# ---- syn_sram_acc_arb ----
**src/rtl/syn_global_pkg.sv**
```systemverilog
// rtl/syn_global_pkg.sv - shared SRAM geometry defaults and arbiter enums
package syn_global_pkg;
    localparam int P_SRAM_ADDR_W = 18;
    localparam int P_SRAM_DATA_W = 16;

    typedef enum logic [1:0] {IDLE, ACC, CAP} sram_arb_fsm_t;
    typedef enum logic {SRC_VGA, SRC_GPU} sram_arb_src_t;
endpackage

```
**src/rtl/syn_sram_arb_prio.sv**
```systemverilog
// rtl/syn_sram_arb_prio.sv - VGA-first grant decision; SYN_SRAM_ARB_STARVE_GUARD_EN adds the GPU starvation counter
module syn_sram_arb_prio #(
    parameter int P_VGA_BURST_MAX = 8
) (
`ifdef SYN_SRAM_ARB_STARVE_GUARD_EN
    input  logic clk,
    input  logic rst_n,
`endif
    input  logic slot,
    input  logic vga_req,
    input  logic gpu_req,
    output logic vga_gnt,
    output logic gpu_gnt
);
`ifdef SYN_SRAM_ARB_STARVE_GUARD_EN
    localparam int CNT_W = $clog2(P_VGA_BURST_MAX + 1);
    localparam logic [CNT_W-1:0] CNT_MAX = CNT_W'(P_VGA_BURST_MAX);

    logic [CNT_W-1:0] cnt;
    logic             force_gpu;

    // Once VGA has taken P_VGA_BURST_MAX slots past a waiting GPU, the next slot is the GPU's.
    assign force_gpu = gpu_req && (cnt == CNT_MAX);
    assign vga_gnt   = slot && vga_req && !force_gpu;
    assign gpu_gnt   = slot && gpu_req && (!vga_req || force_gpu);

    always_ff @(posedge clk or negedge rst_n) begin
        if (!rst_n) begin
            cnt <= '0;
        end else if (gpu_gnt || !gpu_req) begin
            cnt <= '0;
        end else if (vga_gnt && cnt != CNT_MAX) begin
            cnt <= cnt + 1'b1;
        end
    end
`else
    assign vga_gnt = slot && vga_req;
    assign gpu_gnt = slot && gpu_req && !vga_req;
`endif
endmodule

```
**src/rtl/syn_sram_acc_arb.sv**
```systemverilog
// rtl/syn_sram_acc_arb.sv - async SRAM arbiter/sequencer for VGA and GPU; optional SYN_SRAM_ARB_STARVE_GUARD_EN
module syn_sram_acc_arb #(
    parameter int P_SRAM_ADDR_W   = syn_global_pkg::P_SRAM_ADDR_W,
    parameter int P_SRAM_DATA_W   = syn_global_pkg::P_SRAM_DATA_W,
    parameter int P_VGA_BURST_MAX = 8
) (
    input  logic                     clk_ir,
    input  logic                     rst_il,
    input  logic                     vga_rd_en_i,
    input  logic [P_SRAM_ADDR_W-1:0] vga_addr_i,
    output logic                     vga_rdy_o,
    output logic                     vga_rd_valid_o,
    output logic [P_SRAM_DATA_W-1:0] vga_rd_data_o,
    input  logic                     gpu_en_i,
    input  logic                     gpu_wr_i,
    input  logic [P_SRAM_ADDR_W-1:0] gpu_addr_i,
    input  logic [P_SRAM_DATA_W-1:0] gpu_wdata_i,
    output logic                     gpu_rdy_o,
    output logic                     gpu_rd_valid_o,
    output logic [P_SRAM_DATA_W-1:0] gpu_rd_data_o,
    output logic [P_SRAM_ADDR_W-1:0] sram_addr_o,
    output logic [P_SRAM_DATA_W-1:0] sram_dq_o,
    output logic                     sram_dq_oe_o,
    input  logic [P_SRAM_DATA_W-1:0] sram_dq_i,
    output logic                     sram_ce_n_o,
    output logic                     sram_oe_n_o,
    output logic                     sram_we_n_o,
    output logic                     sram_lb_n_o,
    output logic                     sram_ub_n_o
);
    import syn_global_pkg::*;

    sram_arb_fsm_t state_q, state_d;
    sram_arb_src_t src_q;
    logic          wr_q;
    logic          slot, accept, acc_wr;

    // Reset gates the accept window so rdy drops immediately, not at the next edge.
    assign slot   = rst_il && (state_q != ACC);
    assign accept = vga_rdy_o || gpu_rdy_o;
    assign acc_wr = gpu_rdy_o && gpu_wr_i;

    syn_sram_arb_prio #(
        .P_VGA_BURST_MAX(P_VGA_BURST_MAX)
    ) u_prio (
`ifdef SYN_SRAM_ARB_STARVE_GUARD_EN
        .clk    (clk_ir),
        .rst_n  (rst_il),
`endif
        .slot   (slot),
        .vga_req(vga_rd_en_i),
        .gpu_req(gpu_en_i),
        .vga_gnt(vga_rdy_o),
        .gpu_gnt(gpu_rdy_o)
    );

    always_comb begin
        state_d = state_q;
        case (state_q)
            IDLE:    if (accept) state_d = ACC;
            ACC:     state_d = CAP;
            CAP:     state_d = accept ? ACC : IDLE;
            default: state_d = IDLE;
        endcase
    end

    always_ff @(posedge clk_ir or negedge rst_il) begin
        if (!rst_il) begin
            state_q <= IDLE;
        end else begin
            state_q <= state_d;
        end
    end

    always_ff @(posedge clk_ir or negedge rst_il) begin
        if (!rst_il) begin
            src_q          <= SRC_VGA;
            wr_q           <= 1'b0;
            sram_addr_o    <= '0;
            sram_dq_o      <= '0;
            sram_dq_oe_o   <= 1'b0;
            sram_ce_n_o    <= 1'b1;
            sram_oe_n_o    <= 1'b1;
            sram_we_n_o    <= 1'b1;
            sram_lb_n_o    <= 1'b1;
            sram_ub_n_o    <= 1'b1;
            vga_rd_valid_o <= 1'b0;
            gpu_rd_valid_o <= 1'b0;
            vga_rd_data_o  <= '0;
            gpu_rd_data_o  <= '0;
        end else begin
            vga_rd_valid_o <= 1'b0;
            gpu_rd_valid_o <= 1'b0;
            // The edge closing a read ACC samples the pad and routes it back to its issuer.
            if (state_q == ACC && !wr_q) begin
                if (src_q == SRC_VGA) begin
                    vga_rd_valid_o <= 1'b1;
                    vga_rd_data_o  <= sram_dq_i;
                end else begin
                    gpu_rd_valid_o <= 1'b1;
                    gpu_rd_data_o  <= sram_dq_i;
                end
            end
            if (accept) begin
                src_q        <= vga_rdy_o ? SRC_VGA : SRC_GPU;
                wr_q         <= acc_wr;
                sram_addr_o  <= vga_rdy_o ? vga_addr_i : gpu_addr_i;
                if (acc_wr) sram_dq_o <= gpu_wdata_i;
                sram_dq_oe_o <= acc_wr;
                sram_ce_n_o  <= 1'b0;
                sram_lb_n_o  <= 1'b0;
                sram_ub_n_o  <= 1'b0;
                sram_oe_n_o  <= acc_wr;
                sram_we_n_o  <= !acc_wr;
            end else if (state_q == ACC) begin
                // Entering CAP: strobes release, address and write data hold.
                sram_ce_n_o  <= 1'b1;
                sram_lb_n_o  <= 1'b1;
                sram_ub_n_o  <= 1'b1;
                sram_oe_n_o  <= 1'b1;
                sram_we_n_o  <= 1'b1;
            end else begin
                sram_dq_oe_o <= 1'b0;
            end
        end
    end
endmodule

```
**config.mk**
```make
export PLATFORM = sky130hd
export DESIGN_NAME = syn_sram_acc_arb
export DESIGN_NICKNAME = d
export VERILOG_FILES = /design/src/rtl/syn_global_pkg.sv /design/src/rtl/syn_sram_arb_prio.sv /design/src/rtl/syn_sram_acc_arb.sv
export SDC_FILE = /design/constraint.sdc
export NUM_CORES = 1
export LEC_CHECK = 0
export CORE_ASPECT_RATIO = 0.8
export CORE_MARGIN = 5
export CORE_UTILIZATION = 40
export DETAILED_ROUTE_END_ITERATION = 7
export PLACE_DENSITY = 0.79
export SKIP_CTS_REPAIR_TIMING = 1
export SLEW_MARGIN = 0
export SYNTH_ARGS = -nofsm -noshare
export SYNTH_HDL_FRONTEND = slang
export SYNTH_SLANG_ARGS = --single-unit
```
**constraint.sdc**
```tcl
create_clock -name clk_ir -period 1.9 [get_ports clk_ir]
set_clock_uncertainty 0.1 [all_clocks]
set_input_delay 0.285 -clock clk_ir [delete_from_list [all_inputs] [get_ports clk_ir]]
set_output_delay 0.285 -clock clk_ir [all_outputs]
set_load 0.05 [all_outputs]
```
# ---- imem_arbiter ----
==> config.mk <==
export PLATFORM = sky130hd
export DESIGN_NAME = imem_arbiter
export DESIGN_NICKNAME = d
export VERILOG_FILES = /design/src/rtl/imem_arbiter.sv
export SDC_FILE = /design/constraint.sdc
export NUM_CORES = 1
export LEC_CHECK = 0
export ABC_AREA = 1
export CORE_AREA = 2 2 94 96
export CTS_BUF_LIST = sky130_fd_sc_hd__clkbuf_2 sky130_fd_sc_hd__clkbuf_4 sky130_fd_sc_hd__clkbuf_8
export CTS_CLUSTER_DIAMETER = 100
export DETAILED_ROUTE_END_ITERATION = 8
export DIE_AREA = 0 0 96 98
export GPL_ROUTABILITY_DRIVEN = 0
export SLEW_MARGIN = 5
export SYNTH_ARGS = -nofsm -noshare
export SYNTH_HDL_FRONTEND = slang
export SYNTH_SLANG_ARGS = --single-unit
==> constraint.sdc <==
create_clock -name clk -period 2.65 [get_ports clk]
set_input_delay 0.6625 -clock clk [delete_from_list [all_inputs] [get_ports clk]]
set_output_delay 0.6625 -clock clk [all_outputs]
set_load 0.03 [all_outputs]
==> src/rtl/imem_arbiter.sv <==
// Instruction-memory arbiter between a boot loader and a CPU fetch port.
// Optional loader anti-starvation force-grant is built when IMEM_ARB_STARVE_EN is defined.
//
// state    | meaning
// ---------+-------------------------------------------------------------
// ST_BOOT  | loader owns memory, CPU stalled, every loader request granted
// ST_RUN   | shared memory, CPU has priority, loader uses idle CPU cycles
// ST_DRAIN | one cycle to retire the in-flight access before BOOT
module imem_arbiter #(
  parameter int ADDR_W     = 6,
  parameter int STARVE_MAX = 8
) (
  input  logic              clk,
  input  logic              rstn,
  // CPU fetch port
  input  logic              cpu_req,
  input  logic [31:0]       cpu_addr,
  output logic              cpu_stall,
  output logic [31:0]       cpu_rdata,
  output logic              cpu_rvalid,
  // loader port
  input  logic              ldr_req,
  input  logic              ldr_we,
  input  logic [31:0]       ldr_addr,
  input  logic [31:0]       ldr_wdata,
  input  logic              ldr_done,
  input  logic              ldr_halt,
  output logic              ldr_gnt,
  output logic [31:0]       ldr_rdata,
  output logic              ldr_rvalid,
  // memory port
  output logic              mem_en,
  output logic              mem_we,
  output logic [ADDR_W-1:0] mem_addr,
  output logic [31:0]       mem_wdata,
  input  logic [31:0]       mem_rdata,
  output logic              addr_err
);

  localparam logic [1:0] ST_BOOT  = 2'd0;
  localparam logic [1:0] ST_RUN   = 2'd1;
  localparam logic [1:0] ST_DRAIN = 2'd2;

  logic [1:0]  state_q, state_d;
  logic        cpu_gnt;
  logic        ldr_gnt_int;
  logic        force_gnt;
  logic        any_gnt;
  logic [31:0] gnt_addr;
  logic        cpu_rvalid_q;
  logic        ldr_rvalid_q;
  logic        addr_err_q, addr_err_d;
  logic        unused_addr_hi;

`ifdef IMEM_ARB_STARVE_EN
  localparam int CNT_W = $clog2(STARVE_MAX + 1);

  logic [CNT_W-1:0] starve_q, starve_d;

  assign force_gnt = (state_q == ST_RUN) && ldr_req &&
                     (starve_q == CNT_W'(STARVE_MAX));

  // Counts consecutive RUN cycles in which a loader request was refused.
  always_comb begin
    starve_d = '0;
    if ((state_q == ST_RUN) && ldr_req && !ldr_gnt_int) begin
      starve_d = starve_q + CNT_W'(1);
    end
  end

  always_ff @(posedge clk or negedge rstn) begin
    if (!rstn) begin
      starve_q <= '0;
    end else begin
      starve_q <= starve_d;
    end
  end
`else
  logic unused_starve_max;

  assign unused_starve_max = (STARVE_MAX == 0);
  assign force_gnt         = 1'b0;
`endif

  // Grants are gated by rstn so no memory access can start during reset.
  always_comb begin
    cpu_gnt     = 1'b0;
    ldr_gnt_int = 1'b0;
    cpu_stall   = 1'b1;
    if (rstn) begin
      case (state_q)
        ST_RUN: begin
          cpu_gnt     = cpu_req && !force_gnt;
          ldr_gnt_int = ldr_req && (!cpu_req || force_gnt);
          cpu_stall   = ldr_gnt_int;
        end
        default: begin
          ldr_gnt_int = ldr_req;
        end
      endcase
    end
  end

  always_comb begin
    state_d = state_q;
    case (state_q)
      ST_BOOT: begin
        if (ldr_done) begin
          state_d = ST_RUN;
        end
      end
      ST_RUN: begin
        if (ldr_halt) begin
          state_d = ST_DRAIN;
        end
      end
      ST_DRAIN: begin
        state_d = ST_BOOT;
      end
      default: begin
        state_d = ST_BOOT;
      end
    endcase
  end

  assign any_gnt  = cpu_gnt | ldr_gnt_int;
  assign gnt_addr = cpu_gnt ? cpu_addr : ldr_addr;

  always_comb begin
    addr_err_d = addr_err_q;
    if (any_gnt && (gnt_addr[1:0] != 2'b00)) begin
      addr_err_d = 1'b1;
    end
  end

  always_ff @(posedge clk or negedge rstn) begin
    if (!rstn) begin
      state_q      <= ST_BOOT;
      cpu_rvalid_q <= 1'b0;
      ldr_rvalid_q <= 1'b0;
      addr_err_q   <= 1'b0;
    end else begin
      state_q      <= state_d;
      cpu_rvalid_q <= cpu_gnt;
      ldr_rvalid_q <= ldr_gnt_int & ~ldr_we;
      addr_err_q   <= addr_err_d;
    end
  end

  // Upper address bits are dropped on purpose: accesses wrap modulo the depth.
  assign unused_addr_hi = ^gnt_addr[31:ADDR_W+2];

  assign mem_en    = any_gnt;
  assign mem_we    = ldr_gnt_int & ldr_we;
  assign mem_addr  = gnt_addr[ADDR_W+1:2];
  assign mem_wdata = ldr_wdata;

  assign ldr_gnt    = ldr_gnt_int;
  assign cpu_rvalid = cpu_rvalid_q;
  assign ldr_rvalid = ldr_rvalid_q;
  assign cpu_rdata  = cpu_rvalid_q ? mem_rdata : 32'h0;
  assign ldr_rdata  = ldr_rvalid_q ? mem_rdata : 32'h0;
  assign addr_err   = addr_err_q;

endmodule

# ---- pe5_psum_drain ----
--- src/rtl/pe5_psum_drain.sv ---
// Output collector for a 5-tap PE row: drops per-row warm-up sums, requantizes
// survivors to int8 and queues them behind a valid/ready port; tracks row/frame.
module pe5_psum_drain #(
  parameter int BW_IN = 19,
  parameter int K     = 5,
  parameter int IMG_W = 32,
  parameter int IMG_H = 32,
  parameter int SHIFT = 7,
  parameter int DEPTH = 4
) (
  input  logic                    iCLK,
  input  logic                    iRST,
  input  logic                    iStart,
  input  logic                    iRelu,
  input  logic                    iValid,
  input  logic signed [BW_IN-1:0] iPsum,
  output logic signed [7:0]       oData,
  output logic                    oValid,
  input  logic                    iReady,
  output logic                    oBusy,
  output logic                    oRowDone,
  output logic                    oFrameDone,
  output logic                    oOvf
);
  localparam int CW     = (IMG_W > 1) ? $clog2(IMG_W) : 1;
  localparam int RW     = (IMG_H > 1) ? $clog2(IMG_H) : 1;
  localparam int AW     = (DEPTH > 1) ? $clog2(DEPTH) : 1;
  localparam int RND_I  = (2 ** SHIFT) / 2;
  localparam logic signed [BW_IN:0] RND    = (BW_IN+1)'(RND_I);
  localparam logic signed [BW_IN:0] SAT_HI = (BW_IN+1)'(127);
  localparam logic signed [BW_IN:0] SAT_LO = -(BW_IN+1)'(128);

  typedef enum logic [1:0] {S_IDLE, S_ACTIVE, S_DRAIN} state_t;

  state_t                 state_q, state_d;
  logic [CW-1:0]          col_q, col_d;
  logic [RW-1:0]          row_q, row_d;
  logic                   ovf_q, ovf_d;
  logic                   row_done_q, row_done_d;
  logic                   frame_done_q, frame_done_d;
  logic [DEPTH-1:0][7:0]  mem_q, mem_d;
  logic [AW-1:0]          wr_ptr_q, wr_ptr_d, rd_ptr_q, rd_ptr_d;
  logic [AW:0]            cnt_q, cnt_d;
  logic [7:0]             last_q, last_d;

  logic                   keep, push, pop, full;
  logic signed [BW_IN:0]  s_w, q_w;
  logic signed [7:0]      rq;

  // Rounding add is one bit wider than the input so it can never wrap.
  always_comb begin
    s_w = $signed({iPsum[BW_IN-1], iPsum}) + RND;
    q_w = s_w >>> SHIFT;
    if (iRelu && q_w < 0) q_w = '0;
    if (q_w > SAT_HI)      rq = 8'sd127;
    else if (q_w < SAT_LO) rq = -8'sd128;
    else                   rq = q_w[7:0];
  end

  always_comb begin
    state_d      = state_q;
    col_d        = col_q;
    row_d        = row_q;
    ovf_d        = ovf_q;
    row_done_d   = 1'b0;
    frame_done_d = 1'b0;
    keep         = 1'b0;
    case (state_q)
      S_IDLE: begin
        if (iStart) begin
          state_d = S_ACTIVE;
          col_d   = '0;
          row_d   = '0;
          ovf_d   = 1'b0;
        end
      end
      S_ACTIVE: begin
        if (iValid) begin
          keep = (col_q >= CW'(K-1));
          if (col_q == CW'(IMG_W-1)) begin
            col_d      = '0;
            row_done_d = 1'b1;
            if (row_q == RW'(IMG_H-1)) state_d = S_DRAIN;
            else                       row_d   = row_q + 1'b1;
          end else begin
            col_d = col_q + 1'b1;
          end
        end
      end
      S_DRAIN: begin
        if (cnt_q == '0) begin
          state_d      = S_IDLE;
          frame_done_d = 1'b1;
        end
      end
      default: state_d = S_IDLE;
    endcase

    // A pop frees the slot on the same edge, so full+pop+push still succeeds.
    full     = (cnt_q == (AW+1)'(DEPTH));
    pop      = (cnt_q != '0) && iReady;
    push     = keep && (!full || pop);
    if (keep && full && !pop) ovf_d = 1'b1;

    mem_d    = mem_q;
    wr_ptr_d = wr_ptr_q;
    rd_ptr_d = rd_ptr_q;
    last_d   = last_q;
    if (push) begin
      mem_d[wr_ptr_q] = rq;
      wr_ptr_d = (wr_ptr_q == AW'(DEPTH-1)) ? '0 : wr_ptr_q + 1'b1;
    end
    if (pop) begin
      last_d   = mem_q[rd_ptr_q];
      rd_ptr_d = (rd_ptr_q == AW'(DEPTH-1)) ? '0 : rd_ptr_q + 1'b1;
    end
    cnt_d = cnt_q + (AW+1)'(push) - (AW+1)'(pop);
  end

  always_ff @(posedge iCLK) begin
    if (iRST) begin
      state_q      <= S_IDLE;
      col_q        <= '0;
      row_q        <= '0;
      ovf_q        <= 1'b0;
      row_done_q   <= 1'b0;
      frame_done_q <= 1'b0;
      mem_q        <= '0;
      wr_ptr_q     <= '0;
      rd_ptr_q     <= '0;
      cnt_q        <= '0;
      last_q       <= '0;
    end else begin
      state_q      <= state_d;
      col_q        <= col_d;
      row_q        <= row_d;
      ovf_q        <= ovf_d;
      row_done_q   <= row_done_d;
      frame_done_q <= frame_done_d;
      mem_q        <= mem_d;
      wr_ptr_q     <= wr_ptr_d;
      rd_ptr_q     <= rd_ptr_d;
      cnt_q        <= cnt_d;
      last_q       <= last_d;
    end
  end

  // Head of queue when non-empty, otherwise the most recently popped value.
  assign oData      = (cnt_q != '0) ? mem_q[rd_ptr_q] : last_q;
  assign oValid     = (cnt_q != '0);
  assign oBusy      = (state_q != S_IDLE);
  assign oRowDone   = row_done_q;
  assign oFrameDone = frame_done_q;
  assign oOvf       = ovf_q;
endmodule
--- config.mk ---
export PLATFORM = sky130hd
export DESIGN_NAME = pe5_psum_drain
export DESIGN_NICKNAME = d
export VERILOG_FILES = /design/src/rtl/pe5_psum_drain.sv
export SDC_FILE = /design/constraint.sdc
export NUM_CORES = 1
export LEC_CHECK = 0
export CAP_MARGIN = 20
export CORE_ASPECT_RATIO = 0.8
export CORE_MARGIN = 2
export CORE_UTILIZATION = 55
export CTS_CLUSTER_SIZE = 8
export DETAILED_ROUTE_END_ITERATION = 10
export GPL_TIMING_DRIVEN = 0
export PLACE_DENSITY_LB_ADDON = 0.08
export SLEW_MARGIN = 20
export SYNTH_ARGS = -nofsm -noshare
export SYNTH_HDL_FRONTEND = slang
export SYNTH_SLANG_ARGS = --single-unit
--- constraint.sdc ---
create_clock -name iCLK -period 3.2 [get_ports iCLK]
set_clock_uncertainty 0.1 [all_clocks]
set_input_delay 0.64 -clock iCLK [delete_from_list [all_inputs] [get_ports iCLK]]
set_output_delay 0.64 -clock iCLK [all_outputs]
set_load 0.02 [all_outputs]
# ---- wb_port_arbiter ----
--- config.mk ---
export PLATFORM = sky130hd
export DESIGN_NAME = wb_port_arbiter
export DESIGN_NICKNAME = d
export VERILOG_FILES = /design/src/rtl/wb_port_arbiter.sv
export SDC_FILE = /design/constraint.sdc
export NUM_CORES = 1
export LEC_CHECK = 0
export ABC_AREA = 1
export CORE_ASPECT_RATIO = 0.5
export CORE_MARGIN = 10
export CORE_UTILIZATION = 39
export CTS_CLUSTER_SIZE = 10
export DETAILED_ROUTE_END_ITERATION = 6
export PLACE_DENSITY_LB_ADDON = 0.25
export SLEW_MARGIN = 20
export SYNTH_ARGS = -nofsm -noshare
export SYNTH_HDL_FRONTEND = slang
export SYNTH_SLANG_ARGS = --single-unit
--- constraint.sdc ---
create_clock -name CLK -period 7 [get_ports CLK]
set_input_delay 2.1 -clock CLK [delete_from_list [all_inputs] [get_ports CLK]]
set_output_delay 2.1 -clock CLK [all_outputs]
set_load 0.01 [all_outputs]
--- src/rtl/wb_port_arbiter.sv ---
// Round-robin arbiter sharing the register-file write port among N_REQ writeback sources.
// Grants are combinational; the winning beat is registered onto the WB_* outputs one cycle later.
module wb_port_arbiter #(
   parameter int N_REQ  = 4,
   parameter int DATA_W = 32
) (
   input  logic                      CLK,
   input  logic                      RESET,
   input  logic [N_REQ-1:0]          REQ_VALID,
   input  logic [5*N_REQ-1:0]        REQ_ADDR,
   input  logic [DATA_W*N_REQ-1:0]   REQ_DATA,
   output logic [N_REQ-1:0]          REQ_READY,
   input  logic                      FREEZE,
   output logic                      WB_WRITE_EN,
   output logic [4:0]                WB_ADDRESS,
   output logic [DATA_W-1:0]         WB_DATA,
   output logic [2:0]                WB_SRC,
   output logic [15:0]               CONFLICT_CNT
);

   localparam int PW = (N_REQ > 1) ? $clog2(N_REQ) : 1;

   logic [N_REQ-1:0][4:0]        lane_addr;
   logic [N_REQ-1:0][DATA_W-1:0] lane_data;

   for (genvar i = 0; i < N_REQ; i++) begin : g_lane
      assign lane_addr[i] = REQ_ADDR[5*i +: 5];
      assign lane_data[i] = REQ_DATA[DATA_W*i +: DATA_W];
   end

   logic [PW-1:0] ptr;
   logic [PW-1:0] gnt_idx;
   logic [PW-1:0] nxt_ptr;
   logic          gnt_any;
   logic          multi_req;
   logic [4:0]    sel_addr;

   // Scan from ptr upward with wrap; the first valid lane wins.
   always_comb begin
      int            j;
      logic [PW-1:0] idx;
      j         = 0;
      idx       = '0;
      gnt_idx   = '0;
      gnt_any   = 1'b0;
      REQ_READY = '0;
      for (int k = 0; k < N_REQ; k++) begin
         j = int'(ptr) + k;
         if (j >= N_REQ) j = j - N_REQ;
         idx = PW'(j);
         if (!gnt_any && REQ_VALID[idx]) begin
            gnt_any = 1'b1;
            gnt_idx = idx;
         end
      end
      if (FREEZE || RESET) gnt_any = 1'b0;
      if (gnt_any) REQ_READY[gnt_idx] = 1'b1;
   end

   assign nxt_ptr   = (gnt_idx == PW'(N_REQ-1)) ? '0 : gnt_idx + PW'(1);
   assign sel_addr  = lane_addr[gnt_idx];
   assign multi_req = |(REQ_VALID & (REQ_VALID - N_REQ'(1)));

   always_ff @(posedge CLK or posedge RESET) begin
      if (RESET) begin
         ptr          <= '0;
         WB_WRITE_EN  <= 1'b0;
         WB_ADDRESS   <= '0;
         WB_DATA      <= '0;
         WB_SRC       <= '0;
         CONFLICT_CNT <= '0;
      end else begin
         if (multi_req && CONFLICT_CNT != 16'hFFFF)
            CONFLICT_CNT <= CONFLICT_CNT + 16'd1;
         WB_WRITE_EN <= 1'b0;
         if (gnt_any) begin
            // x0 beats are consumed and still move the pointer, but never assert the write.
            ptr         <= nxt_ptr;
            WB_ADDRESS  <= sel_addr;
            WB_DATA     <= lane_data[gnt_idx];
            WB_SRC      <= 3'(gnt_idx);
            WB_WRITE_EN <= |sel_addr;
         end
      end
   end

endmodule

Fig. 1: imem_arbiter, M3 wires
Drawn at 4 px/um.
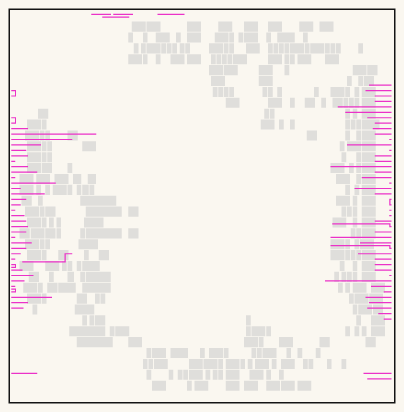
wire length on this layer: 461 um
share of all routed wire: 12%
longest straight run: 20.9 um
nets with wire on the layer: 85
main direction: horizontal
routed vias: 1441
met3 GRT Util: 0.0224
Total Wirelength: 3710 um

Fig. 2: imem_arbiter, M1 wires
Drawn at 3 px/um. Supply wires on this layer in grey.
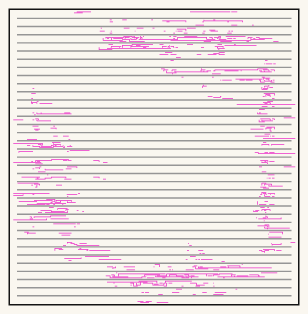
wire length on this layer: 1310 um
longest straight run: 26.7 um
main direction: horizontal
nets with wire on the layer: 309
GR Util met1: 0.0642

==> impl_metrics.json, imem_arbiter <==
{
  "comb_area_sq_um": 433,
  "cap_violations": 0,
  "regToRegSetupSlack_ns": 1.64,
  "tightest_slew_ns": 0.356,
  "post-synth-top-area-cell": "nand2_1",
  "internal_power_uw": 430,
  "warnings": 74,
  "htree_levels": 1,
  "outcome": "finished clean",
  "drt_iter0_markers": 25,
  "nNonClkBuffers": 134,
  "fp_nets": 351,
  "cts_root_buffer": "clkbuf_8",
  "timing_hold_violations_final": 0,
  "syn_to_final_growth_pct": 111,
  "dpl.hpwl_um": 3130,
  "antenna_cells": 0
}
imem_arbiter: flip-flops by register name, summed over array words and instances (netlist names):
signal,count
addr_err,1
ldr_rvalid,1
state_q,2
cpu_rvalid,1
imem_arbiter: Yosys cell counts:
library cell / number
buf_2: 6
nand3_4: 1
or2_2: 1
nor3_1: 1
inv_1: 70
nand4_2: 1
nand3_1: 1
nor2_1: 7
buf_4: 32
dfrtp_1: 5
nor2_8: 1
nand2_1: 87
a211oi_1: 1
nand2_2: 1
inv_2: 1
imem_arbiter: layout by cell type, fill, tap and decap left out, types with 3 or more instances in the layout:
master	instances
nor2_1	7
clkdlybuf4s50_1	109
inv_1	70
nand2_1	87
dlymetal6s2s_1	4
dfrtp_1	5
buf_4	21
clkbuf_8	3
imem_arbiter: worst register-to-register path: stages (launching register included):
cell and delay (ns):
dfrtp_1 0.45, nand4_2 0.26, nand2_1 0.12, nand3_1 0.07
imem_arbiter: per-layer routing:
layer / track usage / vias to the layer above
met2: 0.139 / 85
met1: 0.0642 / 601
met4: 0.0176 / 0
met3: 0.0224 / 4
met5: 0 / -
li1: - / 751
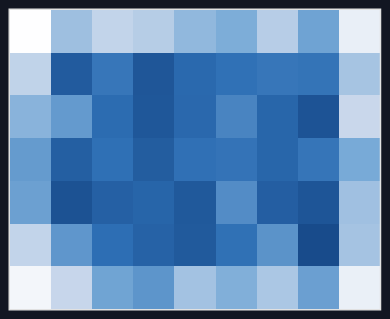
Fig. 3. Local utilization (pe5_psum_drain).
Drawn at 4 px/um. 9 x 7 tiles, from white (low) to dark blue (high), 0 to 100% covered.
mean over tiles: 58%
nearly empty tiles: 1.6%
fullest tile: 89%
Final Util: 0.690
Core Region: 5970 sq um

Fig. 4: pe5_psum_drain, M1 wires
Drawn at 3 px/um. Supply wires on this layer in grey.
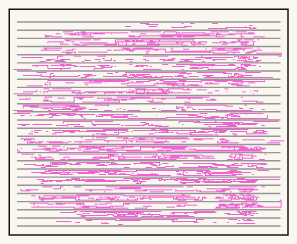
nets with wire on the layer: 392
longest straight run: 48.3 um
main direction: horizontal
share of all routed wire: 49%
routed vias: 2877
Total Wirelength: 8400 um
GR Util met1: 0.358

==> impl_metrics.json, pe5_psum_drain <==
{
  "timing.final.crit_share": 0.981,
  "seq_share": 0.301,
  "cts_root_buffer": "clkbuf_8",
  "nets": 429,
  "fp_nets": 387,
  "clock.fmax_mhz": 319,
  "largest_cell_class": "logic gates",
  "p_clk_frac": 0.398,
  "syn_to_final_growth_pct": 19.8,
  "p_leak_nw": 1.64,
  "postRouteAntennaNets": 0,
  "compound_area_frac": 0.166,
  "outcome": "finished clean",
  "top_power_group": "the clock network",
  "finalSetupTns_ns": 0,
  "avgSynthCellArea_sq_um": 9.89,
  "internal_power_mw": 1.51,
  "cts_tree": "yes",
  "warnings": 38,
  "wirelength_met1_um": 4090,
  "nFillCells": 473,
  "drt_iter0_markers": 228
}
==> pe5_psum_drain: path summary, 6_finish.rpt <==
check,startpoint,endpoint,slack [ns],cells past startpoint
worst max-delay path,iPsum[7],mem_q[19],0.06,8
worst min-delay path,last_q[2],last_q[2],0.36,2
worst max register to register,cnt_q[1],cnt_q[2],0.40,10
worst min register to register,last_q[2],last_q[2],0.36,2
==> pe5_psum_drain: flip-flops by register name (all words and copies together), names as in the netlist <==
register and flops:
oRowDone 1, wr_ptr_q 2, row_q 5, col_q 5
oFrameDone 1, state_q 2, cnt_q 3, rd_ptr_q 2
mem_q 32, last_q 8, oOvf 1
==> pe5_psum_drain: cells in the mapped netlist, types with 3 or more instances <==
library cell   n
dfxtp_1       62
mux2i_1       35
nand2_1       35
o32ai_1       29
a21oi_1       19
nor2_1        17
inv_1         14
ha_1          13
clkbuf_1      11
nand3_1        9
mux2_2         8
mux4_2         8
xnor2_1        7
buf_2          6
nor3_1         6
nand2b_1       5
xor2_1         5
a211oi_2       4
nor2b_1        4
nand4_1        3
nor4b_1        3
or4_1          3
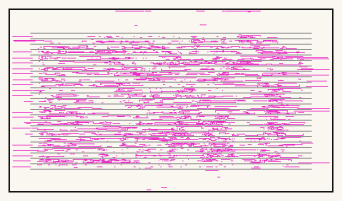
Fig. 5. M1 wires (wb_port_arbiter).
Drawn at 2 px/um. Supply wires on this layer in grey.
share of all routed wire: 38%
main direction: horizontal
wire length on this layer: 5240 um
longest straight run: 33.1 um
Total Wirelength: 13800 um
routed vias: 4260
GR Util met1: 0.187

==> impl_metrics.json, wb_port_arbiter <==
{
  "synth-edff-count": 0,
  "arrival_ns": 4.37,
  "cp.depth": 15,
  "rsz0062_at_grt": "no",
  "clock_sinks": 58,
  "crit_chain": "clkdlybuf4s50_1, inv_1, nand2_1, nand2_1, nand2_1, nand2_1, nand2_1, nand2_1, nand2_2, nand3_2, inv_2, ha_1, inv_1, nor2_1, clkdlybuf4s50_1",
  "cts_made_buffers": 9,
  "drv_slew": 0,
  "wl_met3_um": 1230,
  "avgSynthCellArea_sq_um": 7.14,
  "cp-endpoint": "REQ_READY[3]",
  "stdcell_area_sq_um": 6370,
  "setup_violations": 0,
  "async_reset_ff_frac": 1.00,
  "synth.distinct_cells": 33,
  "fp_nets": 703,
  "nFillCells": 867,
  "cts_tree": "yes",
  "setup.worst_path.end_class": "output pin",
  "pre_cts_ws_ns": 0.525,
  "die_w_um": 161,
  "outcome": "finished clean",
  "ys_ff": 58,
  "irDropWorstVdd_mv": 0.277,
  "setup.worst_path.start": "REQ_VALID[2]",
  "vias_per_cell": 4.80,
  "top_usage_layer": "met2",
  "stdcell_count": 888,
  "timing.rr.start": "ptr[0]"
}
==> wb_port_arbiter: flip-flops by register name, summed over array words and instances, names as in the netlist <==
name and cells:
WB_WRITE_EN 1, WB_DATA 32, ptr 2, CONFLICT_CNT 16, WB_ADDRESS 5, WB_SRC 2
==> wb_port_arbiter: final cells by class <==
type / instances / share of cell area
Clock buffer: 11 / 0.0381
Tap cell: 135 / 0.0265
Timing Repair Buffer: 222 / 0.346
Sequential cell: 58 / 0.228
Clock inverter: 5 / 0.00845
Multi-Input combinational cell: 395 / 0.316
Inverter: 62 / 0.0373
==> wb_port_arbiter: logic make-up (layout without fill, tap and decap cells) <==
group,count (synthesis),in the layout,share of synthesized area
and+or+nand+nor,277,277,0.308
AOI/OAI and AO/OA,97,97,0.160
buffers and inverters,90,300,0.106
DFF,58,58,0.374
xor gates and xnor gates,15,15,0.0339
adders and majority gates,5,5,0.0161
other,1,1,0.000967
==> wb_port_arbiter: report_power, final <==
group	internal [mW]	switching [mW]
Sequential	0.479	0.0929
Clock	0.284	0.149
Combinational	0.786	1.12
Total	1.55	1.36
Fig. 6: syn_sram_acc_arb, local utilization
Drawn at 3 px/um. 11 x 9 tiles, from white (low) to dark blue (high), 0 to 100% covered.
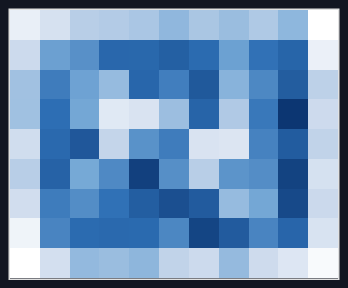
tiles over 75% full: 27%
fullest tile: 98%
nearly empty tiles: 2.0%
Final Util: 0.654
FP Util: 0.405
Core Region: 7800 sq um

==> impl_metrics.json, syn_sram_acc_arb <==
{
  "crit_chain": "clkdlybuf4s50_1",
  "syn_to_final_growth_pct": 61.4,
  "largest_cell_class": "registers",
  "regToRegSetupSlack_ns": 0.37,
  "postRouteAntennaNets": 0,
  "simple_gate_area_frac": 0.0772,
  "seq_cells": 76,
  "slew_headroom": 0.642,
  "post-synth-top-area-cell": "dfrtp_1",
  "regToRegEndpoint": "sram_addr_o[12]",
  "flop_cell": "dfrtp_1",
  "grt-ovfl-total": 0,
  "avgSynthCellArea_sq_um": 14.5,
  "outcome": "finished clean",
  "clock_sinks": 76,
  "clock.fmax_mhz": 545,
  "grt_pass1_wl_um": 13100,
  "buf_share": 0.346,
  "clockBufferDepth": 2,
  "vias": 2381,
  "largest_register_ffs": 18,
  "cp_max_fo": 1,
  "synthMuxAreaShare": 0.192
}
-- syn_sram_acc_arb: where the power goes --
group	internal, mW	leakage [nW]	switching (mW)
logic	1.50	1.64	2.49
clock network	0.466	0.0848	0.584
registers	2.16	0.893	0.292
total	4.12	2.61	3.37
-- syn_sram_acc_arb: kinds of logic (layout without fill, tap and decap cells) --
family / after synthesis / after routing
flops: 76 / 76
simple gates: 49 / 49
mux: 48 / 48
compound gates: 25 / 25
buf+inv: 20 / 187
-- syn_sram_acc_arb: metal layers --
layer  vias to the layer above  share of wire  routed length (um)  track usage
li1                       1111              -                   -            -
met1                      1169           0.43                3550        0.229
met2                        90           0.47                3920        0.273
met3                        11          0.080                 665       0.0628
met4                         0          0.016                 133       0.0566
met5                         -              0                   0            0
-- syn_sram_acc_arb: stage by stage --
stage          total power [mW]  worst slack [ns]  cells  hold slack, ns
4_1_cts                    7.63            -0.117    492          -0.382
2_1_floorplan              5.10            0.0537    218          -0.111
6_report                   7.49            0.0643    493           0.247
3_3_place_gp               6.49            0.0282    476        -0.00241
5_1_grt                    7.87           0.00565    493           0.244
3_5_place_dp               6.54           0.00402    476        -0.00398

# ---- hex_display_arbiter ----
Fig. 7: hex_display_arbiter, clock network drawn from the DEF
Drawn at 3 px/um.
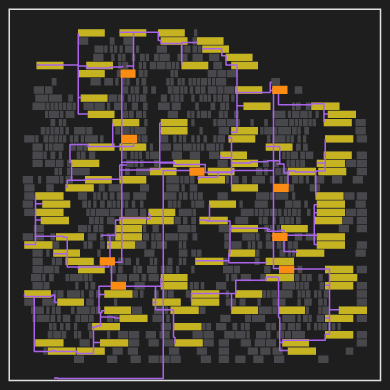

==> src/rtl/hex_display_arbiter.sv <==
`default_nettype none
// ============================================================================
// Module   : hex_display_arbiter
// Purpose  : Arbitrates ownership of six 7-segment displays between two
//            requesters. The owner's accepted writes load a 24-bit hex value
//            and a 6-bit blank mask. The segments are decoded and registered
//            one edge after the write. An owner that holds the displays
//            without writing for TIMEOUT_CYCLES loses them to a waiting
//            requester.
// Ports    : clk_clk        - system clock, rising edge
//            reset_reset_n  - asynchronous active-low reset
//            req0/req1      - ownership requests
//            wr0/wr1        - write strobes (honoured only from current owner)
//            data0/data1    - six hex nibbles, nibble k -> digit k
//            blank0/blank1  - per-digit blank mask, bit k=1 blanks digit k
//            gnt0/gnt1      - registered grants (mutually exclusive)
//            preempt        - one-cycle pulse on a timeout-forced hand-over
//            hex0..hex5     - registered active-low segments, bit order g..a
// Revision : 1.0 - initial release
// ============================================================================
module hex_display_arbiter #(
  parameter int TIMEOUT_CYCLES = 50000000,
  parameter int CNT_W          = 26
) (
  input  logic        clk_clk,
  input  logic        reset_reset_n,
  input  logic        req0,
  input  logic        req1,
  input  logic        wr0,
  input  logic        wr1,
  input  logic [23:0] data0,
  input  logic [23:0] data1,
  input  logic [5:0]  blank0,
  input  logic [5:0]  blank1,
  output logic        gnt0,
  output logic        gnt1,
  output logic        preempt,
  output logic [6:0]  hex0,
  output logic [6:0]  hex1,
  output logic [6:0]  hex2,
  output logic [6:0]  hex3,
  output logic [6:0]  hex4,
  output logic [6:0]  hex5
);

  localparam logic [CNT_W-1:0] c_cnt_max = CNT_W'(TIMEOUT_CYCLES - 1);

  // One-hot owner encoding so each grant is a flop output directly.
  typedef enum logic [1:0] {
    ST_IDLE = 2'b00,
    ST_OWN0 = 2'b01,
    ST_OWN1 = 2'b10
  } state_t;

  state_t             r_state;
  state_t             w_next_state;
  logic               w_preempt;
  logic               r_preempt;
  logic [CNT_W-1:0]   r_cnt;
  logic               r_last_owner;
  logic [23:0]        r_value;
  logic [5:0]         r_mask;
  logic [41:0]        w_seg;
  logic [41:0]        r_hex;
  logic               w_acc0;
  logic               w_acc1;

  assign gnt0    = r_state[0];
  assign gnt1    = r_state[1];
  assign preempt = r_preempt;

  // A write counts only when the writer already holds the registered grant.
  assign w_acc0 = wr0 & gnt0;
  assign w_acc1 = wr1 & gnt1;

  always_ff @(posedge clk_clk or negedge reset_reset_n) begin
    if (!reset_reset_n) begin
      r_state   <= ST_IDLE;
      r_preempt <= 1'b0;
    end else begin
      r_state   <= w_next_state;
      r_preempt <= w_preempt;
    end
  end

  always_comb begin
    w_next_state = r_state;
    w_preempt    = 1'b0;
    case (r_state)
      ST_IDLE: begin
        if (req0 && req1)
          w_next_state = r_last_owner ? ST_OWN0 : ST_OWN1;
        else if (req0)
          w_next_state = ST_OWN0;
        else if (req1)
          w_next_state = ST_OWN1;
      end
      ST_OWN0: begin
        if (!req0) begin
          w_next_state = req1 ? ST_OWN1 : ST_IDLE;
        end else if (req1 && (r_cnt == c_cnt_max) && !w_acc0) begin
          // A write in the expiry cycle keeps the owner in place.
          w_next_state = ST_OWN1;
          w_preempt    = 1'b1;
        end
      end
      ST_OWN1: begin
        if (!req1) begin
          w_next_state = req0 ? ST_OWN0 : ST_IDLE;
        end else if (req0 && (r_cnt == c_cnt_max) && !w_acc1) begin
          w_next_state = ST_OWN0;
          w_preempt    = 1'b1;
        end
      end
      default: w_next_state = ST_IDLE;
    endcase
  end

  // Hold counter: restarts on any state change or accepted write,
  // otherwise counts owned cycles and parks at the expiry value.
  always_ff @(posedge clk_clk or negedge reset_reset_n) begin
    if (!reset_reset_n) begin
      r_cnt <= '0;
    end else if ((w_next_state != r_state) || w_acc0 || w_acc1) begin
      r_cnt <= '0;
    end else if ((r_state != ST_IDLE) && (r_cnt != c_cnt_max)) begin
      r_cnt <= r_cnt + CNT_W'(1);
    end
  end

  // Reset value 1 makes requester 0 win the first simultaneous request.
  always_ff @(posedge clk_clk or negedge reset_reset_n) begin
    if (!reset_reset_n)
      r_last_owner <= 1'b1;
    else if (w_next_state == ST_OWN0)
      r_last_owner <= 1'b0;
    else if (w_next_state == ST_OWN1)
      r_last_owner <= 1'b1;
  end

  // Display contents persist until the next accepted write, regardless
  // of ownership; a write on the releasing edge still lands.
  always_ff @(posedge clk_clk or negedge reset_reset_n) begin
    if (!reset_reset_n) begin
      r_value <= '0;
      r_mask  <= 6'b111111;
    end else if (w_acc0) begin
      r_value <= data0;
      r_mask  <= blank0;
    end else if (w_acc1) begin
      r_value <= data1;
      r_mask  <= blank1;
    end
  end

  function automatic logic [6:0] seg_decode(input logic [3:0] nib);
    logic [6:0] seg;
    case (nib)
      4'h0: seg = 7'b1000000;
      4'h1: seg = 7'b1111001;
      4'h2: seg = 7'b0100100;
      4'h3: seg = 7'b0110000;
      4'h4: seg = 7'b0011001;
      4'h5: seg = 7'b0010010;
      4'h6: seg = 7'b0000010;
      4'h7: seg = 7'b1111000;
      4'h8: seg = 7'b0000000;
      4'h9: seg = 7'b0010000;
      4'hA: seg = 7'b0001000;
      4'hB: seg = 7'b0000011;
      4'hC: seg = 7'b1000110;
      4'hD: seg = 7'b0100001;
      4'hE: seg = 7'b0000110;
      default: seg = 7'b0001110;
    endcase
    return seg;
  endfunction

  for (genvar k = 0; k < 6; k++) begin : g_digit
    assign w_seg[k*7 +: 7] = r_mask[k] ? 7'b1111111 : seg_decode(r_value[k*4 +: 4]);
  end

  always_ff @(posedge clk_clk or negedge reset_reset_n) begin
    if (!reset_reset_n)
      r_hex <= {42{1'b1}};
    else
      r_hex <= w_seg;
  end

  assign hex0 = r_hex[6:0];
  assign hex1 = r_hex[13:7];
  assign hex2 = r_hex[20:14];
  assign hex3 = r_hex[27:21];
  assign hex4 = r_hex[34:28];
  assign hex5 = r_hex[41:35];

endmodule
`default_nettype wire

==> config.mk <==
export PLATFORM = sky130hd
export DESIGN_NAME = hex_display_arbiter
export DESIGN_NICKNAME = d
export VERILOG_FILES = /design/src/rtl/hex_display_arbiter.sv
export SDC_FILE = /design/constraint.sdc
export NUM_CORES = 1
export LEC_CHECK = 0
export ABC_AREA = 1
export CAP_MARGIN = 20
export CORE_MARGIN = 4
export CORE_UTILIZATION = 45
export CTS_BUF_LIST = sky130_fd_sc_hd__clkbuf_8
export DETAILED_ROUTE_END_ITERATION = 8
export MAX_ROUTING_LAYER = met4
export PLACE_DENSITY = 0.7
export SYNTH_ARGS = -nofsm -noshare
export SYNTH_HDL_FRONTEND = slang
export SYNTH_SLANG_ARGS = --single-unit
==> constraint.sdc <==
create_clock -name clk_clk -period 4.65 [get_ports clk_clk]
set_clock_uncertainty 0.05 [all_clocks]
set_input_delay 0.465 -clock clk_clk [delete_from_list [all_inputs] [get_ports clk_clk]]
set_output_delay 0.465 -clock clk_clk [all_outputs]
set_load 0.005 [all_outputs]
# ---- register_file ----
File: src/rtl/register_file.sv
// Multi-entry register file: byte-enabled write port, two registered read
// ports with same-cycle write forwarding, optional hard-wired zero entry.
module register_file #(
    parameter int WIDTH   = 64,
    parameter int DEPTH   = 16,
    parameter int AW      = $clog2(DEPTH),
    parameter int ZERO_R0 = 1
) (
    input  logic             Clock,
    input  logic             Resetn,
    input  logic             Clear,
    input  logic             Write,
    input  logic [AW-1:0]    WriteAddr,
    input  logic [WIDTH/8-1:0] ByteEn,
    input  logic [WIDTH-1:0] D,
    input  logic             ReadEnA,
    input  logic             ReadEnB,
    input  logic [AW-1:0]    ReadAddrA,
    input  logic [AW-1:0]    ReadAddrB,
    output logic [WIDTH-1:0] QA,
    output logic [WIDTH-1:0] QB
);

    localparam int NB = WIDTH / 8;

    logic [WIDTH-1:0] mem [DEPTH];
    logic [WIDTH-1:0] merged;
    logic [WIDTH-1:0] nxt_a;
    logic [WIDTH-1:0] nxt_b;
    logic             wr_zero;
    logic             wr_en;
    logic             rd_zero_a;
    logic             rd_zero_b;

    assign wr_zero   = (ZERO_R0 != 0) && (WriteAddr == '0);
    assign wr_en     = Write && !Clear && (|ByteEn) && !wr_zero;
    assign rd_zero_a = (ZERO_R0 != 0) && (ReadAddrA == '0);
    assign rd_zero_b = (ZERO_R0 != 0) && (ReadAddrB == '0);

    // Post-write value of the addressed entry, shared by storage and forwarding
    always_comb begin
        merged = mem[WriteAddr];
        for (int i = 0; i < NB; i++) begin
            if (ByteEn[i]) begin
                merged[8*i +: 8] = D[8*i +: 8];
            end
        end
    end

    always_comb begin
        nxt_a = mem[ReadAddrA];
        if (rd_zero_a) begin
            nxt_a = '0;
        end else if (wr_en && (WriteAddr == ReadAddrA)) begin
            nxt_a = merged;
        end
    end

    always_comb begin
        nxt_b = mem[ReadAddrB];
        if (rd_zero_b) begin
            nxt_b = '0;
        end else if (wr_en && (WriteAddr == ReadAddrB)) begin
            nxt_b = merged;
        end
    end

    always_ff @(posedge Clock or negedge Resetn) begin
        if (!Resetn) begin
            for (int i = 0; i < DEPTH; i++) begin
                mem[i] <= '0;
            end
        end else if (Clear) begin
            for (int i = 0; i < DEPTH; i++) begin
                mem[i] <= '0;
            end
        end else if (wr_en) begin
            mem[WriteAddr] <= merged;
        end
    end

    always_ff @(posedge Clock or negedge Resetn) begin
        if (!Resetn) begin
            QA <= '0;
            QB <= '0;
        end else if (Clear) begin
            QA <= '0;
            QB <= '0;
        end else begin
            if (ReadEnA) begin
                QA <= nxt_a;
            end
            if (ReadEnB) begin
                QB <= nxt_b;
            end
        end
    end

endmodule
File: config.mk
export PLATFORM = sky130hd
export DESIGN_NAME = register_file
export DESIGN_NICKNAME = d
export VERILOG_FILES = /design/src/rtl/register_file.sv
export SDC_FILE = /design/constraint.sdc
export NUM_CORES = 2
export LEC_CHECK = 0
export CAP_MARGIN = 20
export CORE_MARGIN = 4
export CORE_UTILIZATION = 35
export DETAILED_ROUTE_END_ITERATION = 12
export PLACE_DENSITY = 0.52
export SETUP_SLACK_MARGIN = 0.5
export SKIP_LAST_GASP = 1
export SYNTH_ARGS = -nofsm -noshare
export SYNTH_HDL_FRONTEND = slang
export SYNTH_SLANG_ARGS = --single-unit
File: constraint.sdc
create_clock -name Clock -period 6.2 [get_ports Clock]
set_clock_uncertainty 0.15 [all_clocks]
set_input_delay 1.24 -clock Clock [delete_from_list [all_inputs] [get_ports Clock]]
set_output_delay 1.24 -clock Clock [all_outputs]
set_load 0.1 [all_outputs]
# ---- arr_deser_rx ----
[config.mk]
export PLATFORM = sky130hd
export DESIGN_NAME = arr_deser_rx
export DESIGN_NICKNAME = d
export VERILOG_FILES = /design/src/rtl/arr_deser_rx.sv
export SDC_FILE = /design/constraint.sdc
export NUM_CORES = 1
export LEC_CHECK = 0
export CAP_MARGIN = 5
export CORE_AREA = 3 3 46 48
export DETAILED_ROUTE_END_ITERATION = 12
export DIE_AREA = 0 0 49 51
export GPL_ROUTABILITY_DRIVEN = 0
export HOLD_SLACK_MARGIN = 0.12
export PLACE_DENSITY = 0.85
export SYNTH_ARGS = -nofsm -noshare
export SYNTH_HDL_FRONTEND = slang
export SYNTH_SLANG_ARGS = --single-unit
[constraint.sdc]
create_clock -name clk -period 4.31 [get_ports clk]
set_input_delay 0.6465 -clock clk [delete_from_list [all_inputs] [get_ports clk]]
set_output_delay 0.6465 -clock clk [all_outputs]
set_load 0.05 [all_outputs]
[src/rtl/arr_deser_rx.sv]
// arr_deser_rx -- receive side of the bit-serial array link.
// Takes one bit per s_valid/s_ready handshake (element 0 first, MSB first
// within each element) and rebuilds an unpacked array of packed elements.
// A shift register fills the next frame while the output register holds
// the current one; completed frames leave over m_valid/m_ready.
// Optional feature macro: ARR_DESER_RX_PARITY_EN (trailing even-parity bit
// per frame, reported on par_err alongside that frame).
//
// Handshakes: a transfer happens on a rising edge where valid && ready are
// both high; valid never waits on ready, and ready depends only on state.
module arr_deser_rx #(
   parameter int ELEM_W = 2,
   parameter int ELEMS  = 4
) (
   input  logic              clk,
   input  logic              rst,
   input  logic              s_valid,
   input  logic              s_data,
   output logic              s_ready,
   output logic              m_valid,
   input  logic              m_ready,
   output logic [ELEM_W-1:0] out_arr [0:ELEMS-1],
   output logic              par_err
);

   localparam int DATA_BITS = ELEMS * ELEM_W;
`ifdef ARR_DESER_RX_PARITY_EN
   localparam int FRAME_BITS = DATA_BITS + 1;
`else
   localparam int FRAME_BITS = DATA_BITS;
`endif
   localparam int CNT_W = (FRAME_BITS > 1) ? $clog2(FRAME_BITS) : 1;
   localparam logic [CNT_W-1:0] LAST_CNT = CNT_W'(FRAME_BITS - 1);

   typedef enum logic {ST_FILL, ST_FULL} state_t;

   state_t               r_state;
   state_t               w_state_nxt;
   logic [CNT_W-1:0]     r_cnt;
   logic [DATA_BITS-1:0] r_shift;
   logic [DATA_BITS-1:0] w_shift_nxt;
   logic [DATA_BITS-1:0] r_out;
   logic                 r_m_valid;
   logic                 w_s_ready;
   logic                 w_accept;
   logic                 w_last;
   logic                 w_shift_en;
   logic                 w_load_new;
   logic                 w_load_held;
   logic [DATA_BITS-1:0] w_frame_new;

   // Ready is a pure function of state so it never combinationally
   // depends on s_valid or m_ready.
   assign w_s_ready = (r_state == ST_FILL);
   assign w_accept  = s_valid && w_s_ready;
   assign w_last    = w_accept && (r_cnt == LAST_CNT);

`ifdef ARR_DESER_RX_PARITY_EN
   logic r_par_acc;
   logic r_hold_perr;
   logic r_par_err;
   logic w_perr_new;
   // The final bit is parity: it does not enter the shift register, so the
   // frame is already complete in r_shift when it arrives.
   assign w_shift_en  = w_accept && (r_cnt != LAST_CNT);
   assign w_frame_new = r_shift;
   assign w_perr_new  = r_par_acc ^ s_data;
   assign par_err     = r_par_err;
`else
   assign w_shift_en  = w_accept;
   assign w_frame_new = w_shift_nxt;
   assign par_err     = 1'b0;
`endif

   // Shift left, new bit at LSB: the first bit of a frame ends up at the MSB.
   always_comb begin
      w_shift_nxt    = '0;
      w_shift_nxt[0] = s_data;
      for (int i = 1; i < DATA_BITS; i++) begin
         w_shift_nxt[i] = r_shift[i-1];
      end
   end

   // Next state and output-register load decisions.
   always_comb begin
      w_state_nxt = r_state;
      w_load_new  = 1'b0;
      w_load_held = 1'b0;
      case (r_state)
         ST_FILL: begin
            if (w_last) begin
               if (!r_m_valid || m_ready) w_load_new  = 1'b1;
               else                       w_state_nxt = ST_FULL;
            end
         end
         ST_FULL: begin
            if (m_ready && r_m_valid) begin
               w_load_held = 1'b1;
               w_state_nxt = ST_FILL;
            end
         end
         default: w_state_nxt = ST_FILL;
      endcase
   end

   // State, bit counter and shift register.
   always_ff @(posedge clk) begin
      if (rst) begin
         r_state <= ST_FILL;
         r_cnt   <= '0;
         r_shift <= '0;
      end else begin
         r_state <= w_state_nxt;
         if (w_accept) r_cnt <= w_last ? '0 : r_cnt + 1'b1;
         if (w_shift_en) r_shift <= w_shift_nxt;
      end
   end

   // Output register: a new or held frame keeps m_valid high with no bubble.
   always_ff @(posedge clk) begin
      if (rst) begin
         r_out     <= '0;
         r_m_valid <= 1'b0;
      end else begin
         if (w_load_new)       r_out <= w_frame_new;
         else if (w_load_held) r_out <= r_shift;
         if (w_load_new || w_load_held) r_m_valid <= 1'b1;
         else if (m_ready)               r_m_valid <= 1'b0;
      end
   end

`ifdef ARR_DESER_RX_PARITY_EN
   // Running parity per frame; the result follows its frame through the hold.
   always_ff @(posedge clk) begin
      if (rst) begin
         r_par_acc   <= 1'b0;
         r_hold_perr <= 1'b0;
         r_par_err   <= 1'b0;
      end else begin
         if (w_accept) r_par_acc <= w_last ? 1'b0 : (r_par_acc ^ s_data);
         if (w_last) r_hold_perr <= w_perr_new;
         if (w_load_new)       r_par_err <= w_perr_new;
         else if (w_load_held) r_par_err <= r_hold_perr;
      end
   end
`endif

   assign s_ready = w_s_ready;
   assign m_valid = r_m_valid;

   for (genvar g = 0; g < ELEMS; g++) begin : g_unpack
      assign out_arr[g] = r_out[(ELEMS-1-g)*ELEM_W +: ELEM_W];
   end

endmodule

# ---- digit_scan_blinker ----
--- config.mk ---
export PLATFORM = sky130hd
export DESIGN_NAME = digit_scan_blinker
export DESIGN_NICKNAME = d
export VERILOG_FILES = /design/src/rtl/display_pkg.sv /design/src/rtl/blink_timer.sv /design/src/rtl/digit_scan_blinker.sv
export SDC_FILE = /design/constraint.sdc
export NUM_CORES = 1
export LEC_CHECK = 0
export CAP_MARGIN = 5
export CORE_MARGIN = 2
export CORE_UTILIZATION = 31
export CTS_CLUSTER_SIZE = 40
export DETAILED_ROUTE_END_ITERATION = 16
export GPL_ROUTABILITY_DRIVEN = 0
export PLACE_DENSITY_LB_ADDON = 0.05
export SYNTH_ARGS = -nofsm -noshare
export SYNTH_HDL_FRONTEND = slang
export SYNTH_SLANG_ARGS = --single-unit
--- constraint.sdc ---
create_clock -name msecclk -period 6 [get_ports msecclk]
set_clock_uncertainty 0.1 [all_clocks]
set_input_delay 1.2 -clock msecclk [delete_from_list [all_inputs] [get_ports msecclk]]
set_output_delay 1.2 -clock msecclk [all_outputs]
set_load 0.02 [all_outputs]
--- src/rtl/display_pkg.sv ---
// Shared 7-segment display helpers: segment constants and the BCD decode table.
// Segment vectors are {a,b,c,d,e,f,g}, active-high.
package display_pkg;

    localparam logic [6:0] SEG_BLANK = 7'b0000000;
    localparam logic [6:0] SEG_DASH  = 7'b0000001;

    // Codes above 9 show a dash, which the alarm display uses for unset digits.
    function automatic logic [6:0] seg_decode(input logic [3:0] code);
        logic [6:0] pat;
        case (code)
            4'd0:    pat = 7'b1111110;
            4'd1:    pat = 7'b0110000;
            4'd2:    pat = 7'b1101101;
            4'd3:    pat = 7'b1111001;
            4'd4:    pat = 7'b0110011;
            4'd5:    pat = 7'b1011011;
            4'd6:    pat = 7'b1011111;
            4'd7:    pat = 7'b1110000;
            4'd8:    pat = 7'b1111111;
            4'd9:    pat = 7'b1111011;
            default: pat = SEG_DASH;
        endcase
        return pat;
    endfunction

endpackage

--- src/rtl/blink_timer.sv ---
// Blink phase generator: blink_on toggles every BLINK_HALF cycles of msecclk.
// blink_sync restarts the visible half immediately.
module blink_timer #(
    parameter int BLINK_HALF = 256
) (
    input  logic msecclk,
    input  logic rst,
    input  logic blink_sync,
    output logic blink_on
);

    localparam int CNT_W = $clog2(BLINK_HALF);
    localparam logic [CNT_W-1:0] CNT_LAST = CNT_W'(BLINK_HALF - 1);

    logic [CNT_W-1:0] blink_cnt;

    // A sync pulse wins over a terminal-count toggle in the same cycle.
    always_ff @(posedge msecclk) begin
        if (rst || blink_sync) begin
            blink_cnt <= '0;
            blink_on  <= 1'b1;
        end else if (blink_cnt == CNT_LAST) begin
            blink_cnt <= '0;
            blink_on  <= ~blink_on;
        end else begin
            blink_cnt <= blink_cnt + 1'b1;
        end
    end

endmodule

--- src/rtl/digit_scan_blinker.sv ---
// Multiplexed 7-segment scanner with per-digit blink and blank masks.
// Pins are registered from the pre-edge digit index, so an and seg switch together.
module digit_scan_blinker
    import display_pkg::*;
#(
    parameter int DIGITS     = 8,
    parameter int SCAN_DIV   = 2,
    parameter int BLINK_HALF = 256,
    parameter int ACTIVE_LOW = 1
) (
    input  logic                  msecclk,
    input  logic                  rst,
    input  logic [4*DIGITS-1:0]   digit_code,
    input  logic [DIGITS-1:0]     dp_mask,
    input  logic [DIGITS-1:0]     blink_mask,
    input  logic [DIGITS-1:0]     blank_mask,
    input  logic                  blink_sync,
    output logic [DIGITS-1:0]     an,
    output logic [7:0]            seg,
    output logic                  blink_on
);

    localparam int IDX_W  = $clog2(DIGITS);
    localparam int SCAN_W = (SCAN_DIV > 1) ? $clog2(SCAN_DIV) : 1;
    localparam logic [IDX_W-1:0]  IDX_LAST  = IDX_W'(DIGITS - 1);
    localparam logic [SCAN_W-1:0] SCAN_LAST = SCAN_W'(SCAN_DIV - 1);
    localparam logic              POL       = (ACTIVE_LOW != 0);

    logic [SCAN_W-1:0] scan_cnt;
    logic [IDX_W-1:0]  idx;

    logic [3:0]        cur_code;
    logic              cur_dp;
    logic              cur_blink;
    logic              cur_blank;
    logic [DIGITS-1:0] onehot;
    logic              vis;
    logic [DIGITS-1:0] an_nxt;
    logic [7:0]        seg_nxt;

    blink_timer #(
        .BLINK_HALF (BLINK_HALF)
    ) u_blink (
        .msecclk    (msecclk),
        .rst        (rst),
        .blink_sync (blink_sync),
        .blink_on   (blink_on)
    );

    always_ff @(posedge msecclk) begin
        if (rst) begin
            scan_cnt <= '0;
            idx      <= '0;
        end else if (scan_cnt == SCAN_LAST) begin
            scan_cnt <= '0;
            idx      <= (idx == IDX_LAST) ? '0 : idx + 1'b1;
        end else begin
            scan_cnt <= scan_cnt + 1'b1;
        end
    end

    // Mux-by-compare keeps non-power-of-two DIGITS from selecting past the top digit.
    always_comb begin
        cur_code  = '0;
        cur_dp    = 1'b0;
        cur_blink = 1'b0;
        cur_blank = 1'b0;
        onehot    = '0;
        for (int i = 0; i < DIGITS; i++) begin
            if (idx == IDX_W'(i)) begin
                cur_code  = digit_code[4*i +: 4];
                cur_dp    = dp_mask[i];
                cur_blink = blink_mask[i];
                cur_blank = blank_mask[i];
                onehot[i] = 1'b1;
            end
        end
        vis     = !cur_blank && (!cur_blink || blink_on);
        an_nxt  = vis ? onehot : '0;
        seg_nxt = vis ? {seg_decode(cur_code), cur_dp} : {SEG_BLANK, 1'b0};
    end

    always_ff @(posedge msecclk) begin
        if (rst) begin
            an  <= {DIGITS{POL}};
            seg <= {8{POL}};
        end else begin
            an  <= an_nxt ^ {DIGITS{POL}};
            seg <= seg_nxt ^ {8{POL}};
        end
    end

endmodule

# ---- subleq_ctrl ----
### src/rtl/subleq_ctrl.sv
// SUBLEQ instruction sequencer: fetch A/B/C, read mem[A]/mem[B], write mem[B]-mem[A], then branch.
// Optional single-step mode via `SUBLEQ_CTRL_STEP_EN` (adds the step input and an IDLE state).

`ifndef WORD_SIZE
`define WORD_SIZE 16
`endif

module subleq_ctrl #(
    parameter logic [`WORD_SIZE-1:0] RESET_PC = '0
) (
    input  logic                  clk,
    input  logic                  rst_n,
`ifdef SUBLEQ_CTRL_STEP_EN
    input  logic                  step,
`endif
    output logic                  load,
    output logic [`WORD_SIZE-1:0] addr,
    output logic [`WORD_SIZE-1:0] data_out,
    input  logic [`WORD_SIZE-1:0] data_in,
    input  logic                  halt,
    output logic                  mem_we,
    output logic                  halted,
    output logic [`WORD_SIZE-1:0] pc,
    output logic [31:0]           instr_count
);

    localparam int W = `WORD_SIZE;

    typedef enum logic [2:0] {
        FETCH_A,
        FETCH_B,
        FETCH_C,
        READ_A,
        READ_B,
        WRITE,
        HALTED
`ifdef SUBLEQ_CTRL_STEP_EN
        , IDLE
`endif
    } state_t;

`ifdef SUBLEQ_CTRL_STEP_EN
    localparam state_t RST_STATE = IDLE;
`else
    localparam state_t RST_STATE = FETCH_A;
`endif

    state_t         state, next_state;
    logic [W-1:0]   a, b, c, va, vb;
    logic [W-1:0]   diff;
    logic           taken;
    logic           halt_live;

    assign diff  = vb - va;
    assign taken = diff[W-1] || (diff == '0);

    // IDLE waits for an operator step, so a pending halt there is ignored.
`ifdef SUBLEQ_CTRL_STEP_EN
    assign halt_live = halt && (state != HALTED) && (state != IDLE);
`else
    assign halt_live = halt && (state != HALTED);
`endif

    assign halted = (state == HALTED);

    // NOTE: every output gets a default before the case so no path leaves one unassigned (no latch).
    always_comb begin
        next_state = state;
        addr       = pc;
        load       = 1'b1;
        mem_we     = 1'b0;
        data_out   = '0;
        unique case (state)
            FETCH_A: begin addr = pc;         next_state = FETCH_B; end
            FETCH_B: begin addr = pc + W'(1); next_state = FETCH_C; end
            FETCH_C: begin addr = pc + W'(2); next_state = READ_A;  end
            READ_A:  begin addr = a;          next_state = READ_B;  end
            READ_B:  begin addr = b;          next_state = WRITE;   end
            WRITE: begin
                addr     = b;
                load     = 1'b0;
                data_out = diff;
                mem_we   = !halt;
`ifdef SUBLEQ_CTRL_STEP_EN
                next_state = IDLE;
`else
                next_state = FETCH_A;
`endif
            end
`ifdef SUBLEQ_CTRL_STEP_EN
            IDLE:    if (step) next_state = FETCH_A;
`endif
            default: next_state = state;
        endcase
        if (halt_live) next_state = HALTED;
        // NOTE: reset is synchronous, so the bus is forced quiet combinationally to keep the reset cycle from committing a write.
        if (!rst_n) begin
            load     = 1'b1;
            mem_we   = 1'b0;
            data_out = '0;
        end
    end

    // NOTE: sequential state uses non-blocking assignments so every register samples pre-edge values.
    always_ff @(posedge clk) begin
        if (!rst_n) state <= RST_STATE;
        else        state <= next_state;
    end

    always_ff @(posedge clk) begin
        if (!rst_n) begin
            pc          <= RESET_PC;
            instr_count <= '0;
            a           <= '0;
            b           <= '0;
            c           <= '0;
            va          <= '0;
            vb          <= '0;
        end else if (!halt_live) begin
            unique case (state)
                FETCH_A: a  <= data_in;
                FETCH_B: b  <= data_in;
                FETCH_C: c  <= data_in;
                READ_A:  va <= data_in;
                READ_B:  vb <= data_in;
                WRITE: begin
                    pc          <= taken ? c : pc + W'(3);
                    instr_count <= instr_count + 32'd1;
                end
                default: ;
            endcase
        end
    end

endmodule

### config.mk
export PLATFORM = sky130hd
export DESIGN_NAME = subleq_ctrl
export DESIGN_NICKNAME = d
export VERILOG_FILES = /design/src/rtl/subleq_ctrl.sv
export SDC_FILE = /design/constraint.sdc
export NUM_CORES = 1
export LEC_CHECK = 0
export ABC_AREA = 1
export CAP_MARGIN = 20
export CORE_MARGIN = 2
export CORE_UTILIZATION = 55
export CTS_BUF_LIST = sky130_fd_sc_hd__clkbuf_8
export DETAILED_ROUTE_END_ITERATION = 16
export PLACE_DENSITY = 0.79
export SYNTH_ARGS = -nofsm -noshare
export SYNTH_HDL_FRONTEND = slang
export SYNTH_SLANG_ARGS = --single-unit
### constraint.sdc
create_clock -name clk -period 6.9 [get_ports clk]
set_clock_uncertainty 0.15 [all_clocks]
set_input_delay 1.725 -clock clk [delete_from_list [all_inputs] [get_ports clk]]
set_output_delay 1.725 -clock clk [all_outputs]
set_load 0.1 [all_outputs]
Fig. 8: subleq_ctrl, clock network drawn from the DEF
Drawn at 3 px/um.
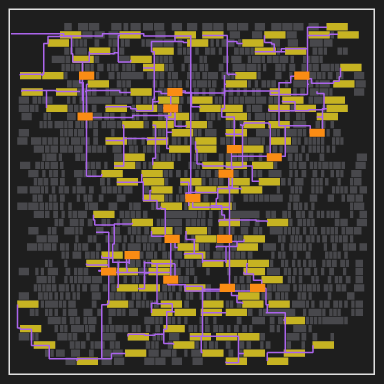
[yellow] flip-flops | count: 131
[orange] clock-net drivers | count: 17
[purple] clock wires | length: 1640 um
routed clock nets: 18
clock share of power: 0.347
Insertion Delay late pin: 0.45 ns
clk pwr: 668 uW

Fig. 9: subleq_ctrl, M1 wires
Drawn at 2 px/um. Supply wires on this layer in grey.
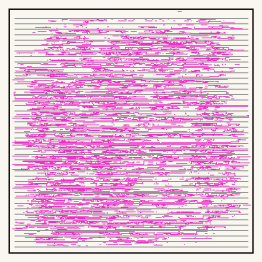
longest straight run: 47.4 um
main direction: horizontal
routed vias: 7773
GR Util met1: 0.425
Total Wirelength: 21100 um

==> impl_metrics.json, subleq_ctrl <==
{
  "synthMuxAreaShare": 0,
  "outcome": "finished clean",
  "compound_area_frac": 0.186,
  "setup.worst_path.start": "state[1]",
  "fp-row-count": 42,
  "syn_to_final_growth_pct": 18.9,
  "p_total_mw": 1.92,
  "arrival_ns": 3.94,
  "cts_root_buffer": "clkbuf_8",
  "cp-endpoint": "addr[4]",
  "fp_nets": 1179,
  "avgSynthCellArea_sq_um": 6.65,
  "io_pins": 102,
  "min_path_type": "flop to flop",
  "slew_headroom": 0.338,
  "clock.fmax_mhz": 172,
  "criticalPathCategory": "flop to output pin",
  "hold-path-endpoint": "c[14]",
  "regToRegEndpoint": "pc[3]",
  "lay_top_cells": "nand2_1, nor2_1, inv_1",
  "p_leak_nw": 3.63,
  "clk_pin_slew_ns": 0.08,
  "cp_max_fo": 17,
  "ys_sh_adder": 0.0408,
  "reg2regPathDepth": 18,
  "gp_congestion": 0.939
}
## subleq_ctrl: final cells by class
class | instances | area share
sequential | 131 | 0.292
inverter | 145 | 0.0606
timing repair buffer | 107 | 0.112
tap | 176 | 0.0245
clock buffer | 17 | 0.0261
clock inverter | 15 | 0.0187
multi-input combinational | 814 | 0.466
## subleq_ctrl: sequential cells by signal, indices dropped and copies added, names as in the netlist
register,flops
a,16
b,16
c,16
instr_count,32
pc,16
state,3
va,16
vb,16
## subleq_ctrl: through the flow
step                       util  cells  instance area, sq um  setup WS, ns
final                     0.673   1405                  8980          1.09
after global routing      0.673   1405                  8980         0.948
after CTS                 0.672   1404                  8970          1.16
after detailed placement  0.642   1372                  8570          1.57
after global placement    0.642   1372                  8570          1.59
after floorplan               -   1136                  7550         0.813
## subleq_ctrl: per-layer routing
metal	vias to the layer above	routed length (um)	share of wire	global-route usage
met5	-	0	0	0
met4	0	219	0.010	0.0805
met3	20	1530	0.073	0.0559
met2	299	9300	0.44	0.436
met1	3560	10100	0.48	0.425
li1	3894	-	-	-
## subleq_ctrl: power breakdown
| part | switching, mW | internal (mW) |
|---|---|---|
| registers | 0.0215 | 0.785 |
| logic | 0.322 | 0.127 |
| clock network | 0.314 | 0.354 |
Fig. 10: hex_display_arbiter, local utilization
Drawn at 3 px/um. 12 x 12 tiles, from white (low) to dark blue (high), 0 to 100% covered.
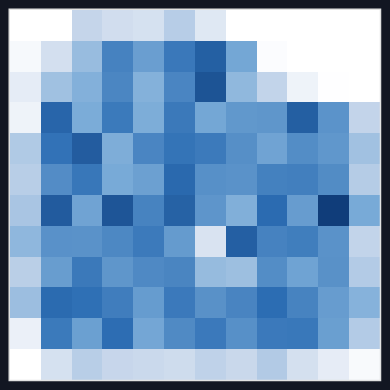
nearly empty tiles: 9.7%
mean over tiles: 47%
fullest tile: 95%
tiles over 75% full: 10%
Core Region: 12800 sq um
Final Util: 0.573
FP Util: 0.466

Fig. 11: hex_display_arbiter, M3 wires
Drawn at 4 px/um.
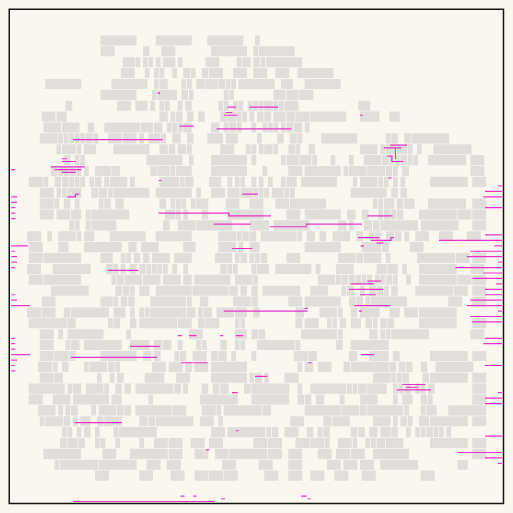
longest straight run: 35.2 um
wire length on this layer: 540 um
Total Wirelength: 14500 um
met3 GRT Util: 0.0220
routed vias: 5142

Notes on Fig. 7 above:
[purple] clock wires | length: 1230 um
[orange] clock-net drivers | count: 9
[yellow] flip-flops | count: 102
flops lie: spread over the die
routed clock nets: 10
clk pwr: 512 uW
clock share of power: 0.119

==> impl_metrics.json, hex_display_arbiter <==
{
  "outcome": "finished clean",
  "async_reset_ff_frac": 1.00,
  "taps": 172,
  "die_w_um": 123,
  "drv_slew": 0,
  "clk_pin_slew_ns": 0.10,
  "syn-instance-count": 705,
  "wl_met2_um": 7100,
  "comb_cells": 487,
  "setup.worst_path.end_class": "flop",
  "grt_max_degree": 62,
  "seq_share": 0.356,
  "fp-row-count": 41,
  "simple_gate_area_frac": 0.234,
  "cap_violations": 0,
  "io_pins": 111,
  "compound_area_frac": 0.132,
  "die_h_um": 123,
  "dpl.hpwl_um": 10600,
  "comb_share": 0.393
}
-- hex_display_arbiter: synthesized netlist by cell type, types with 2 or more instances --
library cell | count | area, sq um
o2111ai_1 | 4 | 35.0
nor3_2 | 21 | 210
nor2_2 | 2 | 12.5
ha_1 | 42 | 526
nor3_1 | 19 | 95.1
nor2_4 | 2 | 22.5
o211ai_1 | 18 | 135
nor2_1 | 64 | 240
o21ai_0 | 65 | 325
xnor2_1 | 5 | 43.8
o311ai_0 | 2 | 17.5
dfstp_2 | 49 | 1290
o22ai_1 | 30 | 188
dfrtp_1 | 53 | 1330
nand4_1 | 8 | 50.1
a21oi_1 | 12 | 60.1
a31oi_1 | 2 | 12.5
xor2_1 | 15 | 131
nand2_2 | 8 | 50.1
buf_6 | 4 | 45.0
clkinv_1 | 2 | 7.51
inv_1 | 85 | 319
clkbuf_1 | 24 | 90.1
nand3_2 | 2 | 20.0
nand3_1 | 47 | 235
nand2_1 | 114 | 428
-- hex_display_arbiter: flip-flops by register name (all words and copies together) (netlist names) --
register	count
r_mask	6
r_state	2
r_last_owner	1
r_hex	42
preempt	1
r_value	24
r_cnt	26
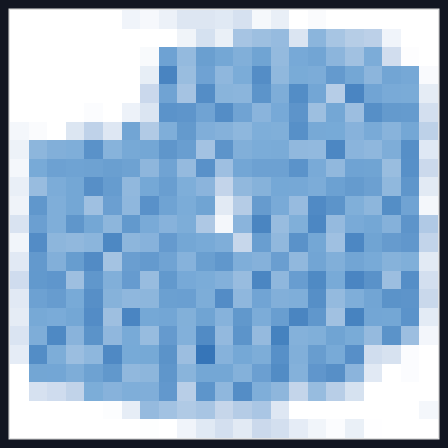
Fig. 12. Local utilization (register_file).
23 x 23 tiles, from white (low) to dark blue (high), 0 to 100% covered.
mean over tiles: 36%
nearly empty tiles: 17%
emptiest ninth of the die: top left
fullest tile: 72%
Core Region: 205000 sq um
Final Util: 0.395

==> impl_metrics.json, register_file <==
{
  "compound_area_frac": 0.162,
  "synth.distinct_cells": 43,
  "regToRegSetupSlack_ns": 3.75,
  "grt_max_degree": 225,
  "io_pins": 218,
  "final-clk-cell-share": 0.0579,
  "arrival_ns": 4.81,
  "drt_iter0_markers": 4936,
  "cts_tree": "yes",
  "synthMuxAreaShare": 0.251,
  "clock_sinks": 1152,
  "antenna_cells": 2,
  "clockBufferCount": 208,
  "outcome": "finished clean",
  "clk_pin_slew_ns": 0.06,
  "htree_levels": 4,
  "nets": 5882,
  "syn-instance-count": 6019,
  "drv_slew": 0,
  "seqCellArea_sq_um": 28800
}
[register_file: layer usage]
layer | part of all wire | GRT usage | up-vias
met4 | 0.033 | 0.0786 | 0
met1 | 0.43 | 0.326 | 27700
li1 | - | - | 22700
met2 | 0.48 | 0.394 | 1990
met5 | 0 | 0 | -
met3 | 0.062 | 0.0392 | 469
[register_file: report_power, final]
| group | total (mW) | leakage [nW] | internal, mW | switching [mW] |
|---|---|---|---|---|
| Sequential | 7.74 | 16.0 | 7.62 | 0.118 |
| Combinational | 2.31 | 19.6 | 0.678 | 1.63 |
| Clock | 8.50 | 2.32 | 4.98 | 3.52 |
| Total | 18.6 | 37.9 | 13.3 | 5.27 |
[register_file: worst max path at each step]
stage | cells after the start | endpoint | slack (ns)
detailed placement | 7 | QA[54] | 1.18
global placement | 7 | QA[54] | 1.16
global route | 7 | QA[62] | 1.81
floorplan | 8 | QA[23] | 2.83
finish | 8 | QA[1] | 1.89
CTS | 7 | QB[54] | 2.03
[register_file: registers in the layout, indices dropped and copies added (netlist names)]
| register | count |
|---|---|
| QA | 64 |
| QB | 64 |
| mem | 1024 |
Fig. 13: digit_scan_blinker, M1 wires
Drawn at 3 px/um. Supply wires on this layer in grey.
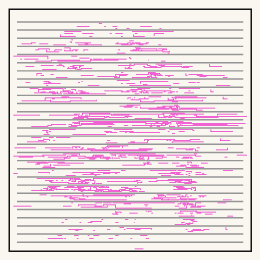
nets with wire on the layer: 309
wire length on this layer: 2260 um
longest straight run: 29.4 um
Total Wirelength: 4870 um
routed vias: 1780
GR Util met1: 0.205

==> impl_metrics.json, digit_scan_blinker <==
{
  "comb-power_uw": 195,
  "wl_met2_um": 2180,
  "fp-row-count": 27,
  "vias_per_cell": 4.93,
  "pg_seq_uw": 215,
  "largest_registers": "an x8, seg x8, u_blink.blink_cnt x8",
  "setup_violations": 0,
  "grt_use_total": 0.158,
  "fp_util": 0.324,
  "nets": 359,
  "crit_family": "simple AND/OR/NAND/NOR gates",
  "dpl.hpwl_um": 3820,
  "start_kind": "flop",
  "outcome": "finished clean",
  "io_pins": 76,
  "syn_to_final_growth_pct": 46.0,
  "grt_max_degree": 28,
  "cap_violations": 0,
  "nFillCells": 596,
  "synth.distinct_cells": 43,
  "hold_slack_ns": 0.365,
  "top_usage_layer": "met2",
  "clock_sinks": 29,
  "top_power_group": "sequential cells",
  "netlist_area_sq_um": 1800,
  "firstDrtPassIters": 4
}
-- digit_scan_blinker: layout by cell type, fill, tap and decap left out, drive strengths merged, types with 4 or more instances in the layout --
| cell | n |
|---|---|
| nand3b | 6 |
| o31ai | 6 |
| ha | 12 |
| a221oi | 4 |
| and3 | 4 |
| a21oi | 19 |
| nor2b | 4 |
| xor2 | 4 |
| inv | 19 |
| clkbuf | 5 |
| o21ai | 11 |
| a211oi | 6 |
| dfxtp | 29 |
| clkdlybuf4s50 | 75 |
| nor3 | 8 |
| nor2 | 13 |
| o22ai | 5 |
| nand2 | 16 |
| nand3 | 11 |
-- digit_scan_blinker: layout make-up --
type / instances / area share
multi-input combinational: 157 / 0.396
timing repair buffer: 75 / 0.286
sequential: 29 / 0.221
tap: 72 / 0.0344
inverter: 20 / 0.0286
clock buffer: 5 / 0.0262
clock inverter: 3 / 0.00668
-- digit_scan_blinker: worst paths after layout --
kind,from,endpoint,slack (ns),cells after the start
hold / removal,u_blink.blink_cnt[0],u_blink.blink_cnt[0],0.36,1
hold reg to reg,u_blink.blink_cnt[0],u_blink.blink_cnt[0],0.36,1
setup / recovery,idx[2],seg[4],2.42,10
setup reg to reg,idx[2],seg[4],2.42,10
Fig. 14: arr_deser_rx, M1 wires
Drawn at 6 px/um. Supply wires on this layer in grey.
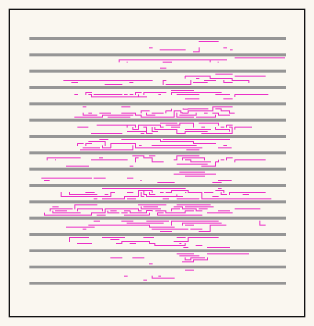
main direction: horizontal
share of all routed wire: 48%
Total Wirelength: 1640 um
routed vias: 733

==> impl_metrics.json, arr_deser_rx <==
{
  "setup_violations": 0,
  "comb_cells": 69,
  "htree_levels": 1,
  "timing.rr.start": "r_cnt[0]",
  "wirelength_met1_um": 785,
  "clockBufferCount": 3,
  "grt_use_total": 0.146,
  "outcome": "finished clean",
  "p_clk_frac": 0.295,
  "regToRegSetupSlack_ns": 2.63,
  "dpl.hpwl_um": 1190,
  "setup.worst_path.end_class": "output pin",
  "final-clk-cell-share": 0.0259,
  "wl_met2_um": 767,
  "fp_util": 0.523,
  "hold-path-endpoint": "r_shift[7]",
  "grt_max_degree": 20,
  "lay_top_count": "dfxtp_1",
  "crit_buf_inv": 1,
  "p_per_area_nw_per_um2": 295
}
arr_deser_rx: logic make-up after synthesis:
kind of cell             count (synthesis)  synth area share
flip-flops                              21             0.461
adder cells (fa/ha/maj)                  2            0.0274
AND/OR/NAND/NOR                         28             0.139
buffers and inverters                   11            0.0699
other                                    1           0.00411
AND-OR/OR-AND                           29             0.200
multiplexers                             9            0.0988
arr_deser_rx: synthesized netlist by cell type:
cell type  instances  area, sq um
buf_4              1         7.51
a21oi_1           18         90.1
inv_1              4         15.0
mux2i_1            9         90.1
ha_1               2         25.0
nand2_1           19         71.3
or3_1              1         6.26
clkbuf_1           1         3.75
o21ai_0            1         5.00
conb_1             1         3.75
buf_2              3         15.0
nor2b_1            2         12.5
nand3_1            3         15.0
dfxtp_1           21          420
nor2_1             2         7.51
nand2b_4           1         13.8
a21oi_2            1         8.76
o41ai_1            8         70.1
buf_6              2         22.5
a221oi_1           1         8.76
arr_deser_rx: state kept, by name (all words and copies together), names as in the netlist:
register	cells
out_arr	8
r_shift	8
r_cnt	3
m_valid	1
r_state	1

# ---- hc04_gate_sched ----
[src/rtl/hc04_gate_sched.sv]
// hc04_gate_sched
// Shares one physical 74HC04 inverter gate among NREQ requesters. A
// round-robin arbiter grants one W-bit word at a time. The word is then
// serialised LSB first through the external gate (gate_a -> gate_y), and the
// inverted result is returned on a valid/ready response port.
//
// Optional feature: define HC04_GATE_SCHED_SELFTEST_EN to compile in a check
// that compares every returned gate bit against the expected inversion and
// raises a sticky err flag on any mismatch. Without the macro, err is tied
// low and the port list stays the same.
module hc04_gate_sched #(
  parameter  int NREQ = 4,
  parameter  int W    = 8,
  localparam int IDW  = (NREQ > 1) ? $clog2(NREQ) : 1
) (
  input  logic              clk,
  input  logic              rst,
  input  logic [NREQ-1:0]   req_valid,
  input  logic [NREQ*W-1:0] req_data,
  output logic [NREQ-1:0]   req_ready,
  output logic              rsp_valid,
  output logic [IDW-1:0]    rsp_id,
  output logic [W-1:0]      rsp_data,
  input  logic              rsp_ready,
  output logic              busy,
  output logic              gate_a,
  input  logic              gate_y,
  output logic              err
);

  localparam int KW = (W > 1) ? $clog2(W) : 1;

  typedef enum logic [1:0] {
    IDLE  = 2'd0,
    SHIFT = 2'd1,
    RESP  = 2'd2
  } state_t;

  state_t          state_reg;
  logic [IDW-1:0]  ptr_reg;
  logic [KW-1:0]   k_reg;
  logic [W-1:0]    shreg_reg;
  logic [W-1:0]    res_reg;
  logic [IDW-1:0]  id_reg;

  logic            grant_any;
  logic [IDW-1:0]  grant_idx;
  logic            grant_en;
  logic [IDW-1:0]  ptr_next;
  logic [W-1:0]    grant_word;
  logic [W-1:0]    req_word [NREQ];

  // Split the flat request bus into one word per requester.
  genvar gi;
  generate
    for (gi = 0; gi < NREQ; gi++) begin : g_unpack
      assign req_word[gi] = req_data[gi*W +: W];
    end
  endgenerate

  // Round-robin pick: first pending requester at or above ptr, wrapping at
  // NREQ. Scanning offsets from high to low lets the lowest offset win.
  always_comb begin
    int idx;
    grant_any = 1'b0;
    grant_idx = '0;
    idx       = 0;
    for (int off = NREQ - 1; off >= 0; off--) begin
      idx = int'(ptr_reg) + off;
      if (idx >= NREQ) begin
        idx = idx - NREQ;
      end
      if (req_valid[idx]) begin
        grant_any = 1'b1;
        grant_idx = IDW'(idx);
      end
    end
  end

  // A grant is only offered while idle; reset suppresses it so nothing is
  // accepted on a cycle whose edge will discard it anyway.
  assign grant_en   = (state_reg == IDLE) && grant_any && !rst;
  assign grant_word = req_word[grant_idx];
  assign ptr_next   = (grant_idx == IDW'(NREQ - 1)) ? '0 : grant_idx + 1'b1;

  // One-hot grant strobe, one lane per requester.
  generate
    for (gi = 0; gi < NREQ; gi++) begin : g_ready
      assign req_ready[gi] = grant_en && (grant_idx == IDW'(gi));
    end
  endgenerate

  // Control FSM: capture on grant, shift one bit per cycle, hold the result
  // until the consumer takes it.
  always_ff @(posedge clk) begin
    if (rst) begin
      state_reg <= IDLE;
      ptr_reg   <= '0;
      k_reg     <= '0;
      shreg_reg <= '0;
      res_reg   <= '0;
      id_reg    <= '0;
    end else begin
      case (state_reg)
        IDLE: begin
          if (grant_any) begin
            shreg_reg <= grant_word;
            id_reg    <= grant_idx;
            k_reg     <= '0;
            ptr_reg   <= ptr_next;
            state_reg <= SHIFT;
          end
        end
        SHIFT: begin
          res_reg[k_reg] <= gate_y;
          if (k_reg == KW'(W - 1)) begin
            k_reg     <= '0;
            state_reg <= RESP;
          end else begin
            k_reg <= k_reg + 1'b1;
          end
        end
        RESP: begin
          if (rsp_ready) begin
            state_reg <= IDLE;
          end
        end
        default: begin
          state_reg <= IDLE;
        end
      endcase
    end
  end

  // Output decode from registered state; response fields read zero outside
  // RESP so a half-built result never leaks onto the bus.
  assign busy      = (state_reg == SHIFT) || (state_reg == RESP);
  assign gate_a    = (state_reg == SHIFT) ? shreg_reg[k_reg] : 1'b0;
  assign rsp_valid = (state_reg == RESP);
  assign rsp_data  = rsp_valid ? res_reg : '0;
  assign rsp_id    = rsp_valid ? id_reg : '0;

`ifdef HC04_GATE_SCHED_SELFTEST_EN
  logic err_reg;

  // Sticky flag: any shifted bit that does not come back inverted marks the
  // shared gate as faulty until the next reset.
  always_ff @(posedge clk) begin
    if (rst) begin
      err_reg <= 1'b0;
    end else if ((state_reg == SHIFT) && (gate_y != ~shreg_reg[k_reg])) begin
      err_reg <= 1'b1;
    end
  end

  assign err = err_reg;
`else
  assign err = 1'b0;
`endif

endmodule

[config.mk]
export PLATFORM = sky130hd
export DESIGN_NAME = hc04_gate_sched
export DESIGN_NICKNAME = d
export VERILOG_FILES = /design/src/rtl/hc04_gate_sched.sv
export SDC_FILE = /design/constraint.sdc
export NUM_CORES = 1
export LEC_CHECK = 0
export CAP_MARGIN = 10
export CORE_AREA = 2 2 64 66
export DETAILED_ROUTE_END_ITERATION = 6
export DIE_AREA = 0 0 66 68
export PLACE_DENSITY_LB_ADDON = 0.05
export SLEW_MARGIN = 10
export SYNTH_ARGS = -nofsm -noshare
export SYNTH_HDL_FRONTEND = slang
export SYNTH_SLANG_ARGS = --single-unit
[constraint.sdc]
create_clock -name clk -period 1.8 [get_ports clk]
set_clock_uncertainty 0.05 [all_clocks]
set_input_delay 0.36 -clock clk [delete_from_list [all_inputs] [get_ports clk]]
set_output_delay 0.36 -clock clk [all_outputs]
set_load 0.02 [all_outputs]
# ---- message_rx ----
[src/rtl/message_rx.sv]
`default_nettype none
// ============================================================================
// Module      : message_rx
// Description : 8N1 UART receiver that assembles fixed-length messages and
//               flags whether each completed message equals EXPECTED.
// Revision    : 1.0 - initial release
// ============================================================================
module message_rx #(
  parameter int                    CLKS_PER_BIT = 10417,
  parameter int                    MSG_LEN      = 12,
  parameter logic [8*MSG_LEN-1:0]  EXPECTED     = "hello world!",
  parameter int                    TIMEOUT_BITS = 20
) (
  input  logic                     clk,
  input  logic                     rst,
  input  logic                     rxd,
  output logic [7:0]               word,
  output logic                     word_valid,
  output logic [8*MSG_LEN-1:0]     msg,
  output logic                     msg_valid,
  output logic                     msg_match,
  output logic                     frame_err
);

  localparam int c_BUF_W     = 8 * MSG_LEN;
  localparam int c_BCNT_W    = $clog2(CLKS_PER_BIT);
  localparam int c_MCNT_W    = (MSG_LEN > 1) ? $clog2(MSG_LEN) : 1;
  localparam int c_TO_CYCLES = TIMEOUT_BITS * CLKS_PER_BIT;
  localparam int c_TCNT_W    = (c_TO_CYCLES > 1) ? $clog2(c_TO_CYCLES) : 1;

  localparam logic [c_BCNT_W-1:0] c_HALF  = c_BCNT_W'(CLKS_PER_BIT / 2 - 1);
  localparam logic [c_BCNT_W-1:0] c_FULL  = c_BCNT_W'(CLKS_PER_BIT - 1);
  localparam logic [c_MCNT_W-1:0] c_MLAST = c_MCNT_W'(MSG_LEN - 1);
  localparam logic [c_TCNT_W-1:0] c_TLAST = c_TCNT_W'(c_TO_CYCLES - 1);

  localparam logic [1:0] c_IDLE  = 2'd0;
  localparam logic [1:0] c_START = 2'd1;
  localparam logic [1:0] c_DATA  = 2'd2;
  localparam logic [1:0] c_STOP  = 2'd3;

  logic                r_sync1;
  logic                r_rx_s;
  logic [1:0]          r_state;
  logic [c_BCNT_W-1:0] r_bcnt;
  logic [2:0]          r_bidx;
  logic [7:0]          r_shift;
  logic [c_BUF_W-1:0]  r_buf;
  logic [c_MCNT_W-1:0] r_mcnt;
  logic [c_TCNT_W-1:0] r_tcnt;

  logic                w_start;
  logic                w_stop_sample;
  logic                w_byte_ok;
  logic                w_byte_bad;
  logic                w_to_active;
  logic                w_timeout;
  logic [c_BUF_W-1:0]  w_buf_next;

  // rxd is asynchronous; both flops idle high so reset never looks like a start bit
  always_ff @(posedge clk) begin
    if (rst) begin
      r_sync1 <= 1'b1;
      r_rx_s  <= 1'b1;
    end else begin
      r_sync1 <= rxd;
      r_rx_s  <= r_sync1;
    end
  end

  assign w_start       = (r_state == c_IDLE) && !r_rx_s;
  assign w_stop_sample = (r_state == c_STOP) && (r_bcnt == c_FULL);
  assign w_byte_ok     = w_stop_sample && r_rx_s;
  assign w_byte_bad    = w_stop_sample && !r_rx_s;
  assign w_to_active   = (r_state == c_IDLE) && (r_mcnt != '0);
  // a start detection on the expiry cycle takes priority and keeps the partial message
  assign w_timeout     = w_to_active && !w_start && (r_tcnt == c_TLAST);
  assign w_buf_next    = (r_buf << 8) | c_BUF_W'(r_shift);

  always_ff @(posedge clk) begin
    if (rst) begin
      r_state <= c_IDLE;
      r_bcnt  <= '0;
      r_bidx  <= 3'd0;
      r_shift <= 8'd0;
    end else begin
      case (r_state)
        c_IDLE: begin
          if (!r_rx_s) begin
            r_state <= c_START;
            r_bcnt  <= '0;
          end
        end
        c_START: begin
          if (r_bcnt == c_HALF) begin
            r_bcnt <= '0;
            r_bidx <= 3'd0;
            r_state <= r_rx_s ? c_IDLE : c_DATA;
          end else begin
            r_bcnt <= r_bcnt + 1'b1;
          end
        end
        c_DATA: begin
          if (r_bcnt == c_FULL) begin
            r_bcnt  <= '0;
            r_shift <= {r_rx_s, r_shift[7:1]};
            if (r_bidx == 3'd7) begin
              r_state <= c_STOP;
            end else begin
              r_bidx <= r_bidx + 1'b1;
            end
          end else begin
            r_bcnt <= r_bcnt + 1'b1;
          end
        end
        c_STOP: begin
          if (r_bcnt == c_FULL) begin
            r_bcnt  <= '0;
            r_state <= c_IDLE;
          end else begin
            r_bcnt <= r_bcnt + 1'b1;
          end
        end
        default: begin
          r_state <= c_IDLE;
          r_bcnt  <= '0;
        end
      endcase
    end
  end

  // Inter-message gap detector
  always_ff @(posedge clk) begin
    if (rst) begin
      r_tcnt <= '0;
    end else if (w_to_active && !w_start && (r_tcnt != c_TLAST)) begin
      r_tcnt <= r_tcnt + 1'b1;
    end else begin
      r_tcnt <= '0;
    end
  end

  always_ff @(posedge clk) begin
    if (rst) begin
      word       <= 8'd0;
      word_valid <= 1'b0;
      msg        <= '0;
      msg_valid  <= 1'b0;
      msg_match  <= 1'b0;
      frame_err  <= 1'b0;
      r_buf      <= '0;
      r_mcnt     <= '0;
    end else begin
      word_valid <= 1'b0;
      msg_valid  <= 1'b0;
      frame_err  <= 1'b0;
      if (w_byte_ok) begin
        word       <= r_shift;
        word_valid <= 1'b1;
        r_buf      <= w_buf_next;
        if (r_mcnt == c_MLAST) begin
          msg       <= w_buf_next;
          msg_match <= (w_buf_next == EXPECTED);
          msg_valid <= 1'b1;
          r_mcnt    <= '0;
        end else begin
          r_mcnt <= r_mcnt + 1'b1;
        end
      end else if (w_byte_bad) begin
        frame_err <= 1'b1;
        r_mcnt    <= '0;
      end else if (w_timeout) begin
        r_mcnt <= '0;
        r_buf  <= '0;
      end
    end
  end

endmodule
`default_nettype wire

[config.mk]
export PLATFORM = sky130hd
export DESIGN_NAME = message_rx
export DESIGN_NICKNAME = d
export VERILOG_FILES = /design/src/rtl/message_rx.sv
export SDC_FILE = /design/constraint.sdc
export NUM_CORES = 1
export LEC_CHECK = 0
export CAP_MARGIN = 20
export CORE_ASPECT_RATIO = 1.75
export CORE_MARGIN = 5
export CORE_UTILIZATION = 50
export DETAILED_ROUTE_END_ITERATION = 16
export PLACE_DENSITY = 0.87
export SYNTH_ARGS = -nofsm -noshare
export SYNTH_HDL_FRONTEND = slang
export SYNTH_SLANG_ARGS = --single-unit
[constraint.sdc]
create_clock -name clk -period 2.2 [get_ports clk]
set_input_delay 0.44 -clock clk [delete_from_list [all_inputs] [get_ports clk]]
set_output_delay 0.44 -clock clk [all_outputs]
set_load 0.01 [all_outputs]
# ---- serial_word_receiver ----
## src/rtl/serial_word_receiver.sv

```systemverilog
// LSB-first serial-to-parallel receiver with a one-entry valid/ready output buffer and sticky overrun.
// Define PARITY_EN to append an even-parity bit to each frame and expose out_perr.
module serial_word_receiver #(
  parameter int WIDTH = 5
) (
  input  logic             clk,
  input  logic             rst,
  input  logic             sin,
  input  logic             sin_en,
  input  logic             sin_start,
  output logic [WIDTH-1:0] out_data,
  output logic             out_valid,
  input  logic             out_ready,
  output logic             busy,
  output logic             ovr,
  input  logic             ovr_clr
`ifdef PARITY_EN
  ,
  output logic             out_perr
`endif
);

  localparam int CW = $clog2(WIDTH + 1);
  localparam logic [1:0] IDLE   = 2'd0;
  localparam logic [1:0] SHIFT  = 2'd1;
`ifdef PARITY_EN
  localparam logic [1:0] PARITY = 2'd2;
`endif
  localparam logic [CW-1:0] LAST = CW'(WIDTH - 1);

  logic [1:0]       state, state_n;
  logic [CW-1:0]    bit_cnt, cnt_n;
  logic [WIDTH-1:0] shreg, shreg_n;
  logic [WIDTH-1:0] word;
  logic             complete;
  logic             load;
  logic             overrun;
`ifdef PARITY_EN
  logic             perr_w;
`endif

  always_comb begin
    state_n  = state;
    cnt_n    = bit_cnt;
    shreg_n  = shreg;
    complete = 1'b0;
    word     = {sin, shreg[WIDTH-1:1]};
`ifdef PARITY_EN
    perr_w   = 1'b0;
`endif
    // A start strobe always begins a fresh frame, aborting any partial one.
    if (sin_en && sin_start) begin
      shreg_n = {sin, {(WIDTH-1){1'b0}}};
      cnt_n   = CW'(1);
      state_n = SHIFT;
    end else if (sin_en) begin
      case (state)
        SHIFT: begin
          shreg_n = {sin, shreg[WIDTH-1:1]};
          if (bit_cnt == LAST) begin
`ifdef PARITY_EN
            state_n = PARITY;
            cnt_n   = bit_cnt + 1'b1;
`else
            complete = 1'b1;
            state_n  = IDLE;
            cnt_n    = '0;
`endif
          end else begin
            cnt_n = bit_cnt + 1'b1;
          end
        end
`ifdef PARITY_EN
        PARITY: begin
          complete = 1'b1;
          word     = shreg;
          perr_w   = ^{shreg, sin};
          state_n  = IDLE;
          cnt_n    = '0;
        end
`endif
        default: ;
      endcase
    end
  end

  // A same-edge consume frees the buffer, so completion never overruns then.
  assign load    = complete && (!out_valid || out_ready);
  assign overrun = complete && out_valid && !out_ready;
  assign busy    = (state != IDLE);

  always_ff @(posedge clk or negedge rst) begin
    if (!rst) begin
      state     <= IDLE;
      bit_cnt   <= '0;
      shreg     <= '0;
      out_data  <= '0;
      out_valid <= 1'b0;
      ovr       <= 1'b0;
`ifdef PARITY_EN
      out_perr  <= 1'b0;
`endif
    end else begin
      state   <= state_n;
      bit_cnt <= cnt_n;
      shreg   <= shreg_n;
      if (load) begin
        out_data  <= word;
        out_valid <= 1'b1;
`ifdef PARITY_EN
        out_perr  <= perr_w;
`endif
      end else if (out_valid && out_ready) begin
        out_valid <= 1'b0;
      end
      if (ovr_clr) begin
        ovr <= 1'b0;
      end else if (overrun) begin
        ovr <= 1'b1;
      end
    end
  end

endmodule
```

## config.mk

```make
export PLATFORM = sky130hd
export DESIGN_NAME = serial_word_receiver
export DESIGN_NICKNAME = d
export VERILOG_FILES = /design/src/rtl/serial_word_receiver.sv
export SDC_FILE = /design/constraint.sdc
export NUM_CORES = 1
export LEC_CHECK = 0
export CORE_MARGIN = 1
export CORE_UTILIZATION = 47
export CTS_CLUSTER_SIZE = 12
export DETAILED_ROUTE_END_ITERATION = 6
export GPL_TIMING_DRIVEN = 0
export PLACE_DENSITY = 0.8
export SETUP_SLACK_MARGIN = 0.2
export SLEW_MARGIN = 20
export SYNTH_ARGS = -nofsm -noshare
export SYNTH_HDL_FRONTEND = slang
export SYNTH_SLANG_ARGS = --single-unit
```

## constraint.sdc

```tcl
create_clock -name clk -period 1.8 [get_ports clk]
set_clock_uncertainty 0.05 [all_clocks]
set_input_delay 0.45 -clock clk [delete_from_list [all_inputs] [get_ports clk]]
set_output_delay 0.45 -clock clk [all_outputs]
set_load 0.02 [all_outputs]
```

# ---- spi_gpio_expander_p ----
File: src/rtl/spi_gpio_expander_p.sv
// SPI-slave GPIO expander. All SPI pins are oversampled in the clk domain. The block provides
// OUT/DIR/IN/MASK/STATUS/ID registers, auto-increment bursts and a change-detect interrupt.
module spi_gpio_expander_p #(
  parameter int unsigned GPIO_W    = 16,
  parameter bit          CPOL      = 1'b0,
  parameter bit          CPHA      = 1'b0,
  parameter bit          SS_ACTIVE = 1'b1
) (
  input  logic              clk,
  input  logic              rst,
  input  logic              ss,
  input  logic              sclk,
  input  logic              mosi,
  output logic              miso,
  output logic              miso_oe,
  input  logic [GPIO_W-1:0] gpio_in,
  output logic [GPIO_W-1:0] gpio_out,
  output logic [GPIO_W-1:0] gpio_oe,
  output logic              irq
);

  localparam int unsigned       NB       = GPIO_W / 8;
  localparam logic [1:0]        LastByte = 2'(NB - 1);
  localparam logic [GPIO_W-1:0] IdVal    = GPIO_W'(GPIO_W);

  typedef enum logic [1:0] {StIdle, StCmd, StData} state_e;

  logic [1:0]        ss_sync, sclk_sync, mosi_sync;
  logic [GPIO_W-1:0] gin_meta, gin_sync, gin_prev;
  logic              sclk_prev, ss_act_prev;
  logic              ss_act, sclk_s, mosi_s, sclk_edge, lead_edge, trail_edge;
  logic              sample_edge, shift_edge, start;

  state_e            state_q, state_d;
  logic [2:0]        bit_cnt_q, bit_cnt_d, addr_q, addr_d;
  logic [1:0]        byte_cnt_q, byte_cnt_d;
  logic [7:0]        rx_q, rx_d, tx_q, tx_d;
  logic              wr_q, wr_d, first_q, first_d, armed_q, armed_d, irq_q, irq_d;
  logic [GPIO_W-1:0] shadow_q, shadow_d, snap_q, snap_d;
  logic [GPIO_W-1:0] out_q, out_d, dir_q, dir_d, mask_q, mask_d, status_q, status_d;

  logic [7:0]        rx_byte, tx_load;
  logic [GPIO_W-1:0] merged, w1c;
  logic [2:0]        addr_nx;

  // The ss synchroniser resets to the active level so a frame already in progress at reset
  // release never looks like a fresh assertion.
  always_ff @(posedge clk or posedge rst) begin
    if (rst) begin
      ss_sync     <= {2{SS_ACTIVE}};
      sclk_sync   <= {2{CPOL}};
      mosi_sync   <= '0;
      gin_meta    <= '0;
      gin_sync    <= '0;
      gin_prev    <= '0;
      sclk_prev   <= CPOL;
      ss_act_prev <= 1'b1;
    end else begin
      ss_sync     <= {ss_sync[0], ss};
      sclk_sync   <= {sclk_sync[0], sclk};
      mosi_sync   <= {mosi_sync[0], mosi};
      gin_meta    <= gpio_in;
      gin_sync    <= gin_meta;
      gin_prev    <= gin_sync;
      sclk_prev   <= sclk_s;
      ss_act_prev <= ss_act;
    end
  end

  assign ss_act      = (ss_sync[1] == SS_ACTIVE);
  assign sclk_s      = sclk_sync[1];
  assign mosi_s      = mosi_sync[1];
  assign sclk_edge   = (sclk_s != sclk_prev);
  assign lead_edge   = sclk_edge && (sclk_s != CPOL);
  assign trail_edge  = sclk_edge && (sclk_s == CPOL);
  assign sample_edge = CPHA ? trail_edge : lead_edge;
  assign shift_edge  = CPHA ? lead_edge : trail_edge;
  assign start       = ss_act && !ss_act_prev && armed_q;

  function automatic logic [GPIO_W-1:0] rd_mux(input logic [2:0] a);
    case (a)
      3'd0:    rd_mux = out_q;
      3'd1:    rd_mux = dir_q;
      3'd2:    rd_mux = gin_sync;
      3'd3:    rd_mux = mask_q;
      3'd4:    rd_mux = status_q;
      3'd5:    rd_mux = IdVal;
      default: rd_mux = '0;
    endcase
  endfunction

  always_comb begin
    tx_load = 8'h00;
    for (int b = 0; b < NB; b++) begin
      if (byte_cnt_q == 2'(b)) tx_load = snap_q[b*8 +: 8];
    end
  end

  always_comb begin
    state_d    = state_q;
    bit_cnt_d  = bit_cnt_q;
    byte_cnt_d = byte_cnt_q;
    addr_d     = addr_q;
    rx_d       = rx_q;
    tx_d       = tx_q;
    wr_d       = wr_q;
    first_d    = first_q;
    shadow_d   = shadow_q;
    snap_d     = snap_q;
    out_d      = out_q;
    dir_d      = dir_q;
    mask_d     = mask_q;
    armed_d    = armed_q | ~ss_act;
    irq_d      = |status_q;
    rx_byte    = {rx_q[6:0], mosi_s};
    merged     = shadow_q;
    w1c        = '0;
    addr_nx    = addr_q + 3'd1;

    case (state_q)
      StIdle: begin
        if (start) begin
          state_d    = StCmd;
          bit_cnt_d  = '0;
          byte_cnt_d = '0;
          shadow_d   = '0;
          tx_d       = 8'h5A;
          first_d    = CPHA;
        end
      end
      default: begin
        if (!ss_act) begin
          state_d = StIdle;
          tx_d    = 8'h00;
          first_d = 1'b0;
        end else begin
          if (sample_edge) begin
            rx_d      = rx_byte;
            bit_cnt_d = bit_cnt_q + 3'd1;
            if (bit_cnt_q == 3'd7) begin
              if (state_q == StCmd) begin
                state_d    = StData;
                wr_d       = rx_byte[7];
                addr_d     = rx_byte[6:4];
                byte_cnt_d = '0;
                snap_d     = rd_mux(rx_byte[6:4]);
              end else begin
                for (int b = 0; b < NB; b++) begin
                  if (byte_cnt_q == 2'(b)) merged[b*8 +: 8] = rx_byte;
                end
                shadow_d = merged;
                if (byte_cnt_q == LastByte) begin
                  if (wr_q) begin
                    case (addr_q)
                      3'd0:    out_d  = merged;
                      3'd1:    dir_d  = merged;
                      3'd3:    mask_d = merged;
                      3'd4:    w1c    = merged;
                      default: ;
                    endcase
                  end
                  addr_d     = addr_nx;
                  byte_cnt_d = '0;
                  snap_d     = rd_mux(addr_nx);
                end else begin
                  byte_cnt_d = byte_cnt_q + 2'd1;
                end
              end
            end
          end
          // A wrapped bit counter on a shift edge means a new byte starts on miso.
          if (shift_edge) begin
            if (first_q)                first_d = 1'b0;
            else if (bit_cnt_q == 3'd0) tx_d    = tx_load;
            else                        tx_d    = {tx_q[6:0], 1'b0};
          end
        end
      end
    endcase

    // Set wins over a simultaneous W1C clear.
    status_d = (status_q & ~w1c) | ((gin_sync ^ gin_prev) & mask_q);
  end

  always_ff @(posedge clk or posedge rst) begin
    if (rst) begin
      state_q    <= StIdle;
      bit_cnt_q  <= '0;
      byte_cnt_q <= '0;
      addr_q     <= '0;
      rx_q       <= '0;
      tx_q       <= '0;
      wr_q       <= 1'b0;
      first_q    <= 1'b0;
      armed_q    <= 1'b0;
      irq_q      <= 1'b0;
      shadow_q   <= '0;
      snap_q     <= '0;
      out_q      <= '0;
      dir_q      <= '0;
      mask_q     <= '0;
      status_q   <= '0;
    end else begin
      state_q    <= state_d;
      bit_cnt_q  <= bit_cnt_d;
      byte_cnt_q <= byte_cnt_d;
      addr_q     <= addr_d;
      rx_q       <= rx_d;
      tx_q       <= tx_d;
      wr_q       <= wr_d;
      first_q    <= first_d;
      armed_q    <= armed_d;
      irq_q      <= irq_d;
      shadow_q   <= shadow_d;
      snap_q     <= snap_d;
      out_q      <= out_d;
      dir_q      <= dir_d;
      mask_q     <= mask_d;
      status_q   <= status_d;
    end
  end

  assign miso_oe  = ss_act && armed_q;
  assign miso     = miso_oe && !first_q && tx_q[7];
  assign gpio_out = out_q;
  assign gpio_oe  = dir_q;
  assign irq      = irq_q;

endmodule

File: config.mk
export PLATFORM = sky130hd
export DESIGN_NAME = spi_gpio_expander_p
export DESIGN_NICKNAME = d
export VERILOG_FILES = /design/src/rtl/spi_gpio_expander_p.sv
export SDC_FILE = /design/constraint.sdc
export NUM_CORES = 1
export LEC_CHECK = 0
export CORE_ASPECT_RATIO = 0.9
export CORE_UTILIZATION = 30
export CTS_CLUSTER_SIZE = 10
export DETAILED_ROUTE_END_ITERATION = 12
export PLACE_DENSITY_LB_ADDON = 0.3
export SYNTH_ARGS = -nofsm -noshare
export SYNTH_HDL_FRONTEND = slang
export SYNTH_SLANG_ARGS = --single-unit
File: constraint.sdc
create_clock -name clk -period 6.3 [get_ports clk]
set_input_delay 1.26 -clock clk [delete_from_list [all_inputs] [get_ports clk]]
set_output_delay 1.26 -clock clk [all_outputs]
set_load 0.01 [all_outputs]

==> notes/layouts.md <==
Pictures saved along the way, in no particular order.

Clock nets.
(a)
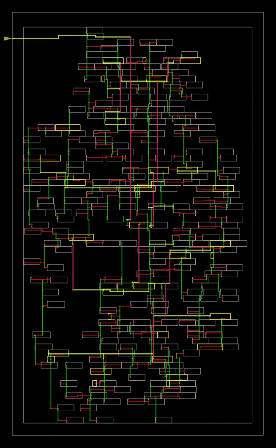
(b)
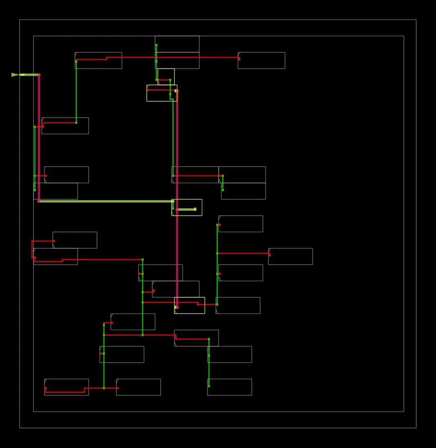
(c)
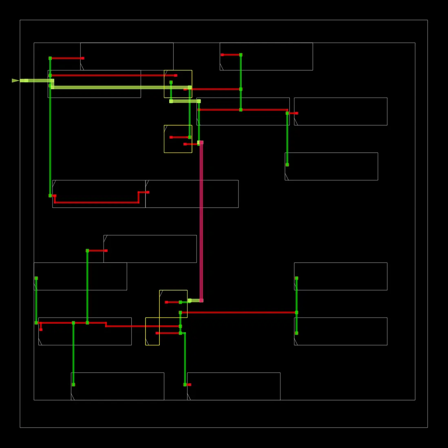
(d)
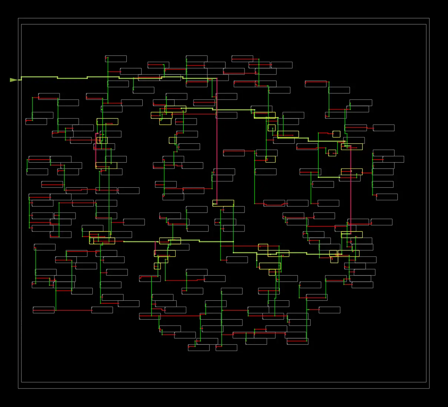
(c) -> serial_word_receiver
(d) -> spi_gpio_expander_p
(a) -> message_rx
(b) -> hc04_gate_sched

Fig. 15: message_rx, M3 wires
Drawn at 3 px/um.
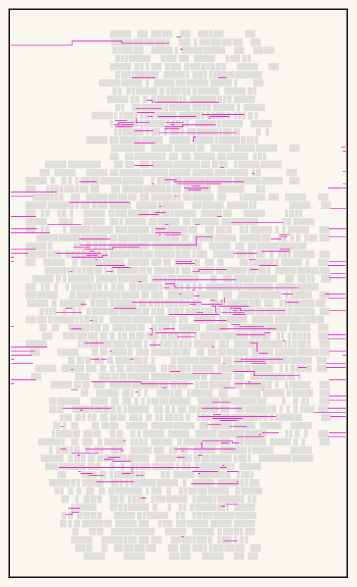
share of all routed wire: 5.6%
nets with wire on the layer: 163
longest straight run: 46.7 um
Total Wirelength: 27600 um
routed vias: 8284
met3 GRT Util: 0.0256

==> impl_metrics.json, message_rx <==
{
  "outcome": "finished with violations",
  "violations": "setup timing",
  "vias_per_cell": 5.94,
  "xor_share": 0.0153,
  "ys_top_logic_family": "simple AND/OR/NAND/NOR gates",
  "finalSetupTns_ns": -14.37,
  "p_leak_nw": 4.21,
  "avgSynthCellArea_sq_um": 9.20,
  "die_h_um": 189,
  "synth-edff-count": 0,
  "dp.cells": 1326,
  "buf_share": 0.181,
  "die_area_sq_um": 21200,
  "synth.distinct_cells": 54,
  "setup_violations": 195,
  "most_common_cell": "dfxtp_1",
  "cts_made_buffers": 21,
  "setup_ws_ns": -0.159,
  "yosysTopAreaCellShare": 0.541,
  "finish.utilization": 0.668,
  "gp_congestion": 0.861,
  "firstDrtPassIters": 5,
  "grt_pass1_wl_um": 38400
}
message_rx: layer usage:
layer,part of all wire,global-route usage,up-vias,wire length [um]
met5,0,0,-,0
met4,0.053,0.116,0,1470
met3,0.056,0.0256,101,1550
met2,0.54,0.411,356,14900
met1,0.35,0.230,4005,9680
li1,-,-,3822,-
message_rx: what timing repair did:
item                                    in CTS  in global routing
endpoints found under the setup margin     105                217
gates resized                                6                 30
cloned                                       2                 20
buffers inserted                             3                  9
pin swaps                                   18                 42
message_rx: worst max-delay path: cells and delay by family, from the launching register on:
kind	cells	cell delay [ns]
simple gates	3	1.22
compound gates	1	0.38
flops	1	0.32
mux	1	0.29
message_rx: placed cells by master (no fill, tap or decap), types with 8 or more instances in the layout:
cell / n
a22o_1: 90
a31oi_1: 8
and3_1: 9
nor4bb_1: 8
nor4_1: 8
clkbuf_16: 33
buf_4: 43
nand2_1: 239
xor2_1: 8
nand4_1: 18
or3_1: 8
dfxtp_1: 243
inv_1: 9
xnor2_1: 8
nor2_1: 34
a21oi_1: 115
clkdlybuf4s50_1: 109
o21ai_0: 12
buf_6: 14
buf_12: 12
nand3_1: 16
nor3_1: 12
Fig. 16: hc04_gate_sched, M1 wires
Drawn at 4 px/um. Supply wires on this layer in grey.
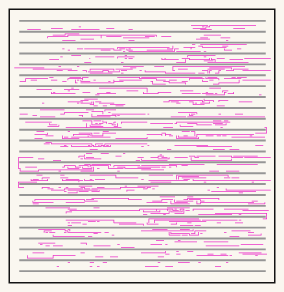
nets with wire on the layer: 264
longest straight run: 22.1 um
main direction: horizontal
routed vias: 1607
Total Wirelength: 4430 um
GR Util met1: 0.229

==> impl_metrics.json, hc04_gate_sched <==
{
  "antenna_found_initial": 0,
  "ctsResizeCount": 84,
  "rsz0062_at_grt": "yes",
  "p_total_mw": 3.11,
  "violations": "setup timing",
  "wirelength_met1_um": 1890,
  "comb_share": 0.442,
  "worstSkewPairLatency_ns": 0.27,
  "regToRegSetupSlack_ns": 0.08,
  "die_w_um": 66,
  "synth.distinct_cells": 40,
  "setup_violations": 5,
  "setup_ws_ns": -0.169,
  "outcome": "finished with violations",
  "fp-row-count": 23,
  "wl_met2_um": 2180,
  "flop_cell": "dfxtp_1"
}
## hc04_gate_sched: logic make-up after synthesis
group | synth area share
muxes | 0.187
AOI/OAI and AO/OA | 0.142
and+or+nand+nor | 0.252
xor gates and xnor gates | 0.00535
buffers and inverters | 0.0604
other | 0.00229
DFF | 0.306
adders and majority gates | 0.0459
## hc04_gate_sched: synthesized netlist by cell type, types with 4 or more instances
library cell	instances	area, sq um
nand2_1	5	18.8
a21oi_1	9	45.0
nand2b_1	5	31.3
nor2_1	15	56.3
inv_1	4	15.0
nor2b_1	4	25.0
nand3b_1	8	60.1
ha_1	6	75.1
and2_1	12	75.1
o221ai_1	8	70.1
mux2i_1	26	260
dfxtp_1	25	500
clkbuf_1	8	30.0
## hc04_gate_sched: per-stage QoR
step           utilization  TNS (ns)  cells
2_1_floorplan            -    -0.194    179
3_3_place_gp         0.616    -10.74    296
3_5_place_dp         0.616    -12.30    296
4_1_cts              0.663    -0.919    305
5_1_grt              0.661    -0.972    306
6_report             0.661    -0.666    306
## hc04_gate_sched: layer usage
layer  track usage  vias up
met5             0        -
met1         0.229      744
li1              -      802
met2         0.374       56
met3        0.0395        5
met4        0.0714        0
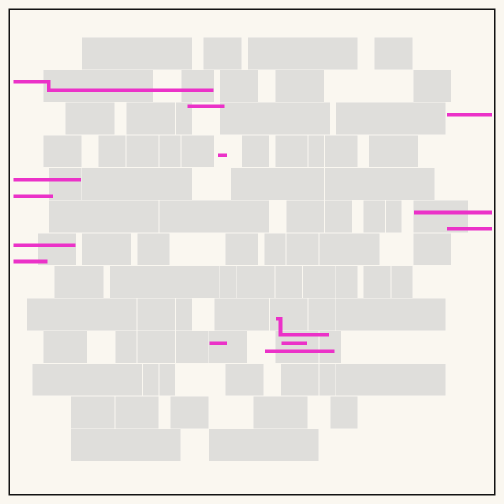
Fig. 17. M3 wires (serial_word_receiver).
Drawn at 12 px/um.
main direction: horizontal
share of all routed wire: 4.3%
wire length on this layer: 62.8 um
met3 GRT Util: 0.0333
routed vias: 539
Total Wirelength: 1450 um

Fig. 18: serial_word_receiver, clock network drawn from the DEF
Drawn at 10 px/um.
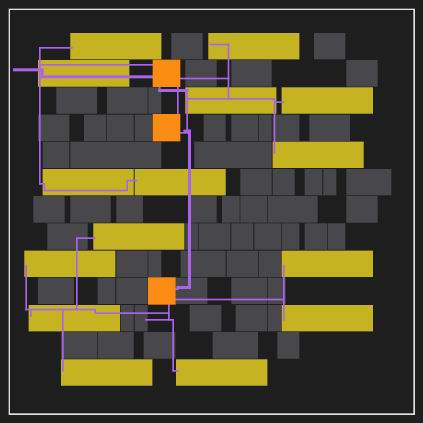
[orange] clock-net drivers | count: 3
[purple] clock wires | length: 184 um
[yellow] flip-flops | count: 15
flops lie: spread over the die
routed clock nets: 4
clock share of power: 0.198
Insertion Delay late pin: 0.28 ns
clk pwr: 194 uW

==> impl_metrics.json, serial_word_receiver <==
{
  "dpl.hpwl_um": 948,
  "met2_usage": 0.361,
  "compound_area_frac": 0.174,
  "htree_levels": 1,
  "outcome": "finished clean",
  "grt_pass1_wl_um": 2210,
  "post-synth-top-area-cell": "dfrtp_1",
  "gp_congestion": 0.773,
  "timing.final.crit_share": 0.843,
  "io_pins": 15,
  "slew_headroom": 0.563,
  "fp_nets": 66,
  "finalSetupTns_ns": 0,
  "p_total_uw": 977,
  "yosys_warnings": 0,
  "netlist_area_sq_um": 691
}
-- serial_word_receiver: synthesized netlist by cell type, drive strengths merged --
cell type	number
and3b	1
nor2	1
nor2b	1
dfrtp	15
mux2	6
a41oi	1
a21oi	2
nor4	1
a22o	2
o22a	2
ha	2
a31oi	1
inv	6
o21ai	2
o22ai	4
nand2	2
nand3	1
and4b	1
a31o	2
o21a	1
buf	3
-- serial_word_receiver: final cells by class --
cell class | count | area (sq um) | share of cell area
sequential | 15 | 375 | 0.403
multi-input combinational | 33 | 300 | 0.323
timing repair buffer | 19 | 170 | 0.183
clock buffer | 4 | 26.3 | 0.0282
inverter | 6 | 22.5 | 0.0242
tap | 15 | 18.8 | 0.0202
buffer | 3 | 17.5 | 0.0188
-- serial_word_receiver: sequential cells by signal, indices dropped and copies added (netlist names) --
register and count:
state 1, bit_cnt 3, out_valid 1, out_data 5, ovr 1, shreg 4
-- serial_word_receiver: power breakdown --
part | total, mW | internal (mW) | leakage (nW) | switching, mW
clock | 0.194 | 0.0861 | 0.0150 | 0.108
combinational | 0.335 | 0.164 | 0.247 | 0.171
sequential | 0.449 | 0.404 | 0.194 | 0.0450
total | 0.977 | 0.654 | 0.457 | 0.323
Fig. 19: spi_gpio_expander_p, clock network drawn from the DEF
Drawn at 2 px/um.
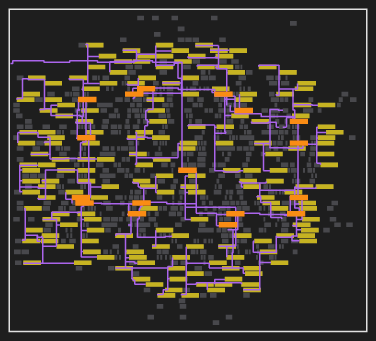
[purple] clock wires | length: 2330 um
[orange] clock-net drivers | count: 17
[yellow] flip-flops | count: 180
routed clock nets: 18
clock share of power: 0.426
clk_skew: 0.0104 ns
clk pwr: 1.02 mW
Insertion Delay late pin: 0.44 ns

==> impl_metrics.json, spi_gpio_expander_p <==
{
  "outcome": "finished clean",
  "irDropWorstVdd_mv": 0.181,
  "crit_buf_inv": 1,
  "vias_per_cell": 5.22,
  "simple_gate_area_frac": 0.110,
  "tightest_slew_ns": 1.05,
  "die_w_um": 178,
  "finish.utilization": 0.359,
  "cts_tree": "yes",
  "grt_pass1_wl_um": 34800,
  "synth_chip_area_sq_um": 8360,
  "clk_pin_slew_ns": 0.07,
  "stdcell_count": 1121,
  "yosys_warnings": 0,
  "reg2regPathDepth": 5
}
spi_gpio_expander_p: layout make-up:
class	count	area, sq um
fill	2675	17400
sequential	180	4510
multi-input combinational	485	3600
timing repair buffer	63	611
clock buffer	19	443
tap	354	443
clock inverter	13	115
inverter	7	33.8
spi_gpio_expander_p: cell families after synthesis:
family          Yosys count
compound gates          168
xor+xnor                 16
fa+ha+maj                 9
buf+inv                  61
flops                   180
mux                     103
simple gates            189
spi_gpio_expander_p: report_power, final:
group	switching [mW]	total (mW)	internal, mW
clock network	0.492	1.02	0.530
registers	0.0343	1.22	1.19
logic	0.0933	0.152	0.0590
total	0.620	2.40	1.78
spi_gpio_expander_p: synth_stat cells (13+ instances only):
cell type,number
a21oi_1,18
a222oi_1,15
buf_2,24
clkbuf_1,23
dfrtp_1,177
mux2_1,21
mux2_2,50
mux2i_1,26
nand2_1,111
nand2b_1,15
nor2_1,17
nor2b_1,19
o21ai_0,28
o21ai_1,13
o31ai_1,20
xor2_1,16


## Gallery

Clock network drawn from the DEF.
shot_01.png
Drawn at 4 px/um.
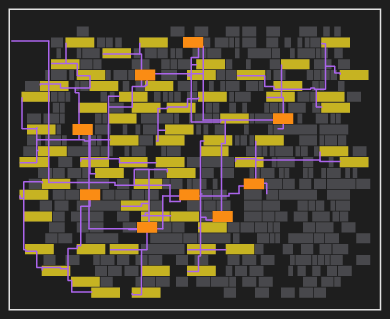
shot_02.png
Drawn at 6 px/um.
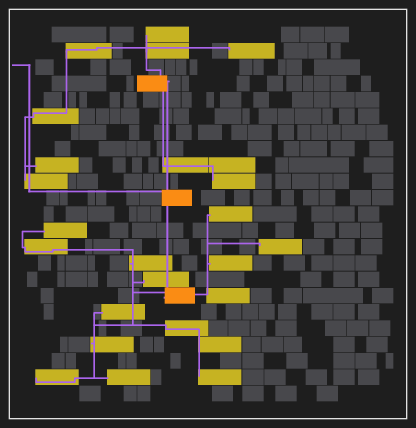
shot_03.png
Drawn at 3 px/um.
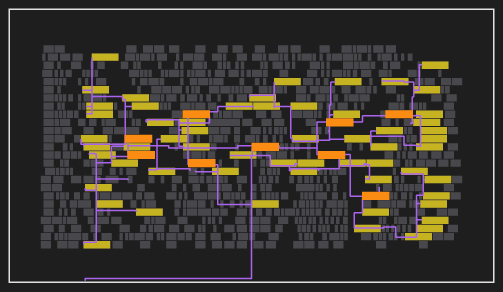
shot_04.png
Drawn at 4 px/um.
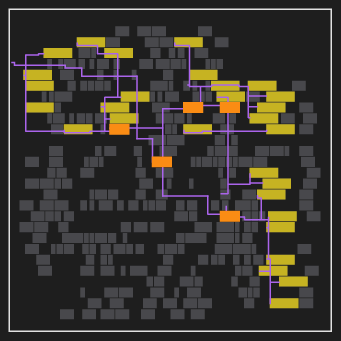
shot_05.png
Drawn at 8 px/um.
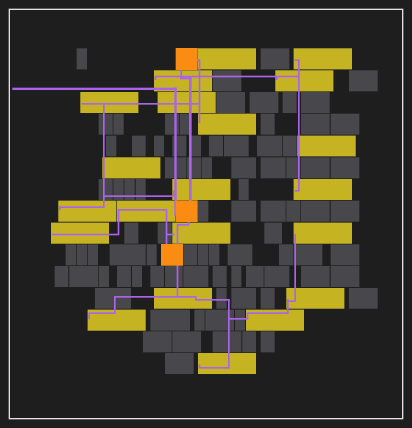
shot_06.png
Drawn at 4 px/um.
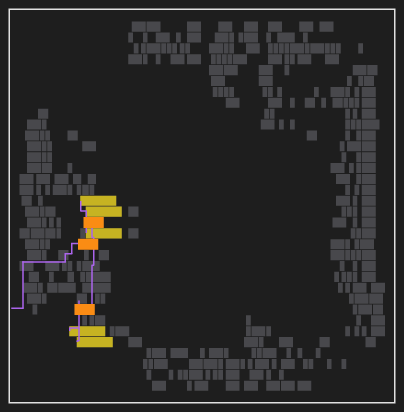
shot_04.png: digit_scan_blinker
shot_06.png: imem_arbiter
shot_02.png: hc04_gate_sched
shot_03.png: wb_port_arbiter
shot_05.png: arr_deser_rx
shot_01.png: pe5_psum_drain
Of these, smallest die: shot_05.png
Of these, largest die: shot_03.png

Key to shot_01.png:
[yellow] flip-flops | count: 62
[purple] clock wires | length: 821 um
[orange] clock-net drivers | count: 9
routed clock nets: 10
flops lie: spread over the die


==> gallery <==
Local utilization.
picture 1
Drawn at 2 px/um. 18 x 16 tiles, from white (low) to dark blue (high), 0 to 100% covered.
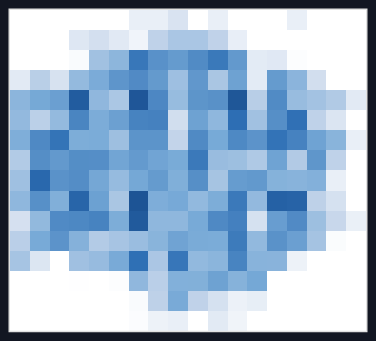
picture 2
Drawn at 3 px/um. 12 x 12 tiles, from white (low) to dark blue (high), 0 to 100% covered.
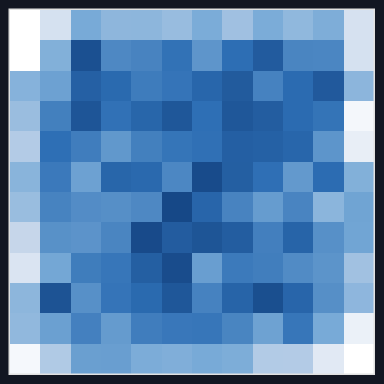
picture 3
Drawn at 8 px/um. 10 x 10 tiles, from white (low) to dark blue (high), 0 to 100% covered.
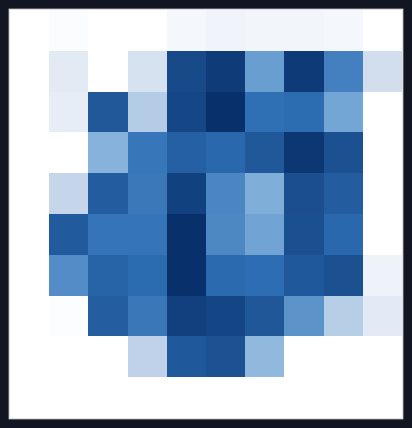
picture 4
Drawn at 6 px/um. 7 x 7 tiles, from white (low) to dark blue (high), 0 to 100% covered.
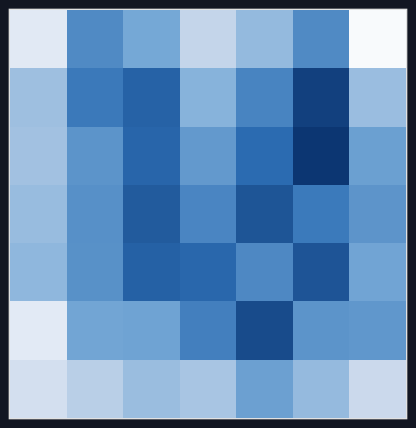
picture 5
Drawn at 4 px/um. 8 x 8 tiles, from white (low) to dark blue (high), 0 to 100% covered.
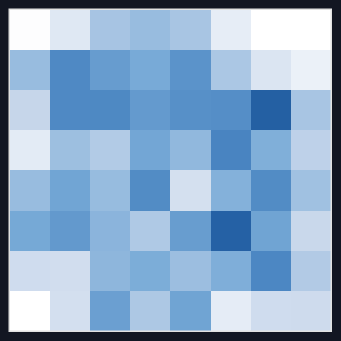
picture 6
Drawn at 2 px/um. 11 x 19 tiles, from white (low) to dark blue (high), 0 to 100% covered.
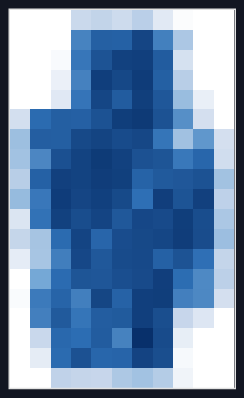
Picture 3 is arr_deser_rx.
Picture 5 is digit_scan_blinker.
Picture 6 is message_rx.
Picture 2 is subleq_ctrl.
Picture 1 is spi_gpio_expander_p.
Picture 4 is hc04_gate_sched.
Of these, lowest utilization: picture 1

Key to picture 5:
emptiest ninth of the die: top right
tiles over 75% full: 3.1%
fullest tile: 81%
mean over tiles: 39%
nearly empty tiles: 6.2%

No activity file was given, so power comes from the tool's default toggle rates.
